# design 1

design_1/gates.png
Drawn at 6 px/um.
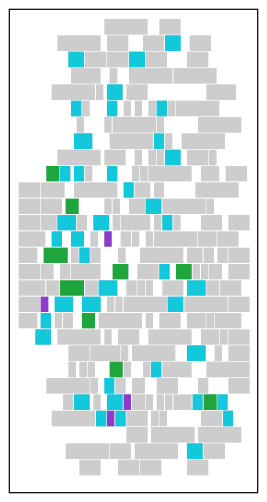

$ cat src/rtl/codec_pkg.sv
// Shared constants and the buffered result-entry type for the priority codec.
package codec_pkg;

    localparam int unsigned CODEC_N_DEFAULT = 8;
    localparam int unsigned CODEC_N_MAX     = 64;
    localparam int unsigned ERR_W           = 8;

    localparam logic MODE_ENC = 1'b0;
    localparam logic MODE_DEC = 1'b1;

    // Result field is sized for the widest legal N; narrower codecs zero-extend.
    typedef struct packed {
        logic [CODEC_N_MAX-1:0] result;
        logic                   zero;
        logic                   multi;
    } codec_entry_t;

endpackage

$ cat src/rtl/codec_fifo2.sv
// Two-entry in-order FIFO; slot 0 is always the head, so read data comes straight from a register.
module codec_fifo2 #(
    parameter int unsigned DW = 8
) (
    input  logic          clk,
    input  logic          rst,
    input  logic          push_i,
    input  logic          pop_i,
    input  logic [DW-1:0] wr_data_i,
    output logic [DW-1:0] rd_data_o,
    output logic          full_o,
    output logic          empty_o
);

    logic [DW-1:0] slot0_q, slot0_d;
    logic [DW-1:0] slot1_q, slot1_d;
    logic          empty_q, empty_d;
    logic          full_q,  full_d;
    logic          do_push;
    logic          do_pop;

    // Pop shifts slot 1 forward first, so a push in the same cycle lands behind the survivor.
    always_comb begin
        slot0_d = slot0_q;
        slot1_d = slot1_q;
        empty_d = empty_q;
        full_d  = full_q;
        do_push = push_i && !full_q;
        do_pop  = pop_i && !empty_q;

        if (do_pop) begin
            slot0_d = slot1_q;
            full_d  = 1'b0;
            empty_d = !full_q;
        end

        if (do_push) begin
            if (empty_d) begin
                slot0_d = wr_data_i;
                empty_d = 1'b0;
            end else begin
                slot1_d = wr_data_i;
                full_d  = 1'b1;
            end
        end
    end

    always_ff @(posedge clk) begin
        if (rst) begin
            slot0_q <= '0;
            slot1_q <= '0;
            empty_q <= 1'b1;
            full_q  <= 1'b0;
        end else begin
            slot0_q <= slot0_d;
            slot1_q <= slot1_d;
            empty_q <= empty_d;
            full_q  <= full_d;
        end
    end

    assign rd_data_o = slot0_q;
    assign full_o    = full_q;
    assign empty_o   = empty_q;

endmodule

$ cat src/rtl/pipelined_priority_codec.sv
// Priority encoder / one-hot decoder with a two-entry result buffer and a zero-input error counter.
module pipelined_priority_codec
    import codec_pkg::*;
#(
    parameter int unsigned N = CODEC_N_DEFAULT,
    parameter int unsigned W = $clog2(N)
) (
    input  logic             clk,
    input  logic             rst,
    input  logic             in_valid,
    output logic             in_ready,
    input  logic             mode,
    input  logic [N-1:0]     enc_in,
    input  logic [W-1:0]     dec_in,
    output logic             out_valid,
    input  logic             out_ready,
    output logic [N-1:0]     result,
    output logic             zero_flag,
    output logic             multi_flag,
    output logic [ERR_W-1:0] err_cnt
);

    localparam int unsigned EW = $bits(codec_entry_t);

    logic [W-1:0]     enc_code;
    logic             enc_zero;
    logic             enc_multi;
    codec_entry_t     wr_entry;
    codec_entry_t     head;
    logic             fifo_full;
    logic             fifo_empty;
    logic             push;
    logic             pop;
    logic [ERR_W-1:0] err_q, err_d;

    // Ascending scan: the last set bit seen is the highest, which wins.
    always_comb begin
        enc_code = '0;
        for (int unsigned i = 0; i < N; i++) begin
            if (enc_in[i]) begin
                enc_code = W'(i);
            end
        end
        enc_zero  = (enc_in == '0);
        enc_multi = |(enc_in & (enc_in - N'(1)));

        wr_entry = '0;
        if (mode == MODE_DEC) begin
            wr_entry.result = CODEC_N_MAX'(N'(1) << dec_in);
        end else begin
            wr_entry.result = CODEC_N_MAX'(enc_code);
            wr_entry.zero   = enc_zero;
            wr_entry.multi  = enc_multi;
        end
    end

    assign in_ready  = !fifo_full;
    assign out_valid = !fifo_empty;
    assign push      = in_valid && in_ready;
    assign pop       = out_valid && out_ready;

    codec_fifo2 #(
        .DW (EW)
    ) u_fifo (
        .clk       (clk),
        .rst       (rst),
        .push_i    (push),
        .pop_i     (pop),
        .wr_data_i (wr_entry),
        .rd_data_o (head),
        .full_o    (fifo_full),
        .empty_o   (fifo_empty)
    );

    // Saturating count of accepted all-zero encode requests.
    always_comb begin
        err_d = err_q;
        if (push && (mode == MODE_ENC) && enc_zero && (err_q != '1)) begin
            err_d = err_q + ERR_W'(1);
        end
    end

    always_ff @(posedge clk) begin
        if (rst) begin
            err_q <= '0;
        end else begin
            err_q <= err_d;
        end
    end

    assign result     = head.result[N-1:0];
    assign zero_flag  = head.zero;
    assign multi_flag = head.multi;
    assign err_cnt    = err_q;

    generate
        if (N < CODEC_N_MAX) begin : g_pad
            logic unused_pad;
            assign unused_pad = |head.result[CODEC_N_MAX-1:N];
        end
    endgenerate

endmodule

$ cat config.mk
export PLATFORM = sky130hd
export DESIGN_NAME = pipelined_priority_codec
export DESIGN_NICKNAME = d
export VERILOG_FILES = /design/src/rtl/codec_pkg.sv /design/src/rtl/codec_fifo2.sv /design/src/rtl/pipelined_priority_codec.sv
export SDC_FILE = /design/constraint.sdc
export NUM_CORES = 1
export LEC_CHECK = 0
export CORE_ASPECT_RATIO = 2
export CORE_UTILIZATION = 48
export CTS_CLUSTER_SIZE = 40
export DETAILED_ROUTE_END_ITERATION = 10
export GPL_TIMING_DRIVEN = 0
export HOLD_SLACK_MARGIN = 0.1
export PLACE_DENSITY = 0.87
export SYNTH_ARGS = -nofsm -noshare
export SYNTH_HDL_FRONTEND = slang
export SYNTH_SLANG_ARGS = --single-unit
$ cat constraint.sdc
create_clock -name clk -period 2.95 [get_ports clk]
set_clock_uncertainty 0.05 [all_clocks]
set_input_delay 0.7375 -clock clk [delete_from_list [all_inputs] [get_ports clk]]
set_output_delay 0.7375 -clock clk [all_outputs]
set_load 0.1 [all_outputs]
# design 2

## src/rtl/fu_issue_ctrl.sv

```systemverilog
// Functional-unit issue control: maps compacted issue slots onto free lanes,
// times each op and arbitrates results onto the CDB. Macro FU_CDB_BYPASS_EN.
`ifndef WAYS
`define WAYS 3
`endif
`ifndef PRF
`define PRF 64
`endif
`ifndef XLEN
`define XLEN 32
`endif

module fu_issue_ctrl #(
   parameter int WAYS      = `WAYS,
   parameter int CDB_PORTS = `WAYS,
   parameter int MULT_LAT  = 4
) (
   input  logic                                   clock,
   input  logic                                   reset,
   input  logic [WAYS-1:0]                        issue_valid,
   input  logic [WAYS-1:0]                        issue_mult,
   input  logic [WAYS-1:0][$clog2(`PRF)-1:0]      issue_tag,
   input  logic [WAYS-1:0][`XLEN-1:0]             lane_result,
   output logic [WAYS-1:0]                        ALU_occupied,
   output logic [WAYS-1:0]                        lane_start,
   output logic [WAYS-1:0][$clog2(WAYS)-1:0]      lane_slot,
   output logic [CDB_PORTS-1:0]                   CDB_valid,
   output logic [CDB_PORTS-1:0][$clog2(`PRF)-1:0] CDB_PRF_idx,
   output logic [CDB_PORTS-1:0][`XLEN-1:0]        CDB_Data
);
   localparam int TW = $clog2(`PRF);
   localparam int SW = $clog2(WAYS);
   localparam int CW = $clog2(MULT_LAT + 1);
   localparam int FW = $clog2(WAYS + 1);

   typedef enum logic [1:0] {
      IDLE,
      EXEC,
      WAIT_CDB
   } lane_st_t;

   lane_st_t                   st_q [WAYS];
   lane_st_t                   st_d [WAYS];
   logic [WAYS-1:0][CW-1:0]    cnt_q, cnt_d;
   logic [WAYS-1:0][TW-1:0]    tag_q, tag_d;
   logic [WAYS-1:0][`XLEN-1:0] data_q, data_d;
   logic [SW-1:0]              ptr_q, ptr_d;
   logic [WAYS-1:0]            grant;
   logic [FW-1:0]              free_cnt;

   always_comb begin
      for (int i = 0; i < WAYS; i++)
         ALU_occupied[i] = (st_q[i] != IDLE);
   end

   // Slot k lands on the k-th free lane in ascending lane order.
   always_comb begin
      int nfree;
      nfree = 0;
      lane_start = '0;
      lane_slot = '0;
      for (int i = 0; i < WAYS; i++) begin
         lane_slot[i] = SW'(nfree);
         if (!ALU_occupied[i]) begin
            lane_start[i] = issue_valid[nfree] && !reset;
            nfree++;
         end
      end
      free_cnt = FW'(nfree);
   end

`ifdef FU_CDB_BYPASS_EN
   logic [WAYS-1:0]         done;
   logic [WAYS-1:0]         byp;
   logic [WAYS-1:0][TW-1:0] cur_tag;

   always_comb begin
      for (int i = 0; i < WAYS; i++) begin
         if (st_q[i] == IDLE) begin
            done[i] = lane_start[i] && !issue_mult[lane_slot[i]];
            cur_tag[i] = issue_tag[lane_slot[i]];
         end else begin
            done[i] = (st_q[i] == EXEC) && (cnt_q[i] == CW'(1));
            cur_tag[i] = tag_q[i];
         end
      end
   end
`endif

   always_comb begin
      int idx;
      int used;
      int last;
      grant = '0;
      CDB_valid = '0;
      CDB_PRF_idx = '0;
      CDB_Data = '0;
      ptr_d = ptr_q;
      used = 0;
      last = -1;
      idx = 0;
`ifdef FU_CDB_BYPASS_EN
      byp = '0;
`endif
      if (!reset) begin
         for (int j = 0; j < WAYS; j++) begin
            idx = int'(ptr_q) + j;
            if (idx >= WAYS) idx -= WAYS;
            if (st_q[idx] == WAIT_CDB && used < CDB_PORTS) begin
               grant[idx] = 1'b1;
               CDB_valid[used] = 1'b1;
               CDB_PRF_idx[used] = tag_q[idx];
               CDB_Data[used] = data_q[idx];
               used++;
               last = idx;
            end
         end
`ifdef FU_CDB_BYPASS_EN
         // Completing lanes take whatever ports the held results left over.
         for (int j = 0; j < WAYS; j++) begin
            idx = int'(ptr_q) + j;
            if (idx >= WAYS) idx -= WAYS;
            if (done[idx] && used < CDB_PORTS) begin
               byp[idx] = 1'b1;
               CDB_valid[used] = 1'b1;
               CDB_PRF_idx[used] = cur_tag[idx];
               CDB_Data[used] = lane_result[idx];
               used++;
               last = idx;
            end
         end
`endif
         if (last >= 0)
            ptr_d = (last == WAYS - 1) ? '0 : SW'(last + 1);
      end
   end

   always_comb begin
      st_d = st_q;
      cnt_d = cnt_q;
      tag_d = tag_q;
      data_d = data_q;
      for (int i = 0; i < WAYS; i++) begin
         unique case (st_q[i])
            IDLE: begin
               if (lane_start[i]) begin
                  tag_d[i] = issue_tag[lane_slot[i]];
                  if (issue_mult[lane_slot[i]]) begin
                     st_d[i] = EXEC;
                     cnt_d[i] = CW'(MULT_LAT - 1);
                  end else begin
                     st_d[i] = WAIT_CDB;
                     data_d[i] = lane_result[i];
                  end
               end
            end
            EXEC: begin
               if (cnt_q[i] == CW'(1)) begin
                  st_d[i] = WAIT_CDB;
                  data_d[i] = lane_result[i];
               end else begin
                  cnt_d[i] = cnt_q[i] - CW'(1);
               end
            end
            WAIT_CDB: begin
               if (grant[i]) st_d[i] = IDLE;
            end
            default: st_d[i] = IDLE;
         endcase
`ifdef FU_CDB_BYPASS_EN
         if (byp[i]) st_d[i] = IDLE;
`endif
      end
   end

   always_ff @(posedge clock) begin
      if (reset) begin
         for (int i = 0; i < WAYS; i++) st_q[i] <= IDLE;
         cnt_q <= '0;
         tag_q <= '0;
         data_q <= '0;
         ptr_q <= '0;
      end else begin
         for (int i = 0; i < WAYS; i++) st_q[i] <= st_d[i];
         cnt_q <= cnt_d;
         tag_q <= tag_d;
         data_q <= data_d;
         ptr_q <= ptr_d;
      end
   end

`ifndef SYNTHESIS
   always @(posedge clock) begin
      if (!reset) begin
         for (int k = 0; k < WAYS; k++)
            assert (!issue_valid[k] || int'(free_cnt) > k)
            else $error("issue slot %0d valid with only %0d free lanes", k, free_cnt);
      end
   end
`endif

endmodule

```

## config.mk

```make
export PLATFORM = sky130hd
export DESIGN_NAME = fu_issue_ctrl
export DESIGN_NICKNAME = d
export VERILOG_FILES = /design/src/rtl/fu_issue_ctrl.sv
export SDC_FILE = /design/constraint.sdc
export NUM_CORES = 1
export LEC_CHECK = 0
export ABC_AREA = 1
export CAP_MARGIN = 25
export CORE_MARGIN = 3
export CORE_UTILIZATION = 46
export DETAILED_ROUTE_END_ITERATION = 7
export GPL_ROUTABILITY_DRIVEN = 0
export PLACE_DENSITY = 0.79
export SLEW_MARGIN = 25
export SYNTH_ARGS = -nofsm -noshare
export SYNTH_HDL_FRONTEND = slang
export SYNTH_SLANG_ARGS = --single-unit
```

## constraint.sdc

```tcl
create_clock -name clock -period 3.4 [get_ports clock]
set_input_delay 0.68 -clock clock [delete_from_list [all_inputs] [get_ports clock]]
set_output_delay 0.68 -clock clock [all_outputs]
set_load 0.03 [all_outputs]
```

# design 3

$ cat src/rtl/cpu7_csr_intc_pkg.sv
`default_nettype none
// cpu7_csr_intc_pkg: ESTAT.IS bit layout, scheduler state encoding and priority helper.
// Revision: 1.0
package cpu7_csr_intc_pkg;

  localparam int IS_W    = 13;
  localparam int IDX_W   = 4;
  localparam int IS_SWI0 = 0;
  localparam int IS_HWI0 = 2;
  localparam int IS_RSVD = 10;
  localparam int IS_TI   = 11;
  localparam int IS_IPI  = 12;

  typedef enum logic [1:0] {
    ST_IDLE  = 2'd0,
    ST_REQ   = 2'd1,
    ST_TAKEN = 2'd2
  } intc_state_e;

  // Highest set bit wins; returns 0 for an all-zero vector.
  function automatic logic [IDX_W-1:0] prio_idx(input logic [IS_W-1:0] v);
    logic [IDX_W-1:0] idx;
    idx = '0;
    for (int i = 0; i < IS_W; i++) begin
      if (v[i]) idx = IDX_W'(i);
    end
    return idx;
  endfunction

endpackage
`default_nettype wire

$ cat src/rtl/cpu7_csr_intc_sync.sv
`default_nettype none
// cpu7_csr_intc_sync: N-stage multi-bit synchroniser with asynchronous active-low reset.
// Revision: 1.0
module cpu7_csr_intc_sync #(
  parameter int WIDTH  = 8,
  parameter int STAGES = 2
) (
  input  logic             clk,
  input  logic             resetn,
  input  logic [WIDTH-1:0] d_i,
  output logic [WIDTH-1:0] q_o
);

  // Fewer than two stages gives no metastability protection.
  localparam int N = (STAGES < 2) ? 2 : STAGES;

  logic [WIDTH-1:0] sync_q [N];

  always_ff @(posedge clk or negedge resetn) begin
    if (!resetn) begin
      for (int i = 0; i < N; i++) sync_q[i] <= '0;
    end else begin
      sync_q[0] <= d_i;
      for (int i = 1; i < N; i++) sync_q[i] <= sync_q[i-1];
    end
  end

  assign q_o = sync_q[N-1];

endmodule
`default_nettype wire

$ cat src/rtl/cpu7_csr_intc.sv
`default_nettype none
// cpu7_csr_intc: HWI sync/latch, ECFG.LIE mask, ESTAT.IS merge and request/ack scheduler.
// Revision: 1.0
module cpu7_csr_intc
  import cpu7_csr_intc_pkg::*;
#(
  parameter int         SYNC_STAGES = 2,
  parameter logic [7:0] HWI_EDGE    = 8'h00
) (
  input  logic        clk,
  input  logic        resetn,
  input  logic        ecfg_wen,
  input  logic [12:0] ecfg_wdata,
  input  logic [12:0] ecfg_mask,
  output logic [12:0] ecfg_lie,
  input  logic [1:0]  swi,
  input  logic [7:0]  ext_intr,
  input  logic [7:0]  hwi_clr,
  input  logic        timer_intr,
  input  logic        ipi,
  input  logic        crmd_ie,
  input  logic        intr_ack,
  output logic        intr_req,
  output logic [3:0]  intr_idx,
  output logic [12:0] intr_pending
);

  localparam logic [IS_W-1:0] RSVD_MASK = IS_W'(1) << IS_RSVD;

  logic [7:0]      hwi_sync;
  logic [7:0]      hwi_prev_q;
  logic [7:0]      hwi_rise;
  logic [7:0]      hwi_latch_q, hwi_latch_d;
  logic [7:0]      hwi_view;
  logic [IS_W-1:0] lie_q, lie_d;
  logic [IS_W-1:0] pend;
  logic [IS_W-1:0] en;
  intc_state_e     state_q, state_d;
  logic [IDX_W-1:0] idx_q, idx_d;

  cpu7_csr_intc_sync #(
    .WIDTH  (8),
    .STAGES (SYNC_STAGES)
  ) u_sync (
    .clk    (clk),
    .resetn (resetn),
    .d_i    (ext_intr),
    .q_o    (hwi_sync)
  );

  // The rise term is ORed into the view so edge bits show up with the same
  // latency as level bits, one cycle before the latch itself is set.
  assign hwi_rise    = hwi_sync & ~hwi_prev_q & HWI_EDGE;
  assign hwi_latch_d = (hwi_rise | (hwi_latch_q & ~hwi_clr)) & HWI_EDGE;
  assign hwi_view    = (hwi_sync & ~HWI_EDGE) | ((hwi_latch_q | hwi_rise) & HWI_EDGE);

  always_comb begin
    lie_d = lie_q;
    if (ecfg_wen) lie_d = (lie_q & ~ecfg_mask) | (ecfg_wdata & ecfg_mask);
    lie_d = lie_d & ~RSVD_MASK;
  end

  always_comb begin
    pend                 = '0;
    pend[IS_SWI0 +: 2]   = swi;
    pend[IS_HWI0 +: 8]   = hwi_view;
    pend[IS_TI]          = timer_intr;
    pend[IS_IPI]         = ipi;
  end

  assign en = pend & lie_q;

  always_comb begin
    state_d = state_q;
    idx_d   = idx_q;
    case (state_q)
      ST_IDLE: begin
        if (crmd_ie && (|en)) begin
          state_d = ST_REQ;
          idx_d   = prio_idx(en);
        end
      end
      ST_REQ: begin
        if (intr_ack)                   state_d = ST_TAKEN;
        else if (!crmd_ie || !en[idx_q]) state_d = ST_IDLE;
      end
      ST_TAKEN: state_d = ST_IDLE;
      default:  state_d = ST_IDLE;
    endcase
  end

  always_ff @(posedge clk or negedge resetn) begin
    if (!resetn) begin
      hwi_prev_q  <= '0;
      hwi_latch_q <= '0;
      lie_q       <= '0;
      state_q     <= ST_IDLE;
      idx_q       <= '0;
    end else begin
      hwi_prev_q  <= hwi_sync;
      hwi_latch_q <= hwi_latch_d;
      lie_q       <= lie_d;
      state_q     <= state_d;
      idx_q       <= idx_d;
    end
  end

  assign ecfg_lie     = lie_q;
  assign intr_pending = pend;
  assign intr_req     = (state_q == ST_REQ);
  assign intr_idx     = idx_q;

endmodule
`default_nettype wire

$ cat config.mk
export PLATFORM = sky130hd
export DESIGN_NAME = cpu7_csr_intc
export DESIGN_NICKNAME = d
export VERILOG_FILES = /design/src/rtl/cpu7_csr_intc_pkg.sv /design/src/rtl/cpu7_csr_intc_sync.sv /design/src/rtl/cpu7_csr_intc.sv
export SDC_FILE = /design/constraint.sdc
export NUM_CORES = 1
export LEC_CHECK = 0
export CAP_MARGIN = 0
export CORE_MARGIN = 2
export CORE_UTILIZATION = 38
export CTS_CLUSTER_SIZE = 28
export DETAILED_ROUTE_END_ITERATION = 10
export PLACE_DENSITY = 0.88
export RECOVER_POWER = 100
export SETUP_SLACK_MARGIN = 0.4
export SYNTH_ARGS = -nofsm -noshare
export SYNTH_HDL_FRONTEND = slang
export SYNTH_SLANG_ARGS = --single-unit
$ cat constraint.sdc
create_clock -name clk -period 4.2 [get_ports clk]
set_clock_uncertainty 0.05 [all_clocks]
set_input_delay 0.42 -clock clk [delete_from_list [all_inputs] [get_ports clk]]
set_output_delay 0.42 -clock clk [all_outputs]
set_load 0.1 [all_outputs]
design_2/sizing.png
Drawn at 2 px/um.
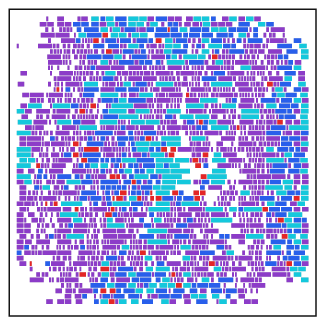
[blue] x3 and x4 | cells: 285 | most used: buf_4
[purple] x1 and smaller | cells: 1418 | most used: nand2_1
[cyan] x6 and larger | cells: 206 | most used: buf_6
[red] x2 | cells: 62 | most used: o21ai_2

==> results.cfg, design 2 <==
; flow metrics
[power]
power.switching_mw = 8.35
clock_net_power_mw = 1.94

[timing]
layout_setup_ws_ps = -422
hold_viol_final = 0
fin_tns_setup_ps = -36070
final_setup_violating_endpoints = 117

[floorplan]
fp.dieW_um = 153

[run_status]
status = complete, but fails checks
failed_checks = DRC, setup timing

[critical_path]
path_class = flop to primary output
cp_slowest_cell = sky130_fd_sc_hd__o21ai_0
arrival_ps = 3140

[synth]
synth.top_cell.area_share = 0.265
largest_area_cell = sky130_fd_sc_hd__dfxtp_1

[layout]
top_class_by_area = combinational gates

[drt]
drc = 6

[cts]
h-tree-depth = 4
design 2: worst reg2reg max path: cells and delay by family (launching register included):
kind                       cells  cell delay (ps)
and+or+nand+nor               10              960
buffers and inverters         10              800
adders and majority gates      3              750
DFF                            1              390
AOI/OAI and AO/OA              1              160
design 2: metrics by stage:
stage,cell area (um2),util
4_1_cts,16200,0.768
3_3_place_gp,14200,0.674
5_1_grt,16800,0.799
3_5_place_dp,14200,0.674
6_report,16800,0.799
2_1_floorplan,11100,-
design 2: what timing repair did:
item	4_1_cts	5_1_grt
endpoints found under the setup margin	117	117
cloned	9	10
gates resized	321	126
buffers inserted	25	20
pin swaps	24	31
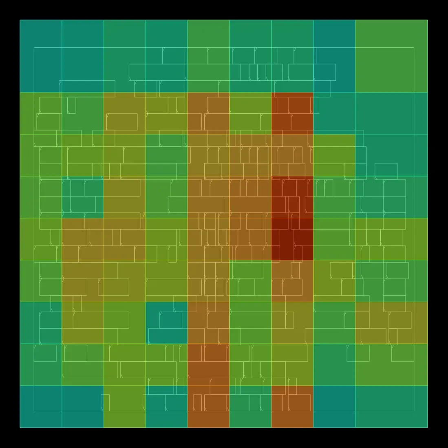
design_3/congestion_map.png
average routed wire per standard cell: 14.1 um
most heavily used metal layer in global routing: met2
Final Core Density: 0.598
met2 track demand over resource: 0.282
overall global routing resource usage: 0.172

==> results.cfg, design 3 <==
; flow metrics
[run_status]
status = complete, but fails checks
failed_checks = capacitance limit, slew limit

[critical_path]
ff2ff_setup_slack_ps = 2210
cpPeakStageDelay_ps = 1210

[placement]
final_replace_weighted_congestion = 0.759

[timing]
timing_max_transition_violations_final = 35
hold_viol_final = 0

[layout]
design.seq.count = 34
seq_share = 0.380
fin_area_mm2 = 0.00224
layout.nets = 246
top_class_by_area = sequential cells
lay_top_count = sky130_fd_sc_hd__dlygate4sd3_1
fill_cells = 333
comb_area_frac = 0.234

[power]
power_per_standard_cell_area_mw_per_mm2 = 591

[worst_hold_path]
hold_class = flop to flop

[drt]
wirelength_mm = 3.44

[run]
warnings = 36
maxCapViolations = 1

[synth]
synthAoiAreaFrac = 0.125
ys_sh_xor = 0
design 3: metal layers:
metal  part of all wire  GRT usage
met1               0.39      0.194
met2               0.51      0.282
met5                  0          0
met3               0.10     0.0845
met4             0.0035     0.0536
design 3: synth_stat cells (all sizes together), types with 2 or more instances:
master   n  share of area
buf     15          0.073
nor2     2         0.0050
dfrtp   34           0.56
a22oi    3          0.024
nand3b   2         0.0099
nand2   30          0.074
a21oi    4          0.013
nand3    9          0.033
o211ai   4          0.020
o31ai    2          0.019
o21ai    3         0.0099
clkbuf   2         0.0058
mux2    12          0.089
design_1/class_map.png
Drawn at 6 px/um. Fill, decap, tap and diode cells in gray.
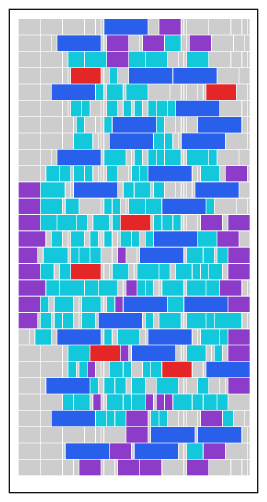
[blue] registers | cells: 30
[cyan] remaining logic cells | cells: 141
[purple] remaining buffers and delay cells | cells: 43
[red] clock drivers and dummy loads | cells: 6
Row Count: 28
Core Box Area: 0.00294 mm2

About design_1/gates.png:
[purple] inv cells | cells: 4
[cyan] aoi and oai cells | cells: 40
[green] and/or cells | cells: 9
multi-input logic portion of the cell area: 0.426
post-route insts no fill: 250

==> results.cfg, design 1 <==
; flow metrics
[run_status]
status = completed

[power]
p_leak_nw = 0.729

[grt]
grt-busiest-layer = met2
first_global_vias = 1407

[critical_path]
most_used_cell_along_the_critical_path = sky130_fd_sc_hd__or4_1
startpoint = enc_in[7]

[drt]
via_per_inst = 6.00
met3_wirelength_um = 155

[synth]
mappedNetlistNets = 197
netlist_top_cells_area = sky130_fd_sc_hd__dfxtp_1 (41%), sky130_fd_sc_hd__mux2i_1 (8.2%), sky130_fd_sc_hd__nor2_1 (6.4%), sky130_fd_sc_hd__a21oi_1 (5.4%), sky130_fd_sc_hd__nand2_1 (5.4%)
synth_flops = 30
synth_top_cell_by_count = sky130_fd_sc_hd__dfxtp_1
simple_gate_share = 0.244
yosysUniqueCellTypes = 38

[timing]
fin_tns_setup_ps = 0
hold-worst-slack_ps = 404

[layout]
layout-drive-gt1-share = 0.0500
fill_cells = 255
layout.nets = 238

[floorplan]
n_tap_cell = 30
fp.dieW_um = 41.2

[cts]
clock.latency.late_pin_ps = 290
design 1: sequential cells by signal, summed over array words and instances, names as in the netlist:
signal            flops
err_cnt               8
u_fifo.empty_o        1
u_fifo.rd_data_o     10
u_fifo.slot1_q       10
u_fifo.full_o         1
design 1: tightest hold or removal path: stages (launching register included):
cell                      delay, ps
sky130_fd_sc_hd__dfxtp_1        310
sky130_fd_sc_hd__nand2_1         50
sky130_fd_sc_hd__a21oi_1         50

==> screenshots <==
The metal 3 layer.
(a)
Drawn at 3 px/um.
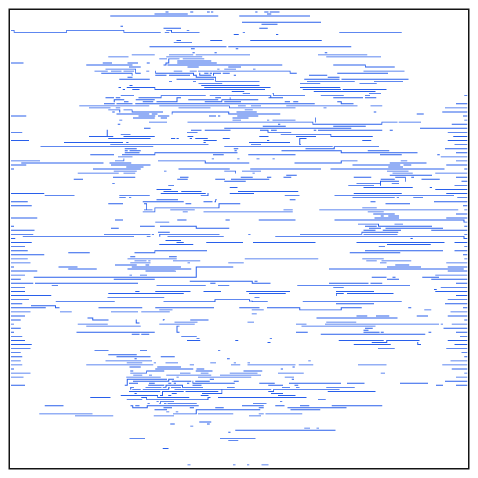
(b)
Drawn at 8 px/um.
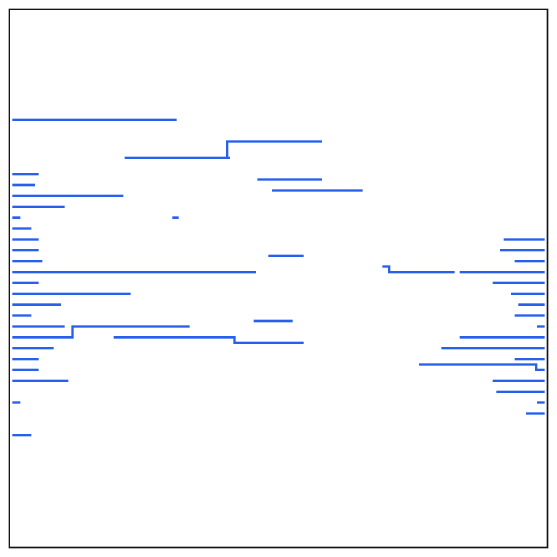
(c)
Drawn at 8 px/um.
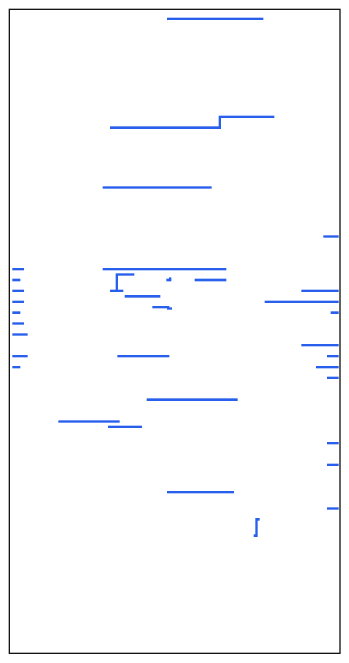
design 1: (c)
design 3: (b)
design 2: (a)


# design 4

--- src/rtl/pipelined_ripple_adder.sv ---
// Pipelined ripple-carry adder/subtractor with a valid/ready handshake.
//
// Operands are split into S slices of W = N/S bits. Each pipeline stage
// ripples one slice using the carry registered by the previous stage, so a
// result takes S cycles and a new operand set can enter every cycle.
//
// Ports:
//   clk, rst_n          clock, asynchronous active-low reset
//   a, b                N-bit operands
//   cin                 carry-in (borrow-in when subtracting)
//   sub                 0 = a + b + cin, 1 = a - b - cin
//   in_valid/in_ready   input handshake (in_ready = pipeline may advance)
//   sum, cout, ovf      registered result, MSB carry-out, signed overflow
//   out_valid/out_ready output handshake

// One pipeline stage: ripples slice K and registers the partial result along
// with the operands still needed by later stages.
module pipelined_ripple_adder_stage #(
  parameter int N = 8,
  parameter int W = 4,
  parameter int K = 0
) (
  input  logic         clk,
  input  logic         rst_n,
  input  logic         en_i,
  input  logic         vld_i,
  input  logic [N-1:0] a_i,
  input  logic [N-1:0] b_i,
  input  logic         c_i,
  input  logic         cmsb_i,
  input  logic [N-1:0] sum_i,
  output logic         vld_q,
  output logic [N-1:0] a_q,
  output logic [N-1:0] b_q,
  output logic         c_q,
  output logic         cmsb_q,
  output logic [N-1:0] sum_q
);
  // The stage holding bit N-1 also captures the carry into that bit for ovf.
  localparam bit LAST = ((K + 1) * W == N);

  logic [W-1:0] as, bs, s;
  logic [W:0]   c;
  logic [N-1:0] sum_d;
  logic         cmsb_d;

  always_comb begin
    as = a_i[K*W +: W];
    bs = b_i[K*W +: W];
    s  = '0;
    c  = '0;
    c[0] = c_i;
    for (int j = 0; j < W; j++) begin
      s[j]   = as[j] ^ bs[j] ^ c[j];
      c[j+1] = (as[j] & bs[j]) | (c[j] & (as[j] ^ bs[j]));
    end
    sum_d = sum_i;
    sum_d[K*W +: W] = s;
    cmsb_d = LAST ? c[W-1] : cmsb_i;
  end

  // Data only loads with a valid entry, so a bubble reaching the output
  // leaves the last result bits in place.
  always_ff @(posedge clk or negedge rst_n) begin
    if (!rst_n) begin
      vld_q  <= 1'b0;
      a_q    <= '0;
      b_q    <= '0;
      c_q    <= 1'b0;
      cmsb_q <= 1'b0;
      sum_q  <= '0;
    end else if (en_i) begin
      vld_q <= vld_i;
      if (vld_i) begin
        a_q    <= a_i;
        b_q    <= b_i;
        c_q    <= c[W];
        cmsb_q <= cmsb_d;
        sum_q  <= sum_d;
      end
    end
  end
endmodule

module pipelined_ripple_adder #(
  parameter int N = 8,
  parameter int S = 2
) (
  input  logic         clk,
  input  logic         rst_n,
  input  logic [N-1:0] a,
  input  logic [N-1:0] b,
  input  logic         cin,
  input  logic         sub,
  input  logic         in_valid,
  output logic         in_ready,
  output logic [N-1:0] sum,
  output logic         cout,
  output logic         ovf,
  output logic         out_valid,
  input  logic         out_ready
);
  localparam int W = N / S;

  // Index 0 is the combinational stage-0 input; index k+1 is stage k's register.
  logic         vld_p  [S+1];
  logic [N-1:0] a_p    [S+1];
  logic [N-1:0] b_p    [S+1];
  logic [N-1:0] sum_p  [S+1];
  logic         c_p    [S+1];
  logic         cm_p   [S+1];
  logic         advance;
  logic         unused_ops;

  // Global stall: the whole pipe moves only when the output slot frees up.
  assign advance  = !out_valid || out_ready;
  assign in_ready = advance;

  assign vld_p[0] = in_valid;
  assign a_p[0]   = a;
  assign b_p[0]   = b ^ {N{sub}};
  assign c_p[0]   = cin ^ sub;
  assign cm_p[0]  = 1'b0;
  assign sum_p[0] = '0;

  for (genvar k = 0; k < S; k++) begin : g_stage
    pipelined_ripple_adder_stage #(.N(N), .W(W), .K(k)) u_stage (
      .clk    (clk),
      .rst_n  (rst_n),
      .en_i   (advance),
      .vld_i  (vld_p[k]),
      .a_i    (a_p[k]),
      .b_i    (b_p[k]),
      .c_i    (c_p[k]),
      .cmsb_i (cm_p[k]),
      .sum_i  (sum_p[k]),
      .vld_q  (vld_p[k+1]),
      .a_q    (a_p[k+1]),
      .b_q    (b_p[k+1]),
      .c_q    (c_p[k+1]),
      .cmsb_q (cm_p[k+1]),
      .sum_q  (sum_p[k+1])
    );
  end

  // Operands are fully consumed by the last stage.
  assign unused_ops = ^{a_p[S], b_p[S]};

  assign out_valid = vld_p[S];
  assign sum       = sum_p[S];
  assign cout      = c_p[S];
  assign ovf       = cm_p[S] ^ c_p[S];
endmodule

--- config.mk ---
export PLATFORM = sky130hd
export DESIGN_NAME = pipelined_ripple_adder
export DESIGN_NICKNAME = d
export VERILOG_FILES = /design/src/rtl/pipelined_ripple_adder.sv
export SDC_FILE = /design/constraint.sdc
export NUM_CORES = 1
export LEC_CHECK = 0
export CAP_MARGIN = 5
export CORE_MARGIN = 5
export CORE_UTILIZATION = 35
export CTS_CLUSTER_DIAMETER = 120
export DETAILED_ROUTE_END_ITERATION = 6
export GPL_TIMING_DRIVEN = 0
export SLEW_MARGIN = 30
export SYNTH_ARGS = -nofsm -noshare
export SYNTH_HDL_FRONTEND = slang
export SYNTH_SLANG_ARGS = --single-unit
--- constraint.sdc ---
create_clock -name clk -period 2.35 [get_ports clk]
set_clock_uncertainty 0.1 [all_clocks]
set_input_delay 0.47 -clock clk [delete_from_list [all_inputs] [get_ports clk]]
set_output_delay 0.47 -clock clk [all_outputs]
set_load 0.01 [all_outputs]
# design 5

File: config.mk
export PLATFORM = sky130hd
export DESIGN_NAME = instr_fetch_flat
export DESIGN_NICKNAME = d
export VERILOG_FILES = /design/src/rtl/rv_fetch_pkg.sv /design/src/rtl/instr_fetch_if.sv /design/src/rtl/fetch_fifo.sv /design/src/rtl/instr_fetch.sv /design/src/flat_wrapper.sv
export SDC_FILE = /design/constraint.sdc
export NUM_CORES = 1
export LEC_CHECK = 0
export ABC_CLOCK_PERIOD_IN_PS = 8800
export CAP_MARGIN = 30
export CELL_PAD_IN_SITES_DETAIL_PLACEMENT = 0
export CELL_PAD_IN_SITES_GLOBAL_PLACEMENT = 2
export CORE_MARGIN = 1.5
export CORE_UTILIZATION = 34
export DETAILED_ROUTE_END_ITERATION = 8
export GPL_TIMING_DRIVEN = 0
export PLACE_DENSITY_LB_ADDON = 0.1
export SLEW_MARGIN = 20
export SYNTH_ARGS = -nofsm -noshare
export SYNTH_HDL_FRONTEND = slang
export SYNTH_SLANG_ARGS = --single-unit
File: constraint.sdc
create_clock -name clk -period 8.8 [get_ports clk]
set_clock_uncertainty 0.15 [all_clocks]
set_input_delay 1.76 -clock clk [delete_from_list [all_inputs] [get_ports clk]]
set_output_delay 1.76 -clock clk [all_outputs]
set_load 0.02 [all_outputs]
File: src/rtl/rv_fetch_pkg.sv
// rv_fetch_pkg: shared fetch-stage constants, fetch state encoding and opcode groups used by decode
package rv_fetch_pkg;
   localparam int XLEN_DEFAULT = 32;
   localparam logic [31:0] NOP_INSTR = 32'h0000_0013;
   typedef enum logic {RUN, HALT} fetch_state_e;
   localparam logic [6:0] OPC_LOAD   = 7'b0000011;
   localparam logic [6:0] OPC_OP_IMM = 7'b0010011;
   localparam logic [6:0] OPC_AUIPC  = 7'b0010111;
   localparam logic [6:0] OPC_STORE  = 7'b0100011;
   localparam logic [6:0] OPC_OP     = 7'b0110011;
   localparam logic [6:0] OPC_LUI    = 7'b0110111;
   localparam logic [6:0] OPC_BRANCH = 7'b1100011;
   localparam logic [6:0] OPC_JALR   = 7'b1100111;
   localparam logic [6:0] OPC_JAL    = 7'b1101111;
   localparam logic [6:0] OPC_SYSTEM = 7'b1110011;
   function automatic logic [6:0] opcode_of(input logic [31:0] i);
      return i[6:0];
   endfunction
endpackage

File: src/rtl/instr_fetch_if.sv
// instr_fetch_if: instruction memory request/response bus between the fetch stage and imem
interface instr_fetch_if import rv_fetch_pkg::*; #(parameter int XLEN = XLEN_DEFAULT);
   logic            req;
   logic [XLEN-1:0] addr;
   logic            gnt;
   logic            rvalid;
   logic [31:0]     rdata;
   modport master (output req, addr, input gnt, rvalid, rdata);
   modport slave  (input req, addr, output gnt, rvalid, rdata);
endinterface

File: src/rtl/fetch_fifo.sv
// fetch_fifo: small circular buffer with synchronous flush, occupancy count and register-backed head
module fetch_fifo #(
   parameter int WIDTH = 64,
   parameter int DEPTH = 2
) (
   input  logic                         clk,
   input  logic                         rst,
   input  logic                         flush_i,
   input  logic                         push_i,
   input  logic                         pop_i,
   input  logic [WIDTH-1:0]             data_i,
   output logic [WIDTH-1:0]             head_o,
   output logic [$clog2(DEPTH+1)-1:0]   count_o
);
   localparam int AW = DEPTH > 1 ? $clog2(DEPTH) : 1;
   localparam int CW = $clog2(DEPTH + 1);
   logic [WIDTH-1:0] mem_q [DEPTH];
   logic [AW-1:0]    rd_q, wr_q;
   logic [CW-1:0]    count_q;
   function automatic logic [AW-1:0] inc(input logic [AW-1:0] p);
      return p == AW'(DEPTH - 1) ? '0 : p + 1'b1;
   endfunction
   // Flush beats push/pop; the storage array itself needs no reset
   always_ff @(posedge clk) begin
      if (rst || flush_i) begin
         rd_q    <= '0;
         wr_q    <= '0;
         count_q <= '0;
      end else begin
         if (push_i) begin
            mem_q[wr_q] <= data_i;
            wr_q        <= inc(wr_q);
         end
         if (pop_i) rd_q <= inc(rd_q);
         count_q <= count_q + CW'(push_i) - CW'(pop_i);
      end
   end
   assign head_o  = mem_q[rd_q];
   assign count_o = count_q;
endmodule

File: src/rtl/instr_fetch.sv
// instr_fetch: RV32I fetch stage with credit-limited imem requests, response FIFO and redirect flush; FETCH_ALIGN_CHECK_EN adds misaligned-redirect fault and HALT
module instr_fetch import rv_fetch_pkg::*; #(
   parameter int              XLEN       = XLEN_DEFAULT,
   parameter logic [XLEN-1:0] RESET_PC   = '0,
   parameter int              FIFO_DEPTH = 2
) (
   input  logic            clk,
   input  logic            rst,
   instr_fetch_if.master   imem,
   output logic            instr_valid_o,
   output logic [31:0]     instr_o,
   output logic [XLEN-1:0] instr_pc_o,
   input  logic            instr_ready_i,
   input  logic            redirect_valid_i,
   input  logic [XLEN-1:0] redirect_pc_i,
   output logic            fetch_fault_o
);
   localparam int CW = $clog2(FIFO_DEPTH + 1);
   logic [XLEN-1:0] fetch_pc_q, fetch_pc_d, resp_pc_q, resp_pc_d, target;
   logic [CW-1:0]   out_q, out_d, drop_q, drop_d, count;
   logic [XLEN+31:0] head;
   logic            run, fire, rsp, push, pop;
   assign imem.req  = run && !rst && !redirect_valid_i &&
                      ({1'b0, out_q} + {1'b0, count} < (CW+1)'(FIFO_DEPTH));
   assign imem.addr = fetch_pc_q;
   assign fire      = imem.req && imem.gnt;
   assign rsp       = imem.rvalid && out_q != '0;
   assign push      = rsp && drop_q == '0 && !redirect_valid_i;
   assign pop       = instr_valid_o && instr_ready_i && !redirect_valid_i;
   // Next PCs and credit counters; a redirect re-bases both PCs and marks every in-flight response stale
   always_comb begin
      out_d      = out_q + CW'(fire) - CW'(rsp);
      drop_d     = redirect_valid_i ? out_d : (rsp && drop_q != '0) ? drop_q - 1'b1 : drop_q;
      fetch_pc_d = redirect_valid_i ? target : fire ? fetch_pc_q + XLEN'(4) : fetch_pc_q;
      resp_pc_d  = redirect_valid_i ? target : push ? resp_pc_q + XLEN'(4) : resp_pc_q;
   end
   // PC and credit registers
   always_ff @(posedge clk) begin
      if (rst) begin
         fetch_pc_q <= RESET_PC;
         resp_pc_q  <= RESET_PC;
         out_q      <= '0;
         drop_q     <= '0;
      end else begin
         fetch_pc_q <= fetch_pc_d;
         resp_pc_q  <= resp_pc_d;
         out_q      <= out_d;
         drop_q     <= drop_d;
      end
   end
`ifdef FETCH_ALIGN_CHECK_EN
   fetch_state_e state_q;
   logic         fault_q, misaligned;
   assign misaligned = redirect_valid_i && redirect_pc_i[1:0] != 2'b00;
   assign target     = redirect_pc_i;
   // A misaligned redirect halts fetch and pulses the fault; an aligned one resumes
   always_ff @(posedge clk) begin
      if (rst) begin
         state_q <= RUN;
         fault_q <= 1'b0;
      end else begin
         fault_q <= misaligned;
         if (redirect_valid_i) state_q <= misaligned ? HALT : RUN;
      end
   end
   assign run           = state_q == RUN;
   assign fetch_fault_o = fault_q;
`else
   assign target        = redirect_pc_i & ~XLEN'(3);
   assign run           = 1'b1;
   assign fetch_fault_o = 1'b0;
`endif
   fetch_fifo #(.WIDTH(XLEN + 32), .DEPTH(FIFO_DEPTH)) u_fifo (
      .clk(clk), .rst(rst), .flush_i(redirect_valid_i), .push_i(push), .pop_i(pop),
      .data_i({resp_pc_q, imem.rdata}), .head_o(head), .count_o(count)
   );
   assign instr_valid_o = count != '0;
   assign instr_o       = instr_valid_o ? head[31:0] : NOP_INSTR;
   assign instr_pc_o    = instr_valid_o ? head[XLEN+31:32] : '0;
endmodule

File: src/flat_wrapper.sv
// flat-port wrapper written by rule: the top's interface ports become plain ports
module instr_fetch_flat import rv_fetch_pkg::*;
#(
   parameter int              XLEN       = XLEN_DEFAULT,
   parameter logic [XLEN-1:0] RESET_PC   = '0,
   parameter int              FIFO_DEPTH = 2
)
  (clk, rst, instr_valid_o, instr_o, instr_pc_o, instr_ready_i, redirect_valid_i, redirect_pc_i, fetch_fault_o, imem_req, imem_addr, imem_gnt, imem_rvalid, imem_rdata);
  instr_fetch_if #(.XLEN(XLEN)) imem_i ();
  input  logic clk;
  input  logic rst;
  output logic instr_valid_o;
  output logic [31:0] instr_o;
  output logic [XLEN-1:0] instr_pc_o;
  input  logic instr_ready_i;
  input  logic redirect_valid_i;
  input  logic [XLEN-1:0] redirect_pc_i;
  output logic fetch_fault_o;
  output wire logic [$bits(imem_i.req)-1:0] imem_req;
  output wire logic [$bits(imem_i.addr)-1:0] imem_addr;
  input wire logic [$bits(imem_i.gnt)-1:0] imem_gnt;
  input wire logic [$bits(imem_i.rvalid)-1:0] imem_rvalid;
  input wire logic [$bits(imem_i.rdata)-1:0] imem_rdata;
  assign imem_req = imem_i.req;
  assign imem_addr = imem_i.addr;
  assign imem_i.gnt = imem_gnt;
  assign imem_i.rvalid = imem_rvalid;
  assign imem_i.rdata = imem_rdata;
  instr_fetch #(.XLEN(XLEN), .RESET_PC(RESET_PC), .FIFO_DEPTH(FIFO_DEPTH)) u_core (.clk(clk), .rst(rst), .imem(imem_i), .instr_valid_o(instr_valid_o), .instr_o(instr_o), .instr_pc_o(instr_pc_o), .instr_ready_i(instr_ready_i), .redirect_valid_i(redirect_valid_i), .redirect_pc_i(redirect_pc_i), .fetch_fault_o(fetch_fault_o));
endmodule

## Gallery

Cell sizes after repair.
shot_01.png
Drawn at 6 px/um.
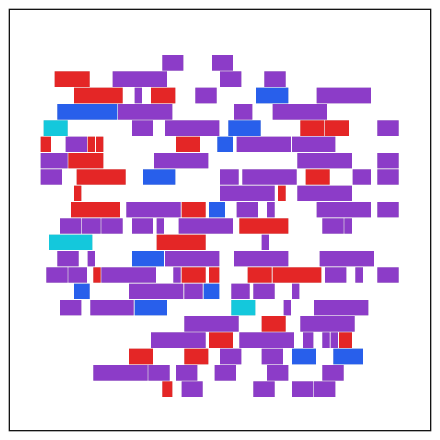
shot_02.png
Drawn at 2 px/um.
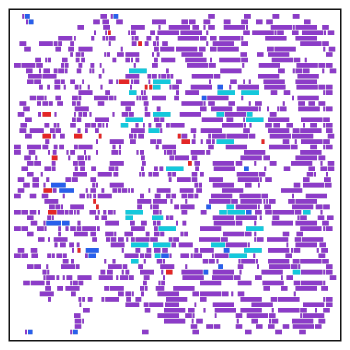
- design 5 = shot_02.png
- design 4 = shot_01.png
- most cells: shot_02.png

Key to shot_02.png:
[blue] x3 and x4 | cells: 20 | most used: buf_4
[cyan] x6 and larger | cells: 32 | most used: clkbuf_16
[red] x2 | cells: 20 | most used: buf_2
[purple] x1 and smaller | cells: 909 | most used: clkdlybuf4s50_1

design_5/class_map.png
Drawn at 2 px/um. Fill, decap, tap and diode cells in gray.
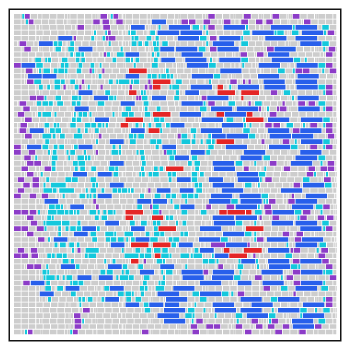
[blue] registers | cells: 193
[cyan] remaining logic cells | cells: 543
[purple] remaining buffers and delay cells | cells: 213
[red] clock drivers and dummy loads | cells: 32

design_5/congestion_map.png
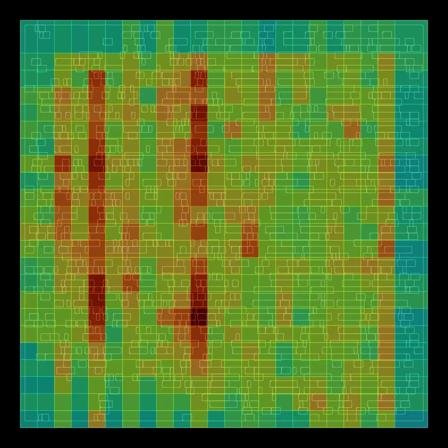
met2 track demand over resource: 0.289
Final Core Density: 0.449
overall global routing resource usage: 0.187
grt met3 use: 0.0357

==> results.cfg, design 5 <==
; flow metrics
[critical_path]
startpoint = redirect_valid_i
ff2ff_setup_slack_ps = 5830
path_class = primary input to primary output
critical_path_buf_inv_count = 3

[grt]
first_global_vias = 6476
grt_start_max_net_pins = 35

[run_status]
status = completed

[synth]
simple_gate_share = 0.183
logic_family = simple AND/OR/NAND/NOR gates
synth_adder_area_share = 0.0120
predominant_post_synthesis_flop_cell = sky130_fd_sc_hd__edfxtp_1

[layout]
non_clock_buffer_instance_count_of_the_final_layout = 213
layout.nets = 1046
antenna-diode-count = 0
layout-drive-gt1-share = 0.0734
area_growth_syn_to_layout_pct = 30.3

[floorplan]
placementRows = 59
fp.dieW_um = 165

[worst_hold_path]
hold_class = flop to flop

[timing]
timing.fmax_mhz = 187

[placement]
dp_cells = 1284

[cts]
cts_buffers = 17
tritoncts = yes

[power]
power.switching_mw = 0.586

[drt]
wirelength_mm = 25.1
==> design 5: power groups by stage <==
stage / logic [mW] / registers, mW / clock network (mW)
5_1_grt: 0.312 / 1.06 / 0.826
6_report: 0.285 / 1.05 / 0.765
2_1_floorplan: 0.149 / 1.07 / 0
4_1_cts: 0.288 / 1.05 / 0.785
3_5_place_dp: 0.286 / 1.07 / 0
3_3_place_gp: 0.281 / 1.08 / 0
==> design 5: through the flow <==
stage | setup slack (ps) | hold slack [ps]
final | 3450 | 374
after global routing | 3320 | 380
after CTS | 3450 | 372
after detailed placement | 3470 | 348
after global placement | -1720 | 335
after floorplan | 1560 | 306
design_4/class_map.png
Drawn at 6 px/um. Fill, decap, tap and diode cells in gray.
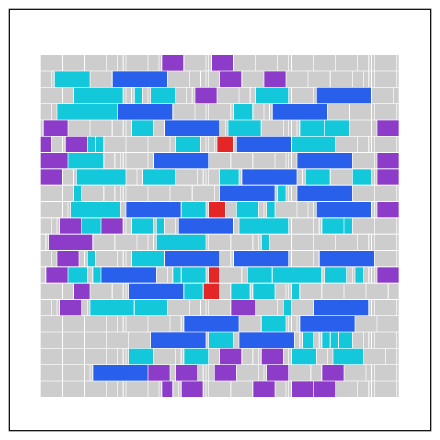
[blue] registers | cells: 25
[cyan] remaining logic cells | cells: 62
[purple] remaining buffers and delay cells | cells: 35
[red] clock drivers and dummy loads | cells: 4

==> results.cfg, design 4 <==
; flow metrics
[synth]
synthAoiAreaFrac = 0.00397
yosysUniqueCellTypes = 15

[layout]
comb_area_frac = 0.351
layout.nets = 157
antenna-diode-count = 0
design.seq.count = 25
largest_register_ff_count = 12

[floorplan]
placementRows = 21
initial_core_util = 0.369
n_tap_cell = 46

[power]
pg_seq_mw = 0.665
clock_power_share = 0.128
clock_net_power_mw = 0.192
power_per_standard_cell_area_mw_per_mm2 = 866
power.switching_mw = 0.451

[grt]
grt_usage = 0.0970

[drt]
routed-via-count = 732
detailedRoute.firstPassIterationCount = 2

[cts]
clk_pin_slew_worst_paths_ps = 140

[run_status]
status = completed

[critical_path]
critPathCaptureType = flop

[timing]
layout_setup_ws_ps = 69.9
[design 4: metal layers]
layer / global-route usage / vias up / routed length (um)
met2: 0.171 / 18 / 1090
met1: 0.112 / 360 / 872
met5: 0 / - / 0
li1: - / 352 / -
met3: 0.0158 / 2 / 96
met4: 0.0511 / 0 / 34
[design 4: repair_timing]
item / in CTS / in global routing
gates resized: 16 / 5
pin swaps: 6 / 5
setup endpoints to repair: 3 / 2
hold buffers: 0 / 0
buffers inserted: 1 / 0

# design 6

design_6/congestion_map.png
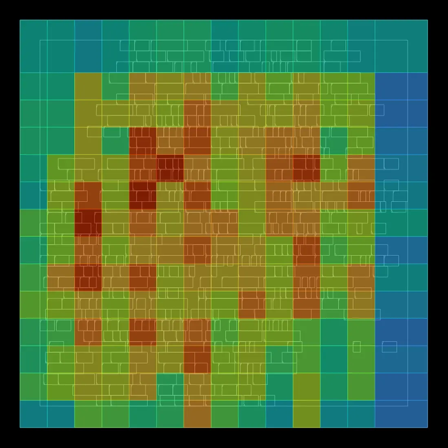

[config.mk]
export PLATFORM = sky130hd
export DESIGN_NAME = mul16_seq
export DESIGN_NICKNAME = d
export VERILOG_FILES = /design/src/rtl/mul16_seq_pkg.sv /design/src/rtl/mul16_seq_cla16.sv /design/src/rtl/mul16_seq.sv
export SDC_FILE = /design/constraint.sdc
export NUM_CORES = 1
export LEC_CHECK = 0
export CAP_MARGIN = 20
export CORE_MARGIN = 5
export CORE_UTILIZATION = 50
export CTS_CLUSTER_DIAMETER = 60
export DETAILED_ROUTE_END_ITERATION = 12
export PLACE_DENSITY = 0.82
export RECOVER_POWER = 100
export SLEW_MARGIN = 20
export SYNTH_ARGS = -nofsm -noshare
export SYNTH_HDL_FRONTEND = slang
export SYNTH_SLANG_ARGS = --single-unit
[constraint.sdc]
create_clock -name clk -period 5.7 [get_ports clk]
set_clock_uncertainty 0.2 [all_clocks]
set_input_delay 0.57 -clock clk [delete_from_list [all_inputs] [get_ports clk]]
set_output_delay 0.57 -clock clk [all_outputs]
set_load 0.05 [all_outputs]
[src/rtl/mul16_seq_pkg.sv]
// mul16_seq_pkg
// Shared constants and state encoding for the sequential 16x16 multiplier.
// Optional feature macro used by the design: MUL16_EARLY_EXIT_EN.
//   MUL_W     operand width
//   MUL_ITER  number of shift-and-add iterations for a full run
//   CNT_W     width of the iteration counter (holds 0..16)
//   LAST_CNT  counter value on the final iteration edge of a full run
package mul16_seq_pkg;

  localparam int MUL_W    = 16;
  localparam int MUL_ITER = 16;
  localparam int CNT_W    = 5;

  localparam logic [CNT_W-1:0] LAST_CNT = CNT_W'(MUL_ITER - 1);

  localparam logic [1:0] ST_IDLE = 2'd0;
  localparam logic [1:0] ST_RUN  = 2'd1;
  localparam logic [1:0] ST_DONE = 2'd2;

  typedef enum logic [1:0] {
    IDLE = ST_IDLE,
    RUN  = ST_RUN,
    DONE = ST_DONE
  } state_t;

endpackage

[src/rtl/mul16_seq_cla16.sv]
// mul16_seq_cla16
// The team's 16-bit carry-lookahead adder (CLA16): four 4-bit lookahead
// groups joined by a second lookahead level.
// Ports:
//   a, b  in  16  addends
//   c_in  in  1   carry in
//   sum   out 16  a + b + c_in (low 16 bits)
//   gm    out 1   block generate (equals carry-out when c_in = 0)
//   pm    out 1   block propagate
module mul16_seq_cla16 (
  input  logic [15:0] a,
  input  logic [15:0] b,
  input  logic        c_in,
  output logic [15:0] sum,
  output logic        gm,
  output logic        pm
);

  logic [15:0] g;
  logic [15:0] p;
  logic [15:0] c;
  logic [3:0]  grp_g;
  logic [3:0]  grp_p;
  logic [3:0]  grp_c;

  // Bit generate/propagate, group generate/propagate, then the second
  // lookahead level produces each group's carry-in; carries inside a group
  // are expanded from that group carry so no ripple path exists.
  always_comb begin
    g = a & b;
    p = a ^ b;

    for (int k = 0; k < 4; k++) begin
      grp_g[k] = g[4*k+3]
               | (p[4*k+3] & g[4*k+2])
               | (p[4*k+3] & p[4*k+2] & g[4*k+1])
               | (p[4*k+3] & p[4*k+2] & p[4*k+1] & g[4*k]);
      grp_p[k] = &p[4*k +: 4];
    end

    grp_c[0] = c_in;
    grp_c[1] = grp_g[0] | (grp_p[0] & c_in);
    grp_c[2] = grp_g[1] | (grp_p[1] & grp_g[0]) | (grp_p[1] & grp_p[0] & c_in);
    grp_c[3] = grp_g[2] | (grp_p[2] & grp_g[1]) | (grp_p[2] & grp_p[1] & grp_g[0])
             | (grp_p[2] & grp_p[1] & grp_p[0] & c_in);

    gm = grp_g[3] | (grp_p[3] & grp_g[2]) | (grp_p[3] & grp_p[2] & grp_g[1])
       | (grp_p[3] & grp_p[2] & grp_p[1] & grp_g[0]);
    pm = &grp_p;

    for (int k = 0; k < 4; k++) begin
      c[4*k]   = grp_c[k];
      c[4*k+1] = g[4*k] | (p[4*k] & grp_c[k]);
      c[4*k+2] = g[4*k+1] | (p[4*k+1] & g[4*k]) | (p[4*k+1] & p[4*k] & grp_c[k]);
      c[4*k+3] = g[4*k+2] | (p[4*k+2] & g[4*k+1]) | (p[4*k+2] & p[4*k+1] & g[4*k])
               | (p[4*k+2] & p[4*k+1] & p[4*k] & grp_c[k]);
    end

    sum = p ^ c;
  end

endmodule

[src/rtl/mul16_seq.sv]
// mul16_seq
// Sequential 16x16 unsigned shift-and-add multiplier (32-bit product) using
// one CLA16 adder per iteration. start/busy/done handshake, one op at a time.
// Optional feature: define MUL16_EARLY_EXIT_EN to leave RUN as soon as the
// remaining multiplier bits are all zero (result re-aligned on exit).
// Ports:
//   clk      in  1   clock, rising edge
//   rst      in  1   asynchronous active-high reset
//   start    in  1   request, sampled only in IDLE
//   a        in  16  multiplicand, captured on accepted start
//   b        in  16  multiplier, captured on accepted start
//   busy     out 1   high while in RUN
//   done     out 1   one-cycle pulse when product is updated
//   product  out 32  registered result, held until next completion
module mul16_seq
  import mul16_seq_pkg::*;
(
  input  logic                 clk,
  input  logic                 rst,
  input  logic                 start,
  input  logic [MUL_W-1:0]     a,
  input  logic [MUL_W-1:0]     b,
  output logic                 busy,
  output logic                 done,
  output logic [2*MUL_W-1:0]   product
);

  state_t               state;
  state_t               state_next;
  logic [2*MUL_W-1:0]   acc;
  logic [2*MUL_W-1:0]   acc_next;
  logic [2*MUL_W-1:0]   final_acc;
  logic [MUL_W-1:0]     mcand;
  logic [MUL_W-1:0]     cla_sum;
  logic                 cla_gm;
  logic                 cla_pm_unused;
  logic [CNT_W-1:0]     cnt;
  logic                 run_exit;

  // Upper half of the accumulator plus multiplicand; with c_in tied low the
  // block generate is the carry-out that becomes acc bit 31.
  mul16_seq_cla16 u_cla16 (
    .a    (acc[2*MUL_W-1:MUL_W]),
    .b    (mcand),
    .c_in (1'b0),
    .sum  (cla_sum),
    .gm   (cla_gm),
    .pm   (cla_pm_unused)
  );

  // One shift-and-add step: add the multiplicand into the upper half when the
  // current multiplier bit (acc[0]) is set, then shift everything right.
  always_comb begin
    if (acc[0]) begin
      acc_next = {cla_gm, cla_sum, acc[MUL_W-1:1]};
    end else begin
      acc_next = {1'b0, acc[2*MUL_W-1:1]};
    end
  end

`ifdef MUL16_EARLY_EXIT_EN
  logic [MUL_W-1:0] mplier;

  // Exit once no set multiplier bits remain beyond the one consumed now; the
  // accumulator then still needs (15 - cnt) right shifts to be aligned.
  assign run_exit  = (mplier[MUL_W-1:1] == '0) || (cnt == LAST_CNT);
  assign final_acc = acc_next >> (LAST_CNT - cnt);

  // Remaining multiplier bits, used only for the early-exit detect.
  always_ff @(posedge clk or posedge rst) begin
    if (rst) begin
      mplier <= '0;
    end else if (state == IDLE && start) begin
      mplier <= b;
    end else if (state == RUN) begin
      mplier <= mplier >> 1;
    end
  end
`else
  assign run_exit  = (cnt == LAST_CNT);
  assign final_acc = acc_next;
`endif

  // State register.
  always_ff @(posedge clk or posedge rst) begin
    if (rst) begin
      state <= IDLE;
    end else begin
      state <= state_next;
    end
  end

  // Next-state and handshake outputs; busy and done decode distinct states
  // so they can never be high together.
  always_comb begin
    state_next = state;
    busy       = 1'b0;
    done       = 1'b0;
    case (state)
      IDLE: begin
        if (start) state_next = RUN;
      end
      RUN: begin
        busy = 1'b1;
        if (run_exit) state_next = DONE;
      end
      DONE: begin
        done       = 1'b1;
        state_next = IDLE;
      end
      default: state_next = IDLE;
    endcase
  end

  // Datapath: capture operands on accept, iterate in RUN, and write the
  // product only on the edge that leaves RUN. Reset aborts with no write.
  always_ff @(posedge clk or posedge rst) begin
    if (rst) begin
      acc     <= '0;
      mcand   <= '0;
      cnt     <= '0;
      product <= '0;
    end else begin
      case (state)
        IDLE: begin
          if (start) begin
            mcand <= a;
            acc   <= {{MUL_W{1'b0}}, b};
            cnt   <= '0;
          end
        end
        RUN: begin
          acc <= acc_next;
          cnt <= cnt + 1'b1;
          if (run_exit) product <= final_acc;
        end
        default: ;
      endcase
    end
  end

endmodule

# design 7

[config.mk]
export PLATFORM = sky130hd
export DESIGN_NAME = mmio_bridge
export DESIGN_NICKNAME = d
export VERILOG_FILES = /design/src/rtl/mmio_pkg.sv /design/src/rtl/mmio_addr_decode.sv /design/src/rtl/mmio_bridge.sv
export SDC_FILE = /design/constraint.sdc
export NUM_CORES = 1
export LEC_CHECK = 0
export ABC_AREA = 1
export ABC_CLOCK_PERIOD_IN_PS = 2700
export CORE_MARGIN = 5
export CORE_UTILIZATION = 28
export DETAILED_ROUTE_END_ITERATION = 8
export PLACE_DENSITY_LB_ADDON = 0.12
export RECOVER_POWER = 25
export SYNTH_ARGS = -nofsm -noshare
export SYNTH_HDL_FRONTEND = slang
export SYNTH_SLANG_ARGS = --single-unit
[constraint.sdc]
create_clock -name clk -period 2.7 [get_ports clk]
set_input_delay 0.27 -clock clk [delete_from_list [all_inputs] [get_ports clk]]
set_output_delay 0.27 -clock clk [all_outputs]
set_load 0.01 [all_outputs]
[src/rtl/mmio_pkg.sv]
// mmio_pkg: shared definitions for the MMIO bridge.
//   - mmio_state_e      : bridge FSM states (IDLE, ACCESS, RESP)
//   - MMIO_BASE_DEFAULT : default start address of the MMIO window
//   - MMIO_ERR_DATA     : all-ones read data returned on an access error,
//                         sliced to DATA_W by the user (DATA_W <= 64)
package mmio_pkg;

  typedef enum logic [1:0] {
    IDLE   = 2'd0,
    ACCESS = 2'd1,
    RESP   = 2'd2
  } mmio_state_e;

  localparam logic [31:0] MMIO_BASE_DEFAULT = 32'h1000_0000;
  localparam logic [63:0] MMIO_ERR_DATA     = 64'hFFFF_FFFF_FFFF_FFFF;

endpackage

[src/rtl/mmio_addr_decode.sv]
// mmio_addr_decode: combinational window/channel decode for the MMIO bridge.
// Ports:
//   addr (in, ADDR_W) : core access address
//   hit  (out, 1)     : BASE <= addr <= BASE + (NUM_CH << CH_SPAN_LOG2) - 1
//   ch   (out, CH_W)  : (addr - BASE) >> CH_SPAN_LOG2, meaningful only on hit
module mmio_addr_decode
  import mmio_pkg::*;
#(
  parameter int                 NUM_CH       = 4,
  parameter int                 ADDR_W       = 32,
  parameter logic [ADDR_W-1:0]  BASE         = ADDR_W'(MMIO_BASE_DEFAULT),
  parameter int                 CH_SPAN_LOG2 = 16,
  parameter int                 CH_W         = 2
) (
  input  logic [ADDR_W-1:0] addr,
  output logic              hit,
  output logic [CH_W-1:0]   ch
);

  // One extra bit so the window end cannot wrap when BASE sits near the top
  // of the address space.
  localparam logic [ADDR_W:0] WIN_SPAN = (ADDR_W + 1)'(NUM_CH) << CH_SPAN_LOG2;
  localparam logic [ADDR_W:0] BASE_X   = {1'b0, BASE};

  logic [ADDR_W:0] addr_x_s;
  logic [ADDR_W:0] off_s;
  logic            above_s;

  // Window compare and channel extraction
  always_comb begin
    addr_x_s = {1'b0, addr};
    off_s    = addr_x_s - BASE_X;
    above_s  = (addr_x_s >= BASE_X);
    hit      = above_s && (off_s < WIN_SPAN);
    ch       = off_s[CH_SPAN_LOG2 +: CH_W];
  end

endmodule

[src/rtl/mmio_bridge.sv]
// mmio_bridge: stalls the core memory stage while one access is forwarded to
// one of NUM_CH peripheral channels on a shared bus.
// Optional feature: define MMIO_TIMEOUT_EN to abort an ACCESS that has seen
// no ready after TIMEOUT_CYC cycles (response with m_err=1, all-ones data).
// Ports:
//   clk, reset          : clock, asynchronous active-high reset
//   m_req/m_wr/m_addr/m_wdata : core request
//   m_stall             : freeze request to the core pipeline
//   m_rdata/m_rvalid/m_err    : response, valid in the RESP cycle
//   p_cs/p_wr/p_rd/p_addr/p_wdata : shared peripheral bus, one-hot select
//   p_rdata/p_ready     : per-channel read data and completion
module mmio_bridge
  import mmio_pkg::*;
#(
  parameter int                NUM_CH       = 4,
  parameter int                ADDR_W       = 32,
  parameter int                DATA_W       = 32,
  parameter logic [ADDR_W-1:0] BASE         = ADDR_W'(MMIO_BASE_DEFAULT),
  parameter int                CH_SPAN_LOG2 = 16,
  parameter int                TIMEOUT_CYC  = 255
) (
  input  logic                     clk,
  input  logic                     reset,
  input  logic                     m_req,
  input  logic                     m_wr,
  input  logic [ADDR_W-1:0]        m_addr,
  input  logic [DATA_W-1:0]        m_wdata,
  output logic                     m_stall,
  output logic [DATA_W-1:0]        m_rdata,
  output logic                     m_rvalid,
  output logic                     m_err,
  output logic [NUM_CH-1:0]        p_cs,
  output logic                     p_wr,
  output logic                     p_rd,
  output logic [ADDR_W-1:0]        p_addr,
  output logic [DATA_W-1:0]        p_wdata,
  input  logic [NUM_CH*DATA_W-1:0] p_rdata,
  input  logic [NUM_CH-1:0]        p_ready
);

  localparam int CH_W = (NUM_CH > 1) ? $clog2(NUM_CH) : 1;

  mmio_state_e       state_r;
  mmio_state_e       state_next_s;

  logic              hit_s;
  logic [CH_W-1:0]   ch_s;

  logic [ADDR_W-1:0] addr_r;
  logic [DATA_W-1:0] wdata_r;
  logic [DATA_W-1:0] rdata_r;
  logic              wr_r;
  logic [CH_W-1:0]   ch_r;

  logic              accept_s;
  logic              capture_s;
  logic              timeout_s;
  logic              abort_s;
  logic              stall_s;
  logic              ready_sel_s;
  logic [DATA_W-1:0] rdata_sel_s;

  mmio_addr_decode #(
    .NUM_CH       (NUM_CH),
    .ADDR_W       (ADDR_W),
    .BASE         (BASE),
    .CH_SPAN_LOG2 (CH_SPAN_LOG2),
    .CH_W         (CH_W)
  ) u_decode (
    .addr (m_addr),
    .hit  (hit_s),
    .ch   (ch_s)
  );

  // Only the latched channel's ready and data matter; the rest are ignored
  always_comb begin
    ready_sel_s = p_ready[ch_r];
    rdata_sel_s = p_rdata[int'(ch_r) * DATA_W +: DATA_W];
  end

`ifdef MMIO_TIMEOUT_EN
  localparam int CNT_W = $clog2(TIMEOUT_CYC + 1);

  logic [CNT_W-1:0] cnt_r;
  logic             err_r;

  // ACCESS-cycle counter, cleared on every entry to ACCESS
  always_ff @(posedge clk or posedge reset) begin
    if (reset) begin
      cnt_r <= '0;
    end else if (accept_s) begin
      cnt_r <= '0;
    end else if (state_r == ACCESS) begin
      cnt_r <= cnt_r + CNT_W'(1'b1);
    end else begin
      cnt_r <= cnt_r;
    end
  end

  // The counter holds the number of completed ACCESS cycles, so the last
  // permitted cycle is when it reads TIMEOUT_CYC-1.
  assign timeout_s = (cnt_r == CNT_W'(TIMEOUT_CYC - 1));

  // Error flag for the coming RESP cycle
  always_ff @(posedge clk or posedge reset) begin
    if (reset) begin
      err_r <= 1'b0;
    end else if (capture_s) begin
      err_r <= 1'b0;
    end else if (abort_s) begin
      err_r <= 1'b1;
    end else begin
      err_r <= err_r;
    end
  end

  assign m_err = (state_r == RESP) && err_r;
`else
  assign timeout_s = 1'b0;
  assign m_err     = 1'b0;
`endif

  // Next-state and handshake decode
  always_comb begin
    state_next_s = state_r;
    accept_s     = 1'b0;
    capture_s    = 1'b0;
    abort_s      = 1'b0;
    stall_s      = 1'b0;
    case (state_r)
      IDLE: begin
        if (m_req && hit_s) begin
          accept_s     = 1'b1;
          stall_s      = 1'b1;
          state_next_s = ACCESS;
        end else begin
          state_next_s = IDLE;
        end
      end
      ACCESS: begin
        stall_s = 1'b1;
        if (ready_sel_s) begin
          capture_s    = 1'b1;
          state_next_s = RESP;
        end else if (timeout_s) begin
          abort_s      = 1'b1;
          state_next_s = RESP;
        end else begin
          state_next_s = ACCESS;
        end
      end
      RESP: begin
        // Any m_req seen here is left for the following IDLE cycle
        state_next_s = IDLE;
      end
      default: begin
        state_next_s = IDLE;
      end
    endcase
  end

  // State register
  always_ff @(posedge clk or posedge reset) begin
    if (reset) begin
      state_r <= IDLE;
    end else begin
      state_r <= state_next_s;
    end
  end

  // Request latch on accept; response data on completion or abort
  always_ff @(posedge clk or posedge reset) begin
    if (reset) begin
      addr_r  <= '0;
      wdata_r <= '0;
      wr_r    <= 1'b0;
      ch_r    <= '0;
      rdata_r <= '0;
    end else begin
      if (accept_s) begin
        addr_r  <= m_addr;
        wdata_r <= m_wdata;
        wr_r    <= m_wr;
        ch_r    <= ch_s;
      end
      if (capture_s) begin
        rdata_r <= rdata_sel_s;
      end else if (abort_s) begin
        rdata_r <= MMIO_ERR_DATA[DATA_W-1:0];
      end
    end
  end

  // Bus and response strobes decoded from registered state only
  always_comb begin
    p_cs     = '0;
    p_wr     = 1'b0;
    p_rd     = 1'b0;
    m_rvalid = 1'b0;
    if (state_r == ACCESS) begin
      p_cs[ch_r] = 1'b1;
      p_wr       = wr_r;
      p_rd       = ~wr_r;
    end else if (state_r == RESP) begin
      m_rvalid = ~wr_r;
    end else begin
      p_cs = '0;
    end
  end

  // Stall is combinational on accept; reset must drop it at once
  assign m_stall = stall_s & ~reset;
  assign m_rdata = rdata_r;
  assign p_addr  = addr_r;
  assign p_wdata = wdata_r;

endmodule

# design 8

[src/rtl/iopmp_rcd_capture.sv]
// IOPMP error-record capture: latches the first violation into the RCD / RCD_ADDR images.
// Optional drop counter built only when IOPMP_RCD_DROP_CNT_EN is defined.
module iopmp_rcd_capture #(
  parameter int ADDR_WIDTH = 32
) (
  input  logic                  clk_i,
  input  logic                  rst_ni,
  input  logic                  enable_i,
  input  logic                  irq_en_i,
  input  logic                  viol_valid_i,
  output logic                  viol_ready_o,
  input  logic [13:0]           viol_sid_i,
  input  logic                  viol_read_i,
  input  logic [12:0]           viol_len_i,
  input  logic [ADDR_WIDTH-1:0] viol_addr_i,
  input  logic                  viol_intr_i,
  input  logic                  sw_clr_i,
  output logic [31:0]           rcd_o,
  output logic [31:0]           rcd_addr_o,
  output logic                  irq_o
);

  typedef enum logic {EMPTY = 1'b0, HELD = 1'b1} state_e;

  state_e                state_q;
  logic                  ready_q;
  logic [13:0]           sid_q;
  logic                  read_q;
  logic [12:0]           len_q;
  logic [ADDR_WIDTH-1:0] addr_q;
  logic                  intr_q;
  logic [2:0]            extra;
  logic                  accept;

  assign accept = viol_valid_i & ready_q & enable_i;

`ifdef IOPMP_RCD_DROP_CNT_EN
  logic [2:0] cnt_q;
  logic [2:0] cnt_d;

  // Saturating increment: lost-event count sticks at 7 rather than wrapping.
  assign cnt_d = (cnt_q == 3'd7) ? cnt_q : cnt_q + 3'd1;
  assign extra = cnt_q;

  always_ff @(posedge clk_i or negedge rst_ni) begin
    if (!rst_ni) begin
      cnt_q <= 3'd0;
    end else if (state_q == HELD) begin
      if (sw_clr_i) begin
        cnt_q <= 3'd0;
      end else if (accept) begin
        cnt_q <= cnt_d;
      end
    end
  end
`else
  assign extra = 3'b000;
`endif

  always_ff @(posedge clk_i or negedge rst_ni) begin
    if (!rst_ni) begin
      state_q <= EMPTY;
      ready_q <= 1'b0;
      sid_q   <= '0;
      read_q  <= 1'b0;
      len_q   <= '0;
      addr_q  <= '0;
      intr_q  <= 1'b0;
    end else begin
      ready_q <= 1'b1;
      case (state_q)
        EMPTY: begin
          if (accept) begin
            state_q <= HELD;
            sid_q   <= viol_sid_i;
            read_q  <= viol_read_i;
            len_q   <= viol_len_i;
            addr_q  <= viol_addr_i;
            intr_q  <= viol_intr_i;
          end
        end
        HELD: begin
          // A clear that coincides with a new event hands the slot straight to that event.
          if (sw_clr_i && accept) begin
            sid_q  <= viol_sid_i;
            read_q <= viol_read_i;
            len_q  <= viol_len_i;
            addr_q <= viol_addr_i;
            intr_q <= viol_intr_i;
          end else if (sw_clr_i) begin
            state_q <= EMPTY;
            sid_q   <= '0;
            read_q  <= 1'b0;
            len_q   <= '0;
            addr_q  <= '0;
            intr_q  <= 1'b0;
          end
        end
        default: state_q <= EMPTY;
      endcase
    end
  end

  assign viol_ready_o = ready_q;
  assign rcd_o        = {(state_q == HELD), extra, len_q, read_q, sid_q};
  assign rcd_addr_o   = 32'(addr_q);
  assign irq_o        = (state_q == HELD) & intr_q & irq_en_i;

endmodule
[config.mk]
export PLATFORM = sky130hd
export DESIGN_NAME = iopmp_rcd_capture
export DESIGN_NICKNAME = d
export VERILOG_FILES = /design/src/rtl/iopmp_rcd_capture.sv
export SDC_FILE = /design/constraint.sdc
export NUM_CORES = 1
export LEC_CHECK = 0
export CAP_MARGIN = 10
export CORE_AREA = 2 2 94 96
export DETAILED_ROUTE_END_ITERATION = 6
export DIE_AREA = 0 0 96 98
export GPL_ROUTABILITY_DRIVEN = 0
export GPL_TIMING_DRIVEN = 0
export PLACE_DENSITY = 0.68
export SLEW_MARGIN = 20
export SYNTH_ARGS = -nofsm -noshare
export SYNTH_HDL_FRONTEND = slang
export SYNTH_SLANG_ARGS = --single-unit
[constraint.sdc]
create_clock -name clk_i -period 1.9 [get_ports clk_i]
set_input_delay 0.38 -clock clk_i [delete_from_list [all_inputs] [get_ports clk_i]]
set_output_delay 0.38 -clock clk_i [all_outputs]
set_load 0.005 [all_outputs]
# design 9

File: src/rtl/amx_frame_pkg.sv
// Shared definitions for the AMX frame transmitter: byte defaults, FSM states
// and the running-checksum helper.
package amx_frame_pkg;

  localparam logic [7:0] SYNC_DEFAULT = 8'hA5;
  localparam logic [7:0] IDLE_DEFAULT = 8'h00;

  typedef enum logic [2:0] {
    ST_IDLE,
    ST_SYNC,
    ST_LEN,
    ST_PAYLOAD,
    ST_CHK
  } state_t;

  function automatic logic [7:0] chk_update(input logic [7:0] acc, input logic [7:0] b);
    return acc ^ b;
  endfunction

endpackage

File: src/rtl/amx_frame_tx_if.sv
// Payload, command and bus-side signals of the AMX frame transmitter.
// The host side drives through master; the transmitter uses slave.
interface amx_frame_tx_if;

  logic [7:0] s_data;
  logic       s_valid;
  logic       s_ready;
  logic [7:0] cmd_len;
  logic       cmd_valid;
  logic       cmd_ready;
  logic [7:0] tx_data;
  logic       tx_strobe;
  logic       busy;
  logic       done;
  logic       stall;

  modport master (
    output s_data, s_valid, cmd_len, cmd_valid,
    input  s_ready, cmd_ready, tx_data, tx_strobe, busy, done, stall
  );

  modport slave (
    input  s_data, s_valid, cmd_len, cmd_valid,
    output s_ready, cmd_ready, tx_data, tx_strobe, busy, done, stall
  );

endinterface

File: src/rtl/amx_byte_fifo.sv
// Byte FIFO with first-word-fall-through read; the caller guarantees no push
// while full and no pop while empty.
module amx_byte_fifo #(
  parameter int DEPTH = 16
) (
  input  logic       clk,
  input  logic       rst,
  input  logic       push,
  input  logic [7:0] wr_data,
  input  logic       pop,
  output logic [7:0] rd_data,
  output logic       full,
  output logic       empty
);

  localparam int AW = $clog2(DEPTH);

  logic [7:0]  mem [DEPTH];
  logic [AW:0] wr_ptr;
  logic [AW:0] rd_ptr;

  always_ff @(posedge clk or posedge rst) begin
    if (rst) begin
      wr_ptr <= '0;
      rd_ptr <= '0;
    end else begin
      if (push) wr_ptr <= wr_ptr + (AW+1)'(1);
      if (pop)  rd_ptr <= rd_ptr + (AW+1)'(1);
    end
  end

  // Storage needs no reset: the pointers alone define the contents.
  always_ff @(posedge clk) begin
    if (push) mem[wr_ptr[AW-1:0]] <= wr_data;
  end

  assign rd_data = mem[rd_ptr[AW-1:0]];
  assign empty   = (wr_ptr == rd_ptr);
  assign full    = (wr_ptr[AW] != rd_ptr[AW]) && (wr_ptr[AW-1:0] == rd_ptr[AW-1:0]);

endmodule

File: src/rtl/amx_frame_tx.sv
// AMX frame transmitter: buffers payload bytes and, per command, emits
// SYNC, LEN, PAYLOAD[0..LEN-1], CHK on a registered byte bus.
//
// state      | meaning
// IDLE       | waiting for a command, cmd_ready high
// SYNC       | SYNC byte on the bus or in the gap after it
// LEN        | LEN byte on the bus, gap after it, or waiting for first payload byte
// PAYLOAD    | payload byte on the bus, gap after it, or waiting for the next one
// CHK        | checksum byte on the bus with done; back to IDLE next cycle
module amx_frame_tx
  import amx_frame_pkg::*;
#(
  parameter int         FIFO_DEPTH = 16,
  parameter int         GAP        = 0,
  parameter logic [7:0] SYNC_BYTE  = SYNC_DEFAULT,
  parameter logic [7:0] IDLE_BYTE  = IDLE_DEFAULT
) (
  input logic           clk,
  input logic           rst,
  amx_frame_tx_if.slave bus
);

  localparam int             GW       = (GAP > 0) ? $clog2(GAP + 1) : 1;
  localparam logic [GW-1:0]  GAP_LOAD = GW'(GAP);

  logic       push, pop, full, empty;
  logic [7:0] fifo_data;

  state_t        state_q, state_d;
  logic [GW-1:0] gap_q, gap_d;
  logic [7:0]    rem_q, rem_d;
  logic [7:0]    len_q, len_d;
  logic [7:0]    acc_q, acc_d;
  logic [7:0]    data_q, data_d;
  logic          strobe_q, strobe_d;
  logic          done_q, done_d;
  logic          stall_q, stall_d;

  assign bus.s_ready = !full && !rst;
  assign push        = bus.s_valid && bus.s_ready;

  amx_byte_fifo #(.DEPTH(FIFO_DEPTH)) u_fifo (
    .clk     (clk),
    .rst     (rst),
    .push    (push),
    .wr_data (bus.s_data),
    .pop     (pop),
    .rd_data (fifo_data),
    .full    (full),
    .empty   (empty)
  );

  always_ff @(posedge clk or posedge rst) begin
    if (rst) begin
      state_q  <= ST_IDLE;
      gap_q    <= '0;
      rem_q    <= '0;
      len_q    <= '0;
      acc_q    <= '0;
      data_q   <= IDLE_BYTE;
      strobe_q <= 1'b0;
      done_q   <= 1'b0;
      stall_q  <= 1'b0;
    end else begin
      state_q  <= state_d;
      gap_q    <= gap_d;
      rem_q    <= rem_d;
      len_q    <= len_d;
      acc_q    <= acc_d;
      data_q   <= data_d;
      strobe_q <= strobe_d;
      done_q   <= done_d;
      stall_q  <= stall_d;
    end
  end

  // The state names the byte most recently strobed; the next byte is
  // registered onto the bus once the gap counter has run down to zero.
  always_comb begin
    state_d  = state_q;
    gap_d    = gap_q;
    rem_d    = rem_q;
    len_d    = len_q;
    acc_d    = acc_q;
    data_d   = IDLE_BYTE;
    strobe_d = 1'b0;
    done_d   = 1'b0;
    stall_d  = 1'b0;
    pop      = 1'b0;
    case (state_q)
      ST_IDLE: begin
        if (bus.cmd_valid) begin
          len_d    = bus.cmd_len;
          rem_d    = bus.cmd_len;
          acc_d    = '0;
          gap_d    = GAP_LOAD;
          data_d   = SYNC_BYTE;
          strobe_d = 1'b1;
          state_d  = ST_SYNC;
        end
      end
      ST_CHK: state_d = ST_IDLE;
      default: begin
        if (gap_q != '0) begin
          gap_d = gap_q - GW'(1);
        end else begin
          case (state_q)
            ST_SYNC: begin
              data_d   = len_q;
              acc_d    = chk_update(acc_q, len_q);
              strobe_d = 1'b1;
              gap_d    = GAP_LOAD;
              state_d  = ST_LEN;
            end
            ST_LEN, ST_PAYLOAD: begin
              if (rem_q == 8'd0) begin
                data_d   = acc_q;
                strobe_d = 1'b1;
                done_d   = 1'b1;
                state_d  = ST_CHK;
              end else if (empty) begin
                stall_d = 1'b1;
              end else begin
                pop      = 1'b1;
                data_d   = fifo_data;
                acc_d    = chk_update(acc_q, fifo_data);
                rem_d    = rem_q - 8'd1;
                strobe_d = 1'b1;
                gap_d    = GAP_LOAD;
                state_d  = ST_PAYLOAD;
              end
            end
            default: state_d = ST_IDLE;
          endcase
        end
      end
    endcase
  end

  assign bus.cmd_ready = (state_q == ST_IDLE) && !rst;
  assign bus.busy      = (state_q != ST_IDLE);
  assign bus.tx_data   = data_q;
  assign bus.tx_strobe = strobe_q;
  assign bus.done      = done_q;
  assign bus.stall     = stall_q;

endmodule

File: src/flat_wrapper.sv
// flat-port wrapper written by rule: the top's interface ports become plain ports
module amx_frame_tx_flat import amx_frame_pkg::*;
#(
  parameter int         FIFO_DEPTH = 16,
  parameter int         GAP        = 0,
  parameter logic [7:0] SYNC_BYTE  = SYNC_DEFAULT,
  parameter logic [7:0] IDLE_BYTE  = IDLE_DEFAULT
)
  (clk, rst, bus_s_data, bus_s_valid, bus_cmd_len, bus_cmd_valid, bus_s_ready, bus_cmd_ready, bus_tx_data, bus_tx_strobe, bus_busy, bus_done, bus_stall);
  amx_frame_tx_if bus_i ();
  input logic clk;
  input logic rst;
  input wire logic [$bits(bus_i.s_data)-1:0] bus_s_data;
  input wire logic [$bits(bus_i.s_valid)-1:0] bus_s_valid;
  input wire logic [$bits(bus_i.cmd_len)-1:0] bus_cmd_len;
  input wire logic [$bits(bus_i.cmd_valid)-1:0] bus_cmd_valid;
  output wire logic [$bits(bus_i.s_ready)-1:0] bus_s_ready;
  output wire logic [$bits(bus_i.cmd_ready)-1:0] bus_cmd_ready;
  output wire logic [$bits(bus_i.tx_data)-1:0] bus_tx_data;
  output wire logic [$bits(bus_i.tx_strobe)-1:0] bus_tx_strobe;
  output wire logic [$bits(bus_i.busy)-1:0] bus_busy;
  output wire logic [$bits(bus_i.done)-1:0] bus_done;
  output wire logic [$bits(bus_i.stall)-1:0] bus_stall;
  assign bus_i.s_data = bus_s_data;
  assign bus_i.s_valid = bus_s_valid;
  assign bus_i.cmd_len = bus_cmd_len;
  assign bus_i.cmd_valid = bus_cmd_valid;
  assign bus_s_ready = bus_i.s_ready;
  assign bus_cmd_ready = bus_i.cmd_ready;
  assign bus_tx_data = bus_i.tx_data;
  assign bus_tx_strobe = bus_i.tx_strobe;
  assign bus_busy = bus_i.busy;
  assign bus_done = bus_i.done;
  assign bus_stall = bus_i.stall;
  amx_frame_tx #(.FIFO_DEPTH(FIFO_DEPTH), .GAP(GAP), .SYNC_BYTE(SYNC_BYTE), .IDLE_BYTE(IDLE_BYTE)) u_core (.clk(clk), .rst(rst), .bus(bus_i));
endmodule
File: config.mk
export PLATFORM = sky130hd
export DESIGN_NAME = amx_frame_tx_flat
export DESIGN_NICKNAME = d
export VERILOG_FILES = /design/src/rtl/amx_frame_pkg.sv /design/src/rtl/amx_frame_tx_if.sv /design/src/rtl/amx_byte_fifo.sv /design/src/rtl/amx_frame_tx.sv /design/src/flat_wrapper.sv
export SDC_FILE = /design/constraint.sdc
export NUM_CORES = 1
export LEC_CHECK = 0
export CAP_MARGIN = 20
export CORE_UTILIZATION = 42
export CTS_CLUSTER_SIZE = 10
export DETAILED_ROUTE_END_ITERATION = 8
export PLACE_DENSITY_LB_ADDON = 0.05
export SLEW_MARGIN = 20
export SYNTH_ARGS = -nofsm -noshare
export SYNTH_HDL_FRONTEND = slang
export SYNTH_SLANG_ARGS = --single-unit
File: constraint.sdc
create_clock -name clk -period 2.42 [get_ports clk]
set_input_delay 0.484 -clock clk [delete_from_list [all_inputs] [get_ports clk]]
set_output_delay 0.484 -clock clk [all_outputs]
set_load 0.05 [all_outputs]
design_6/m3.png
Drawn at 4 px/um.
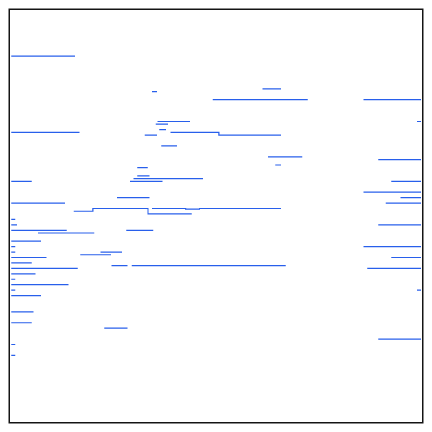
main direction: horizontal
wire length on this layer: 525 um
longest straight run: 38.2 um

## Picture notes: design_6/congestion_map.png
met2 track demand over resource: 0.309
Final Core Density: 0.610
grt met3 use: 0.0392
overall global routing resource usage: 0.188

==> results.cfg, design 6 <==
; flow metrics
[run_status]
status = complete, but fails checks
failed_checks = capacitance limit, slew limit

[layout]
antenna-diode-count = 0
area_growth_syn_to_layout_pct = 21.2
non_clock_inverters = 19
highest_count_cells_in_the_layout_ignoring_fill_and_taps = sky130_fd_sc_hd__dfrtp_1 (87), sky130_fd_sc_hd__o21ai_0 (51), sky130_fd_sc_hd__nand2_1 (44)
post_layout_nonfiller_instances = 583

[worst_hold_path]
hold_start = product[23]
hold_class = flop to flop
worstHoldEndpoint = product[23]

[cts]
clk_pin_slew_worst_paths_ps = 90
postCtsResizedCells = 0

[placement]
final_replace_weighted_congestion = 0.839

[run]
warnings = 26
maxCapViolations = 3

[synth]
mappedNetlistNets = 468
netlist_top_cells_area = sky130_fd_sc_hd__dfrtp_1 (50%), sky130_fd_sc_hd__mux2_2 (8.1%), sky130_fd_sc_hd__o21ai_0 (5.9%), sky130_fd_sc_hd__ha_1 (5.2%), sky130_fd_sc_hd__nand2_1 (3.8%)
most_numerous_cell_types_in_the_synthesized_netlist = sky130_fd_sc_hd__dfrtp_1 (87), sky130_fd_sc_hd__o21ai_0 (51), sky130_fd_sc_hd__nand2_1 (44)
synth_cells = 411
largest_area_cell = sky130_fd_sc_hd__dfrtp_1
yosysUniqueCellTypes = 49
muxShareOfSynthArea = 0.0992

[drt]
number_of_nets_still_failing_antenna_checks_after_routing = 0

[power]
p_leak_nw = 2.33

[timing]
fin_tns_setup_ps = 0
timing_max_transition_violations_final = 70
hold-worst-slack_ps = 279

[floorplan]
coreArea_mm2 = 0.00859
n_tap_cell = 108

[critical_path]
ff2ff_setup_slack_ps = 1520
-- design 6: worst max-delay path: stages, from the launching register on --
cell and delay (ps):
sky130_fd_sc_hd__dfrtp_1 700, sky130_fd_sc_hd__nand2b_1 630, sky130_fd_sc_hd__inv_1 500, sky130_fd_sc_hd__nand2_1 200
sky130_fd_sc_hd__clkbuf_1 1370, sky130_fd_sc_hd__mux2_2 450
-- design 6: layer usage --
layer / track usage / wire [um]
met3: 0.0392 / 524
met2: 0.309 / 4560
met5: 0 / 0
met4: 0.0588 / 68
met1: 0.250 / 4150
design_7/congestion_map.png
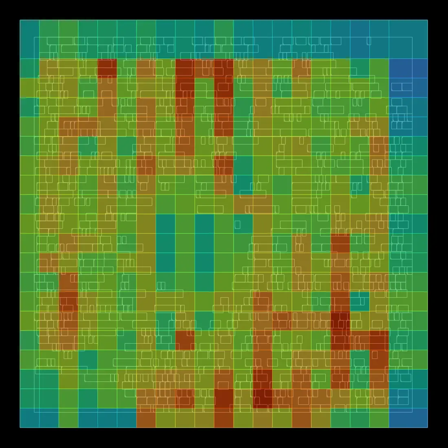
average routed wire per standard cell: 18.1 um
met1 capacity usage during global routing: 0.239
grt met3 use: 0.0585
overall global routing resource usage: 0.193
most heavily used metal layer in global routing: met2

design_7/class_map.png
Drawn at 2 px/um. Fill, decap, tap and diode cells in gray.
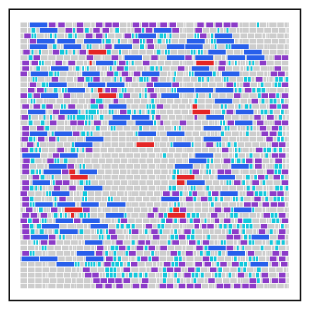
[cyan] remaining logic cells | cells: 489
[blue] registers | cells: 99
[purple] remaining buffers and delay cells | cells: 318
[red] clock drivers and dummy loads | cells: 16

==> results.cfg, design 7 <==
; flow metrics
[synth]
synth_cells = 651
edf_count = 0
largest_area_cell = sky130_fd_sc_hd__dfrtp_1

[cts]
cts_num_sinks = 99
h-tree-depth = 3
cts_buffers = 9

[grt]
globalRouteOverflowTotal = 0
grt_use_met2 = 0.327

[timing]
fin_tns_setup_ps = 0
hold-worst-slack_ps = 358
final_critical_path_share_of_the_clock_period = 0.883
layout_setup_ws_ps = 317

[placement]
placement.setup.worst_slack_ps = 284

[floorplan]
num_io_pins = 305
height_of_the_die_um = 145
fp.dieW_um = 145

[run_status]
status = completed

[layout]
top_class_by_area = non-clock buffers
fin_area_mm2 = 0.00850
non_clock_buffer_area_share = 0.370

[critical_path]
timing.critical_path.from_type = primary input

[drt]
drc = 0

[power]
sw_frac_of_total = 0.246
power.switching_mw = 0.827

[worst_hold_path]
hold_class = primary input to async pin
## design 7: worst max-delay path by stage
| stage | startpoint | end | slack (ps) | depth (start not counted) |
|---|---|---|---|---|
| CTS | m_addr[29] | m_stall | 280 | 10 |
| finish | m_addr[29] | m_stall | 320 | 10 |
| floorplan | reset | m_stall | 450 | 3 |
| detailed placement | m_addr[29] | m_stall | 280 | 10 |
| global placement | m_addr[29] | m_stall | 290 | 10 |
| global route | p_addr[16] | p_cs[3] | 180 | 4 |
## design 7: sequential cells by signal, indices dropped and copies added (netlist names)
name / flops
m_rdata: 32
p_addr: 32
p_wdata: 32
state_r: 2
wr_r: 1
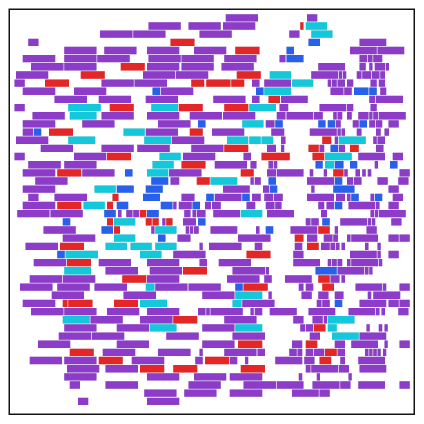
design_9/sizing.png
Drawn at 3 px/um.
[red] x2 | cells: 63 | most used: mux4_2
[cyan] x6 and larger | cells: 45 | most used: buf_12
[purple] x1 and smaller | cells: 398 | most used: edfxtp_1
[blue] x3 and x4 | cells: 47 | most used: buf_4

==> results.cfg, design 9 <==
; flow metrics
[worst_hold_path]
worstHoldPathCells = 1
worstHoldEndpoint = u_core.u_fifo.rd_ptr[4]

[grt]
grt_usage = 0.194

[layout]
non_clock_buffer_area_share = 0.0999
antenna-diode-count = 0
seq_share = 0.549
area_growth_syn_to_layout_pct = 24.6

[run_status]
status = completed

[timing]
worst_slew_margin_rel = 0.455

[placement]
port-buffer-count = 33
post_dp_cell_area_mm2 = 0.00853

[synth]
synth.top_cell.area_share = 0.521

[critical_path]
critical_path.top_delay_family = multiplexers
crit_end = u_core.acc_q[7]
timing.rr.start = u_core.u_fifo.rd_ptr[0]

[power]
pg_seq_mw = 4.11
cellInternalPower_mw = 7.34

[run]
warnings = 29

[drt]
via_per_inst = 5.38

[floorplan]
fp.dieW_um = 135
n_tap_cell = 225
==> design 9: per-layer routing <==
metal,vias up,GRT usage
met4,0,0.0637
met1,2132,0.259
met2,87,0.317
met3,14,0.0420
li1,1956,-
met5,-,0
==> design 9: cells by family after synthesis <==
| group | after synthesis | share of synthesized area |
|---|---|---|
| AND/OR/NAND/NOR | 117 | 0.0760 |
| multiplexers | 41 | 0.111 |
| AND-OR/OR-AND | 76 | 0.0765 |
| adder cells (fa/ha/maj) | 6 | 0.0102 |
| XOR/XNOR | 13 | 0.0154 |
| buffers and inverters | 39 | 0.0266 |
| flip-flops | 176 | 0.684 |
design_8/sizing.png
Drawn at 4 px/um.
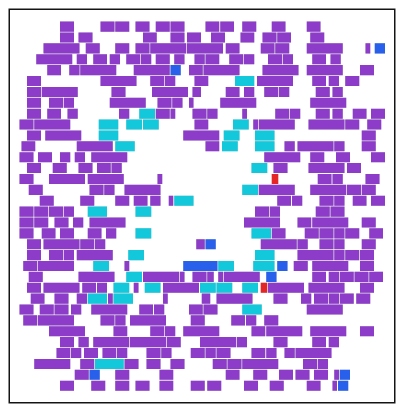
[purple] x1 and smaller | cells: 333 | most used: clkdlybuf4s50_1
[blue] x3 and x4 | cells: 9 | most used: buf_4
[red] x2 | cells: 2 | most used: buf_2
[cyan] x6 and larger | cells: 34 | most used: buf_6

design_8/congestion_map.png
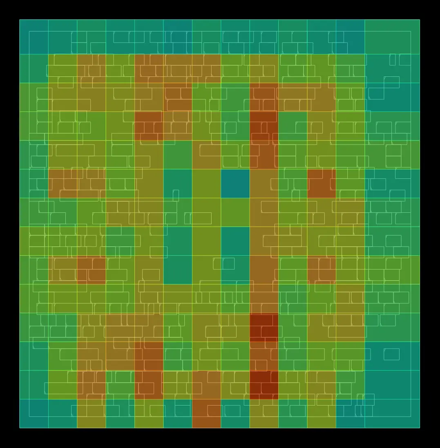
met2 track demand over resource: 0.276
most heavily used metal layer in global routing: met2

==> results.cfg, design 8 <==
; flow metrics
[run_status]
status = completed

[power]
power.switching_mw = 0.916
clock_net_power_mw = 1.07
power_per_standard_cell_area_mw_per_mm2 = 810

[grt]
gr-usage-met1 = 0.243
groute.layer.met3.usage = 0.0509

[drt]
drt_first_iter_violations = 81
drc = 0

[synth]
ys_seq_share = 0.522
netlist_top_cells_area = sky130_fd_sc_hd__dfrtp_1 (52%), sky130_fd_sc_hd__a32o_1 (20%), sky130_fd_sc_hd__a21boi_0 (11%), sky130_fd_sc_hd__buf_6 (7.5%), sky130_fd_sc_hd__a21boi_1 (4.0%)
syn_area_mm2 = 0.00302
yosysUniqueCellTypes = 14
total_number_of_yosys_warnings = 0
synth_area_per_cell_um2 = 13.1
synthAoiAreaFrac = 0.354

[timing]
timing_max_transition_violations_final = 0
final_critical_path_share_of_the_clock_period = 0.977

[placement]
post_detailed_placement_half_perimeter_wirelength_mm = 5.56

[cts]
cts_num_sinks = 63
h-tree-depth = 3
postCtsResizedCells = 1
cts_buffers = 9
tritoncts = yes

[critical_path]
critical_path.top_delay_family = buffers and inverters
crit_end = irq_o

[floorplan]
coreArea_mm2 = 0.00847

[layout]
post_layout_nonfiller_instances = 486
lay_top_count = sky130_fd_sc_hd__clkdlybuf4s50_1
==> design 8: layout make-up <==
cell class | count | area (um2) | share of cell area
Buffer | 37 | 318 | 0.0680
Clock buffer | 14 | 183 | 0.0391
Timing Repair Buffer | 132 | 1330 | 0.284
Multi-Input combinational cell | 132 | 1130 | 0.243
Tap cell | 108 | 135 | 0.0289
Sequential cell | 63 | 1580 | 0.337
==> design 8: state kept, by name, summed over array words and instances (netlist names) <==
name and cells:
len_q 13, rcd_addr_o 32, read_q 1, state_q 1
sid_q 14, intr_q 1, viol_ready_o 1

==> notes/layouts.md <==
Pictures saved along the way, in no particular order.

Logic cells by family.
panel A
Drawn at 2 px/um.
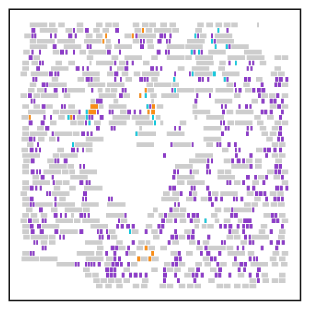
panel B
Drawn at 4 px/um.
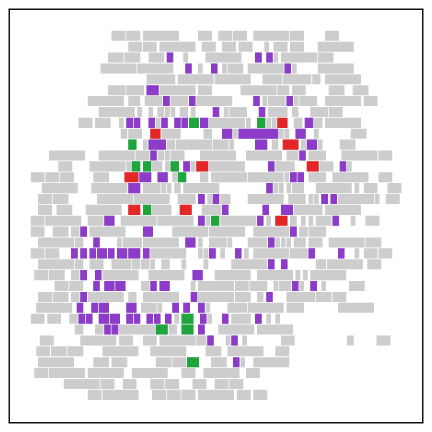
panel C
Drawn at 4 px/um.
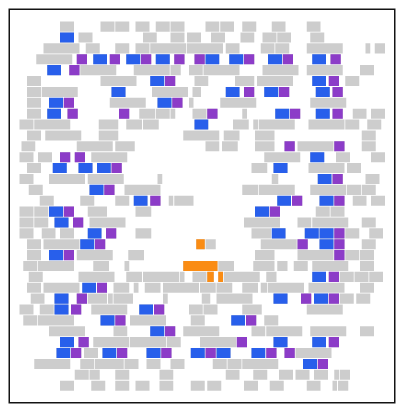
panel D
Drawn at 3 px/um.
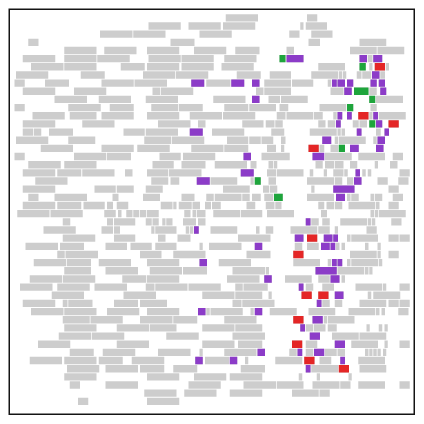
design 7: panel A
design 8: panel C
design 6: panel B
design 9: panel D
The one with the fewest cells is panel C.
The one with the largest die is panel A.

Key to panel A:
[cyan] inv cells | cells: 25
[orange] nor cells | cells: 17
[purple] nand cells | cells: 442 | where: all over the die


# design 10

design_10/class_map.png
Drawn at 4 px/um. Fill, decap, tap and diode cells in gray.
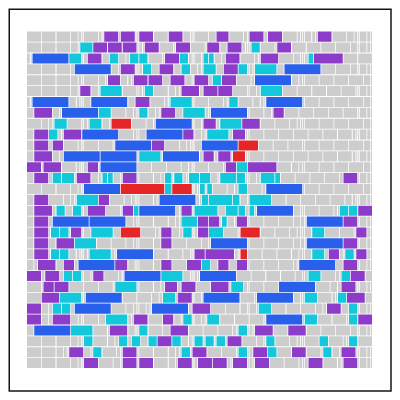

--- src/rtl/ucsbece154_imem_arb_if.sv ---
// ucsbece154_imem_arb_if: signal bundle between the instruction-memory
// arbiter, its two requesters (demand-miss path and next-line prefetcher)
// and the single-port burst memory.
//   slave  : arbiter view (accepts requests, drives the memory)
//   master : environment view (requesters and memory)
interface ucsbece154_imem_arb_if #(
   parameter int BLOCK_WORDS     = 4,
   parameter int LOG_BLOCK_WORDS = $clog2(BLOCK_WORDS)
);
   // demand-miss requester
   logic                       dem_req;
   logic [31:0]                dem_addr;
   logic                       dem_grant;
   logic                       dem_ready;
   logic [31:0]                dem_data;
   logic [LOG_BLOCK_WORDS-1:0] dem_block_index;

   // prefetch requester
   logic                       pf_req;
   logic [31:0]                pf_addr;
   logic                       pf_grant;
   logic                       pf_ready;
   logic [31:0]                pf_data;
   logic [LOG_BLOCK_WORDS-1:0] pf_block_index;

   // burst memory
   logic                       mem_ReadRequest;
   logic [31:0]                mem_ReadAddress;
   logic [31:0]                mem_DataIn;
   logic                       mem_DataReady;
   logic [LOG_BLOCK_WORDS-1:0] mem_block_index;

   modport slave (
      input  dem_req, dem_addr,
      output dem_grant, dem_ready, dem_data, dem_block_index,
      input  pf_req, pf_addr,
      output pf_grant, pf_ready, pf_data, pf_block_index,
      output mem_ReadRequest, mem_ReadAddress,
      input  mem_DataIn, mem_DataReady, mem_block_index
   );

   modport master (
      output dem_req, dem_addr,
      input  dem_grant, dem_ready, dem_data, dem_block_index,
      output pf_req, pf_addr,
      input  pf_grant, pf_ready, pf_data, pf_block_index,
      input  mem_ReadRequest, mem_ReadAddress,
      output mem_DataIn, mem_DataReady, mem_block_index
   );
endinterface

--- src/rtl/ucsbece154_imem_arb.sv ---
// ucsbece154_imem_arb: two-requester arbiter and burst sequencer in front of
// the single-port instruction memory. Demand misses win over prefetches.
// Each burst gets one ReadRequest pulse, a ReadAddress held for the whole
// fetch, and BLOCK_WORDS counted beats that are steered to the owner.
//
// Optional feature, macro IMEM_ARB_MERGE_EN: a demand miss for the block a
// prefetch is already fetching piggybacks on that burst instead of waiting.
// Beats then arrive in prefetch order, not critical-word-first.
module ucsbece154_imem_arb #(
   parameter int BLOCK_WORDS     = 4,
   parameter int LOG_BLOCK_WORDS = $clog2(BLOCK_WORDS)
) (
   input logic                  clk,
   input logic                  reset,
   ucsbece154_imem_arb_if.slave bus
);

   localparam logic [1:0] IDLE  = 2'd0;
   localparam logic [1:0] ISSUE = 2'd1;
   localparam logic [1:0] BUSY  = 2'd2;

   localparam logic [1:0] OWN_NONE = 2'd0;
   localparam logic [1:0] OWN_DEM  = 2'd1;
   localparam logic [1:0] OWN_PF   = 2'd2;

   localparam logic [LOG_BLOCK_WORDS-1:0] LAST_BEAT = LOG_BLOCK_WORDS'(BLOCK_WORDS - 1);

   // Lowest address bit that identifies a block (byte address, 4-byte words).
   localparam int TAG_LSB = LOG_BLOCK_WORDS + 2;

   logic [1:0]                 state;
   logic [1:0]                 owner;
   logic [LOG_BLOCK_WORDS-1:0] beat_cnt;
   logic                       merged;
   logic                       read_request;
   logic [31:0]                read_address;
   logic                       dem_grant;
   logic                       pf_grant;

   logic                       beat;
   logic                       last_beat;
   logic                       arb_open;
   logic                       dem_sel;
   logic                       pf_sel;
   logic                       merge_hit;

   assign beat      = (state == BUSY) & bus.mem_DataReady;
   assign last_beat = beat & (beat_cnt == LAST_BEAT);

   // The memory is idle again in the cycle after its last beat, so the edge
   // that retires the last beat may already select the next burst.
   assign arb_open = (state == IDLE) | last_beat;
   assign dem_sel  = arb_open & bus.dem_req;
   assign pf_sel   = arb_open & ~bus.dem_req & bus.pf_req;

`ifdef IMEM_ARB_MERGE_EN
   // A demand for the block of a prefetch that has not delivered anything yet
   // joins that burst. A beat arriving in the same cycle would be lost to the
   // demand side, so the merge waits one cycle in that case.
   assign merge_hit = (state == BUSY) & (owner == OWN_PF) & ~merged &
                      (beat_cnt == '0) & ~bus.mem_DataReady & bus.dem_req &
                      (bus.dem_addr[31:TAG_LSB] == read_address[31:TAG_LSB]);

   // Merge flag: set by a joining demand, cleared when the burst retires.
   always_ff @(posedge clk or posedge reset) begin
      if (reset) begin
         merged <= 1'b0;
      end else if (last_beat) begin
         merged <= 1'b0;
      end else if (merge_hit) begin
         merged <= 1'b1;
      end
   end
`else
   assign merge_hit = 1'b0;
   assign merged    = 1'b0;
`endif

   // Burst sequencer: arbitration, request pulse, address hold, beat count.
   // NOTE: every register here is sequential state, so only non-blocking
   // assignments are used; the reset branch covers all of them because the
   // block may be reset in the middle of a burst.
   always_ff @(posedge clk or posedge reset) begin
      if (reset) begin
         state        <= IDLE;
         owner        <= OWN_NONE;
         beat_cnt     <= '0;
         read_request <= 1'b0;
         read_address <= '0;
         dem_grant    <= 1'b0;
         pf_grant     <= 1'b0;
      end else begin
         // Request and grants are single-cycle pulses unless re-armed below.
         read_request <= 1'b0;
         dem_grant    <= merge_hit;
         pf_grant     <= 1'b0;

         if (dem_sel | pf_sel) begin
            state        <= ISSUE;
            owner        <= dem_sel ? OWN_DEM : OWN_PF;
            read_address <= dem_sel ? bus.dem_addr : bus.pf_addr;
            read_request <= 1'b1;
            dem_grant    <= dem_sel;
            pf_grant     <= pf_sel;
            beat_cnt     <= '0;
         end else begin
            case (state)
               ISSUE: state <= BUSY;
               BUSY: begin
                  if (beat) begin
                     if (last_beat) begin
                        beat_cnt <= '0;
                        owner    <= OWN_NONE;
                        state    <= IDLE;
                     end else begin
                        beat_cnt <= beat_cnt + 1'b1;
                     end
                  end
               end
               default: state <= IDLE;
            endcase
         end
      end
   end

   // Memory side: registered pulse and address.
   assign bus.mem_ReadRequest = read_request;
   assign bus.mem_ReadAddress = read_address;

   // Requester side: grants, and beats steered to the owner without latency.
   assign bus.dem_grant       = dem_grant;
   assign bus.pf_grant        = pf_grant;
   assign bus.dem_ready       = bus.mem_DataReady & ((owner == OWN_DEM) | merged);
   assign bus.pf_ready        = bus.mem_DataReady & (owner == OWN_PF);
   assign bus.dem_data        = bus.mem_DataIn;
   assign bus.pf_data         = bus.mem_DataIn;
   assign bus.dem_block_index = bus.mem_block_index;
   assign bus.pf_block_index  = bus.mem_block_index;

`ifdef SIM
   // The memory must only return data for a burst this block started.
   assert property (@(posedge clk) disable iff (reset)
                    bus.mem_DataReady |-> (state == BUSY));
`endif

endmodule
--- src/flat_wrapper.sv ---
// flat-port wrapper written by rule: the top's interface ports become plain ports
module ucsbece154_imem_arb_flat 
#(
   parameter int BLOCK_WORDS     = 4,
   parameter int LOG_BLOCK_WORDS = $clog2(BLOCK_WORDS)
)
  (clk, reset, bus_dem_req, bus_dem_addr, bus_dem_grant, bus_dem_ready, bus_dem_data, bus_dem_block_index, bus_pf_req, bus_pf_addr, bus_pf_grant, bus_pf_ready, bus_pf_data, bus_pf_block_index, bus_mem_ReadRequest, bus_mem_ReadAddress, bus_mem_DataIn, bus_mem_DataReady, bus_mem_block_index);
  ucsbece154_imem_arb_if #(.BLOCK_WORDS(BLOCK_WORDS), .LOG_BLOCK_WORDS(LOG_BLOCK_WORDS)) bus_i ();
  input logic clk;
  input logic reset;
  input wire logic [$bits(bus_i.dem_req)-1:0] bus_dem_req;
  input wire logic [$bits(bus_i.dem_addr)-1:0] bus_dem_addr;
  output wire logic [$bits(bus_i.dem_grant)-1:0] bus_dem_grant;
  output wire logic [$bits(bus_i.dem_ready)-1:0] bus_dem_ready;
  output wire logic [$bits(bus_i.dem_data)-1:0] bus_dem_data;
  output wire logic [$bits(bus_i.dem_block_index)-1:0] bus_dem_block_index;
  input wire logic [$bits(bus_i.pf_req)-1:0] bus_pf_req;
  input wire logic [$bits(bus_i.pf_addr)-1:0] bus_pf_addr;
  output wire logic [$bits(bus_i.pf_grant)-1:0] bus_pf_grant;
  output wire logic [$bits(bus_i.pf_ready)-1:0] bus_pf_ready;
  output wire logic [$bits(bus_i.pf_data)-1:0] bus_pf_data;
  output wire logic [$bits(bus_i.pf_block_index)-1:0] bus_pf_block_index;
  output wire logic [$bits(bus_i.mem_ReadRequest)-1:0] bus_mem_ReadRequest;
  output wire logic [$bits(bus_i.mem_ReadAddress)-1:0] bus_mem_ReadAddress;
  input wire logic [$bits(bus_i.mem_DataIn)-1:0] bus_mem_DataIn;
  input wire logic [$bits(bus_i.mem_DataReady)-1:0] bus_mem_DataReady;
  input wire logic [$bits(bus_i.mem_block_index)-1:0] bus_mem_block_index;
  assign bus_i.dem_req = bus_dem_req;
  assign bus_i.dem_addr = bus_dem_addr;
  assign bus_dem_grant = bus_i.dem_grant;
  assign bus_dem_ready = bus_i.dem_ready;
  assign bus_dem_data = bus_i.dem_data;
  assign bus_dem_block_index = bus_i.dem_block_index;
  assign bus_i.pf_req = bus_pf_req;
  assign bus_i.pf_addr = bus_pf_addr;
  assign bus_pf_grant = bus_i.pf_grant;
  assign bus_pf_ready = bus_i.pf_ready;
  assign bus_pf_data = bus_i.pf_data;
  assign bus_pf_block_index = bus_i.pf_block_index;
  assign bus_mem_ReadRequest = bus_i.mem_ReadRequest;
  assign bus_mem_ReadAddress = bus_i.mem_ReadAddress;
  assign bus_i.mem_DataIn = bus_mem_DataIn;
  assign bus_i.mem_DataReady = bus_mem_DataReady;
  assign bus_i.mem_block_index = bus_mem_block_index;
  ucsbece154_imem_arb #(.BLOCK_WORDS(BLOCK_WORDS), .LOG_BLOCK_WORDS(LOG_BLOCK_WORDS)) u_core (.clk(clk), .reset(reset), .bus(bus_i));
endmodule
--- config.mk ---
export PLATFORM = sky130hd
export DESIGN_NAME = ucsbece154_imem_arb_flat
export DESIGN_NICKNAME = d
export VERILOG_FILES = /design/src/rtl/ucsbece154_imem_arb_if.sv /design/src/rtl/ucsbece154_imem_arb.sv /design/src/flat_wrapper.sv
export SDC_FILE = /design/constraint.sdc
export NUM_CORES = 1
export LEC_CHECK = 0
export CAP_MARGIN = 30
export CORE_MARGIN = 4
export CORE_UTILIZATION = 34
export CTS_BUF_LIST = sky130_fd_sc_hd__clkbuf_8
export CTS_CLUSTER_DIAMETER = 60
export DETAILED_ROUTE_END_ITERATION = 16
export GPL_ROUTABILITY_DRIVEN = 0
export HOLD_SLACK_MARGIN = 0.05
export PLACE_DENSITY_LB_ADDON = 0.12
export SYNTH_ARGS = -nofsm -noshare
export SYNTH_HDL_FRONTEND = slang
export SYNTH_SLANG_ARGS = --single-unit
--- constraint.sdc ---
create_clock -name clk -period 1.5 [get_ports clk]
set_input_delay 0.3 -clock clk [delete_from_list [all_inputs] [get_ports clk]]
set_output_delay 0.3 -clock clk [all_outputs]
set_load 0.005 [all_outputs]
# design 11

<file path="src/rtl/core_pkg.sv">
// Shared core widths and typedefs, used by the ROB, decode and the
// register-status controller.
package core_pkg;

  localparam int CORE_A_WIDTH   = 4;
  localparam int CORE_D_WIDTH   = 31;
  localparam int CORE_TAG_WIDTH = 2;
  localparam int CORE_NUM_REGS  = 2 ** (CORE_A_WIDTH + 1);

  typedef logic [CORE_A_WIDTH:0]   reg_addr_t;
  typedef logic [CORE_TAG_WIDTH:0] rob_tag_t;
  typedef logic [CORE_D_WIDTH:0]   word_t;

endpackage

</file>
<file path="src/rtl/busy_tag_table.sv">
// Busy/tag storage for the architectural registers: one set port (dispatch),
// one tag-matched clear port (commit) and a flush that drops all busy bits.
module busy_tag_table
  import core_pkg::*;
#(
  parameter int A_WIDTH   = CORE_A_WIDTH,
  parameter int TAG_WIDTH = CORE_TAG_WIDTH,
  localparam int NREG     = 2 ** (A_WIDTH + 1)
) (
  input  logic                          clk,
  input  logic                          resetN,
  input  logic                          flush,
  input  logic                          set_en,
  input  logic [A_WIDTH:0]              set_addr,
  input  logic [TAG_WIDTH:0]            set_tag,
  input  logic                          clr_en,
  input  logic [A_WIDTH:0]              clr_addr,
  input  logic [TAG_WIDTH:0]            clr_tag,
  output logic [NREG-1:0]               busy,
  output logic [NREG-1:0][TAG_WIDTH:0]  tags,
  output logic [NREG-1:0]               busy_nxt
);

  logic [NREG-1:0][TAG_WIDTH:0] tags_nxt;
  logic                         set_hit;
  logic                         clr_hit;

  assign set_hit = set_en && (set_addr != '0) && !flush;
  assign clr_hit = clr_en && busy[clr_addr] && (tags[clr_addr] == clr_tag);

  // Clear is applied before set so a same-register dispatch wins.
  always_comb begin
    busy_nxt = busy;
    tags_nxt = tags;
    if (flush) begin
      busy_nxt = '0;
    end else begin
      if (clr_hit) busy_nxt[clr_addr] = 1'b0;
      if (set_hit) begin
        busy_nxt[set_addr] = 1'b1;
        tags_nxt[set_addr] = set_tag;
      end
    end
  end

  always_ff @(posedge clk or negedge resetN) begin
    if (!resetN) begin
      busy <= '0;
      tags <= '0;
    end else begin
      busy <= busy_nxt;
      tags <= tags_nxt;
    end
  end

endmodule

</file>
<file path="src/rtl/regfile_commit_ctrl.sv">
// Register-status and write-port controller: busy/tag lookups with commit
// bypass for two decode sources, register file write port, busy count.
module regfile_commit_ctrl
  import core_pkg::*;
#(
  parameter int A_WIDTH   = CORE_A_WIDTH,
  parameter int D_WIDTH   = CORE_D_WIDTH,
  parameter int TAG_WIDTH = CORE_TAG_WIDTH
) (
  input  logic                 clk,
  input  logic                 resetN,
  input  logic                 flush,
  input  logic                 dispValid,
  input  logic [A_WIDTH:0]     dispRd,
  input  logic [TAG_WIDTH:0]   dispTag,
  input  logic [A_WIDTH:0]     src1,
  input  logic [A_WIDTH:0]     src2,
  input  logic                 commitValid,
  input  logic [A_WIDTH:0]     commitRd,
  input  logic [TAG_WIDTH:0]   commitTag,
  input  logic [D_WIDTH:0]     commitData,
  output logic                 src1Busy,
  output logic                 src2Busy,
  output logic [TAG_WIDTH:0]   src1Tag,
  output logic [TAG_WIDTH:0]   src2Tag,
  output logic                 regWrite,
  output logic [A_WIDTH:0]     wraddress,
  output logic [D_WIDTH:0]     wdata,
  output logic [A_WIDTH+1:0]   busyCount
);

  localparam int NREG = 2 ** (A_WIDTH + 1);

  logic [NREG-1:0]              busy;
  logic [NREG-1:0]              busy_nxt;
  logic [NREG-1:0][TAG_WIDTH:0] tags;
  logic                         src1_commit_hit;
  logic                         src2_commit_hit;

  function automatic logic [A_WIDTH+1:0] popcount(input logic [NREG-1:0] v);
    logic [A_WIDTH+1:0] cnt;
    cnt = '0;
    for (int i = 0; i < NREG; i++) begin
      cnt = cnt + {{(A_WIDTH+1){1'b0}}, v[i]};
    end
    return cnt;
  endfunction

  busy_tag_table #(
    .A_WIDTH   (A_WIDTH),
    .TAG_WIDTH (TAG_WIDTH)
  ) u_table (
    .clk      (clk),
    .resetN   (resetN),
    .flush    (flush),
    .set_en   (dispValid),
    .set_addr (dispRd),
    .set_tag  (dispTag),
    .clr_en   (commitValid),
    .clr_addr (commitRd),
    .clr_tag  (commitTag),
    .busy     (busy),
    .tags     (tags),
    .busy_nxt (busy_nxt)
  );

  // Write port: a commit writes even under flush; x0 is forced to zero.
  assign regWrite  = commitValid;
  assign wraddress = commitRd;
  assign wdata     = (commitRd == '0) ? '0 : commitData;

  // A source whose producer commits this cycle is already resolved.
  assign src1_commit_hit = commitValid && (commitRd == src1) && (commitTag == tags[src1]);
  assign src2_commit_hit = commitValid && (commitRd == src2) && (commitTag == tags[src2]);

  assign src1Busy = busy[src1] && !src1_commit_hit;
  assign src2Busy = busy[src2] && !src2_commit_hit;
  assign src1Tag  = src1Busy ? tags[src1] : '0;
  assign src2Tag  = src2Busy ? tags[src2] : '0;

  always_ff @(posedge clk or negedge resetN) begin
    if (!resetN) begin
      busyCount <= '0;
    end else begin
      busyCount <= popcount(busy_nxt);
    end
  end

endmodule

</file>
<file path="config.mk">
export PLATFORM = sky130hd
export DESIGN_NAME = regfile_commit_ctrl
export DESIGN_NICKNAME = d
export VERILOG_FILES = /design/src/rtl/core_pkg.sv /design/src/rtl/busy_tag_table.sv /design/src/rtl/regfile_commit_ctrl.sv
export SDC_FILE = /design/constraint.sdc
export NUM_CORES = 1
export LEC_CHECK = 0
export CAP_MARGIN = 10
export CORE_ASPECT_RATIO = 0.8
export CORE_UTILIZATION = 62
export CTS_CLUSTER_SIZE = 10
export DETAILED_ROUTE_END_ITERATION = 8
export PLACE_DENSITY = 0.87
export SKIP_LAST_GASP = 1
export SYNTH_ARGS = -nofsm -noshare
export SYNTH_HDL_FRONTEND = slang
export SYNTH_SLANG_ARGS = --single-unit
</file>
<file path="constraint.sdc">
create_clock -name clk -period 14.61 [get_ports clk]
set_input_delay 1.461 -clock clk [delete_from_list [all_inputs] [get_ports clk]]
set_output_delay 1.461 -clock clk [all_outputs]
set_load 0.02 [all_outputs]
</file>
design_10/m3.png
Drawn at 4 px/um.
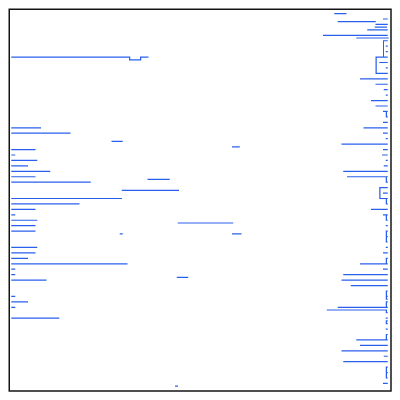
main direction: horizontal
share of all routed wire: 8.2%

Notes on design_10/class_map.png above:
[red] clock drivers and dummy loads | cells: 8
[purple] remaining buffers and delay cells | cells: 136
[cyan] remaining logic cells | cells: 115
[blue] registers | cells: 41

==> results.cfg, design 10 <==
; flow metrics
[synth]
ys_sh_xor = 0
synth-area-yosys_mm2 = 0.00258
ys_seq_share = 0.398

[placement]
placement.setup.worst_slack_ps = -287

[run_status]
status = completed

[critical_path]
timing.critical_path.from_type = flop

[timing]
hold-worst-slack_ps = 336
timing.fmax_mhz = 682

[cts]
cts_root_buffer = sky130_fd_sc_hd__clkbuf_8

[layout]
non_clock_buffer_instance_count_of_the_final_layout = 136

[drt]
drt-wirelength-per-cell_um = 17.0
via_per_inst = 4.84
route.met2.wl_mm = 3.42

[grt]
grt-busiest-layer = met2
antenna_found_initial = 0

[power]
p_leak_nw = 1.63

[run]
maxCapViolations = 0
-- design 10: synth_stat cells (all sizes together), types with 3 or more instances --
| library cell | count | share of area |
|---|---|---|
| a2bb2oi | 14 | 0.067 |
| dfrtp | 41 | 0.40 |
| o21ai | 4 | 0.0078 |
| clkbuf | 7 | 0.011 |
| buf | 77 | 0.23 |
| nand2 | 3 | 0.0073 |
| a31oi | 18 | 0.044 |
| o2bb2ai | 18 | 0.083 |
| and2 | 18 | 0.044 |
| nor2 | 7 | 0.011 |
| o22ai | 14 | 0.034 |
| inv | 3 | 0.0053 |
design_11/gates.png
Drawn at 2 px/um.
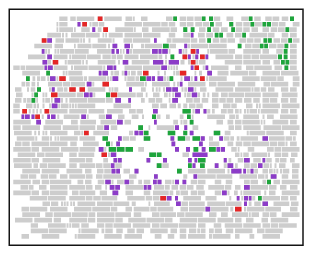
[purple] aoi and oai cells | cells: 139
[red] non-inverting ao/oa cells | cells: 26
[green] and/or cells | cells: 70

==> results.cfg, design 11 <==
; flow metrics
[drt]
number_of_nets_still_failing_antenna_checks_after_routing = 0
route.met2.wl_mm = 15.0
maxUsedRoutingLayer = met4
wirelength_mm = 34.8

[layout]
lay_top_count = sky130_fd_sc_hd__dfrtp_1
comb_area_frac = 0.532
area_growth_syn_to_layout_pct = 16.1

[critical_path]
cpPeakStageDelay_ps = 1000
timing.critical_path.from_type = primary input
critical_path_cell_count = 23

[cts]
cts_buffers = 17

[power]
power_frac_comb = 0.216
cellInternalPower_mw = 0.771
seq_power_share = 0.395
pg_seq_mw = 0.450
power.combinational.total_mw = 0.246

[placement]
placement.setup.worst_slack_ps = 4840

[run_status]
status = completed

[synth]
mappedNetlistNets = 1061
edf_count = 0
synth-area-yosys_mm2 = 0.0103

[grt]
antenna_found_initial = 0
## design 11: how the worst min path moves through the flow
stage	start	end	slack (ps)	depth (start not counted)
6_report	u_table.tags[0]	u_table.tags[0]	430	0
5_1_grt	u_table.tags[0]	u_table.tags[0]	440	0
4_1_cts	u_table.tags[0]	u_table.tags[0]	430	0
3_5_place_dp	u_table.tags[0]	u_table.tags[0]	410	0
3_3_place_gp	u_table.tags[0]	u_table.tags[0]	410	0
2_1_floorplan	u_table.tags[0]	u_table.tags[0]	460	1
## design 11: flip-flops by register name (all words and copies together) (netlist names)
name	cells
u_table.busy	32
u_table.tags	96
busyCount	6


## Gallery

The metal 3 layer.
image #1
Drawn at 3 px/um.
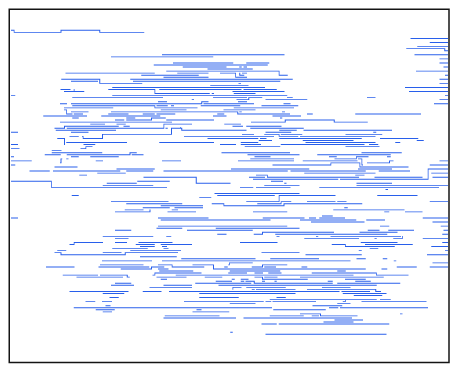
image #2
Drawn at 6 px/um.
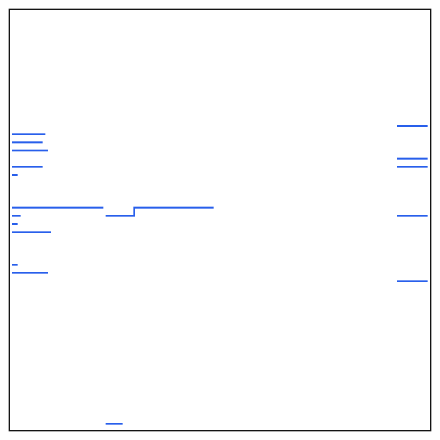
image #3
Drawn at 3 px/um.
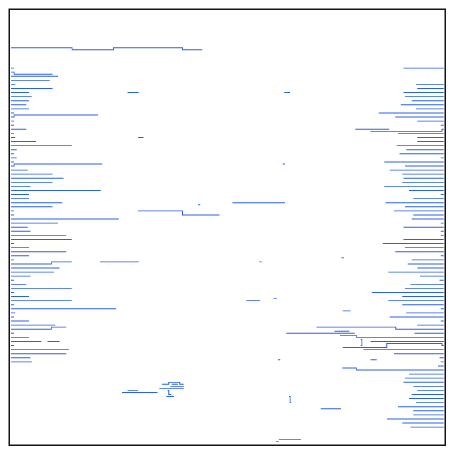
image #4
Drawn at 4 px/um.
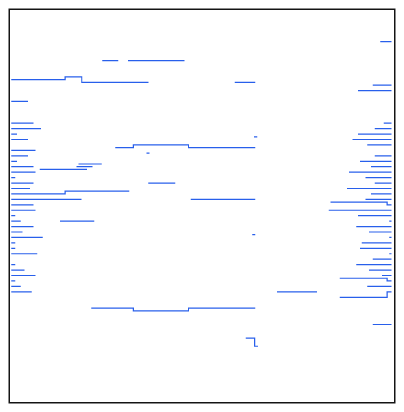
image #5
Drawn at 3 px/um.
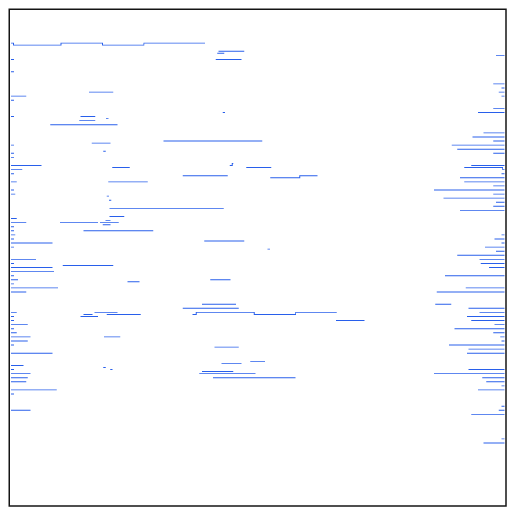
image #6
Drawn at 4 px/um.
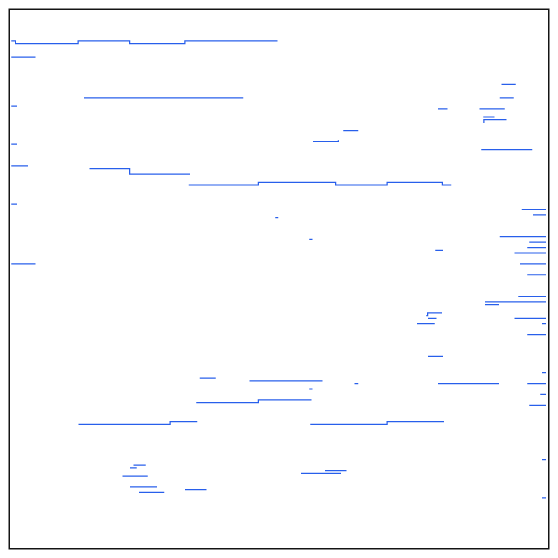
| picture | from |
|---|---|
| image #1 | design 11 |
| image #2 | design 4 |
| image #6 | design 9 |
| image #4 | design 8 |
| image #3 | design 7 |
| image #5 | design 5 |
The one with the largest die is image #5.


## Gallery

Cell sizes after repair.
Plate I
Drawn at 6 px/um.
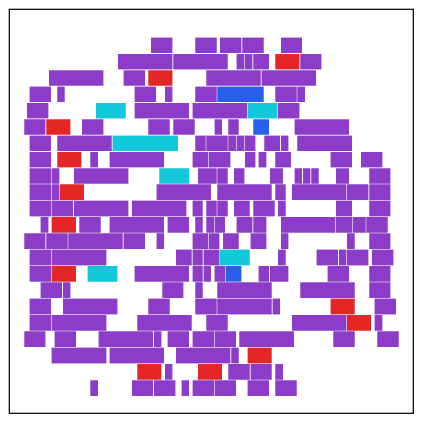
Plate II
Drawn at 6 px/um.
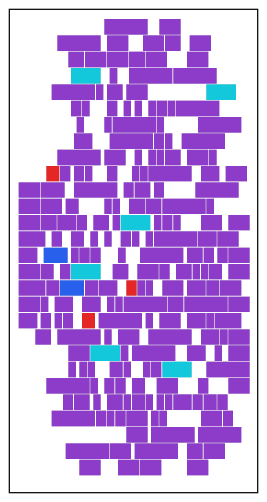
Plate III
Drawn at 2 px/um.
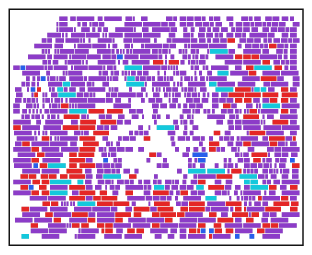
Plate IV
Drawn at 4 px/um.
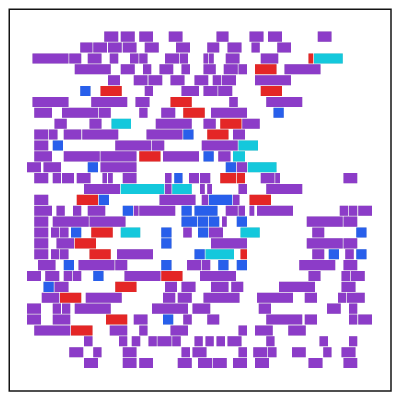
Plate V
Drawn at 2 px/um.
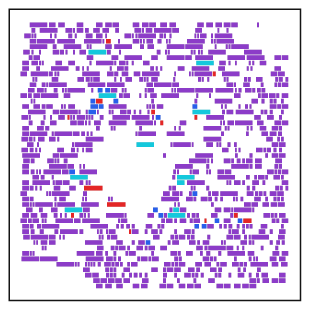
Plate VI
Drawn at 4 px/um.
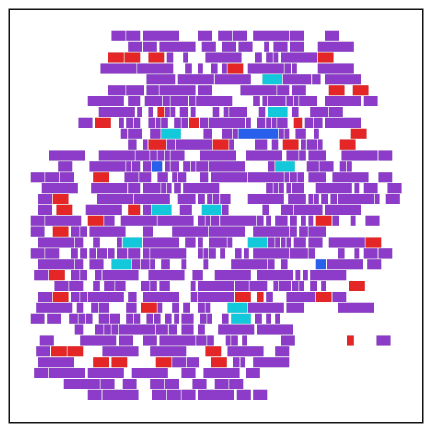
Of these, smallest die: Plate II
Of these, largest die: Plate V
Plate VI -> design 6
Plate II -> design 1
Plate I -> design 3
Plate III -> design 11
Plate V -> design 7
Plate IV -> design 10

Key to Plate IV:
[cyan] x6 and larger | cells: 10 | most used: clkbuf_8
[purple] x1 and smaller | cells: 236 | most used: clkdlybuf4s50_1
[red] x2 | cells: 22 | most used: o2bb2ai_2
[blue] x3 and x4 | cells: 32 | most used: buf_4

Power figures rest on the tool's default switching activity, not on a simulated workload.
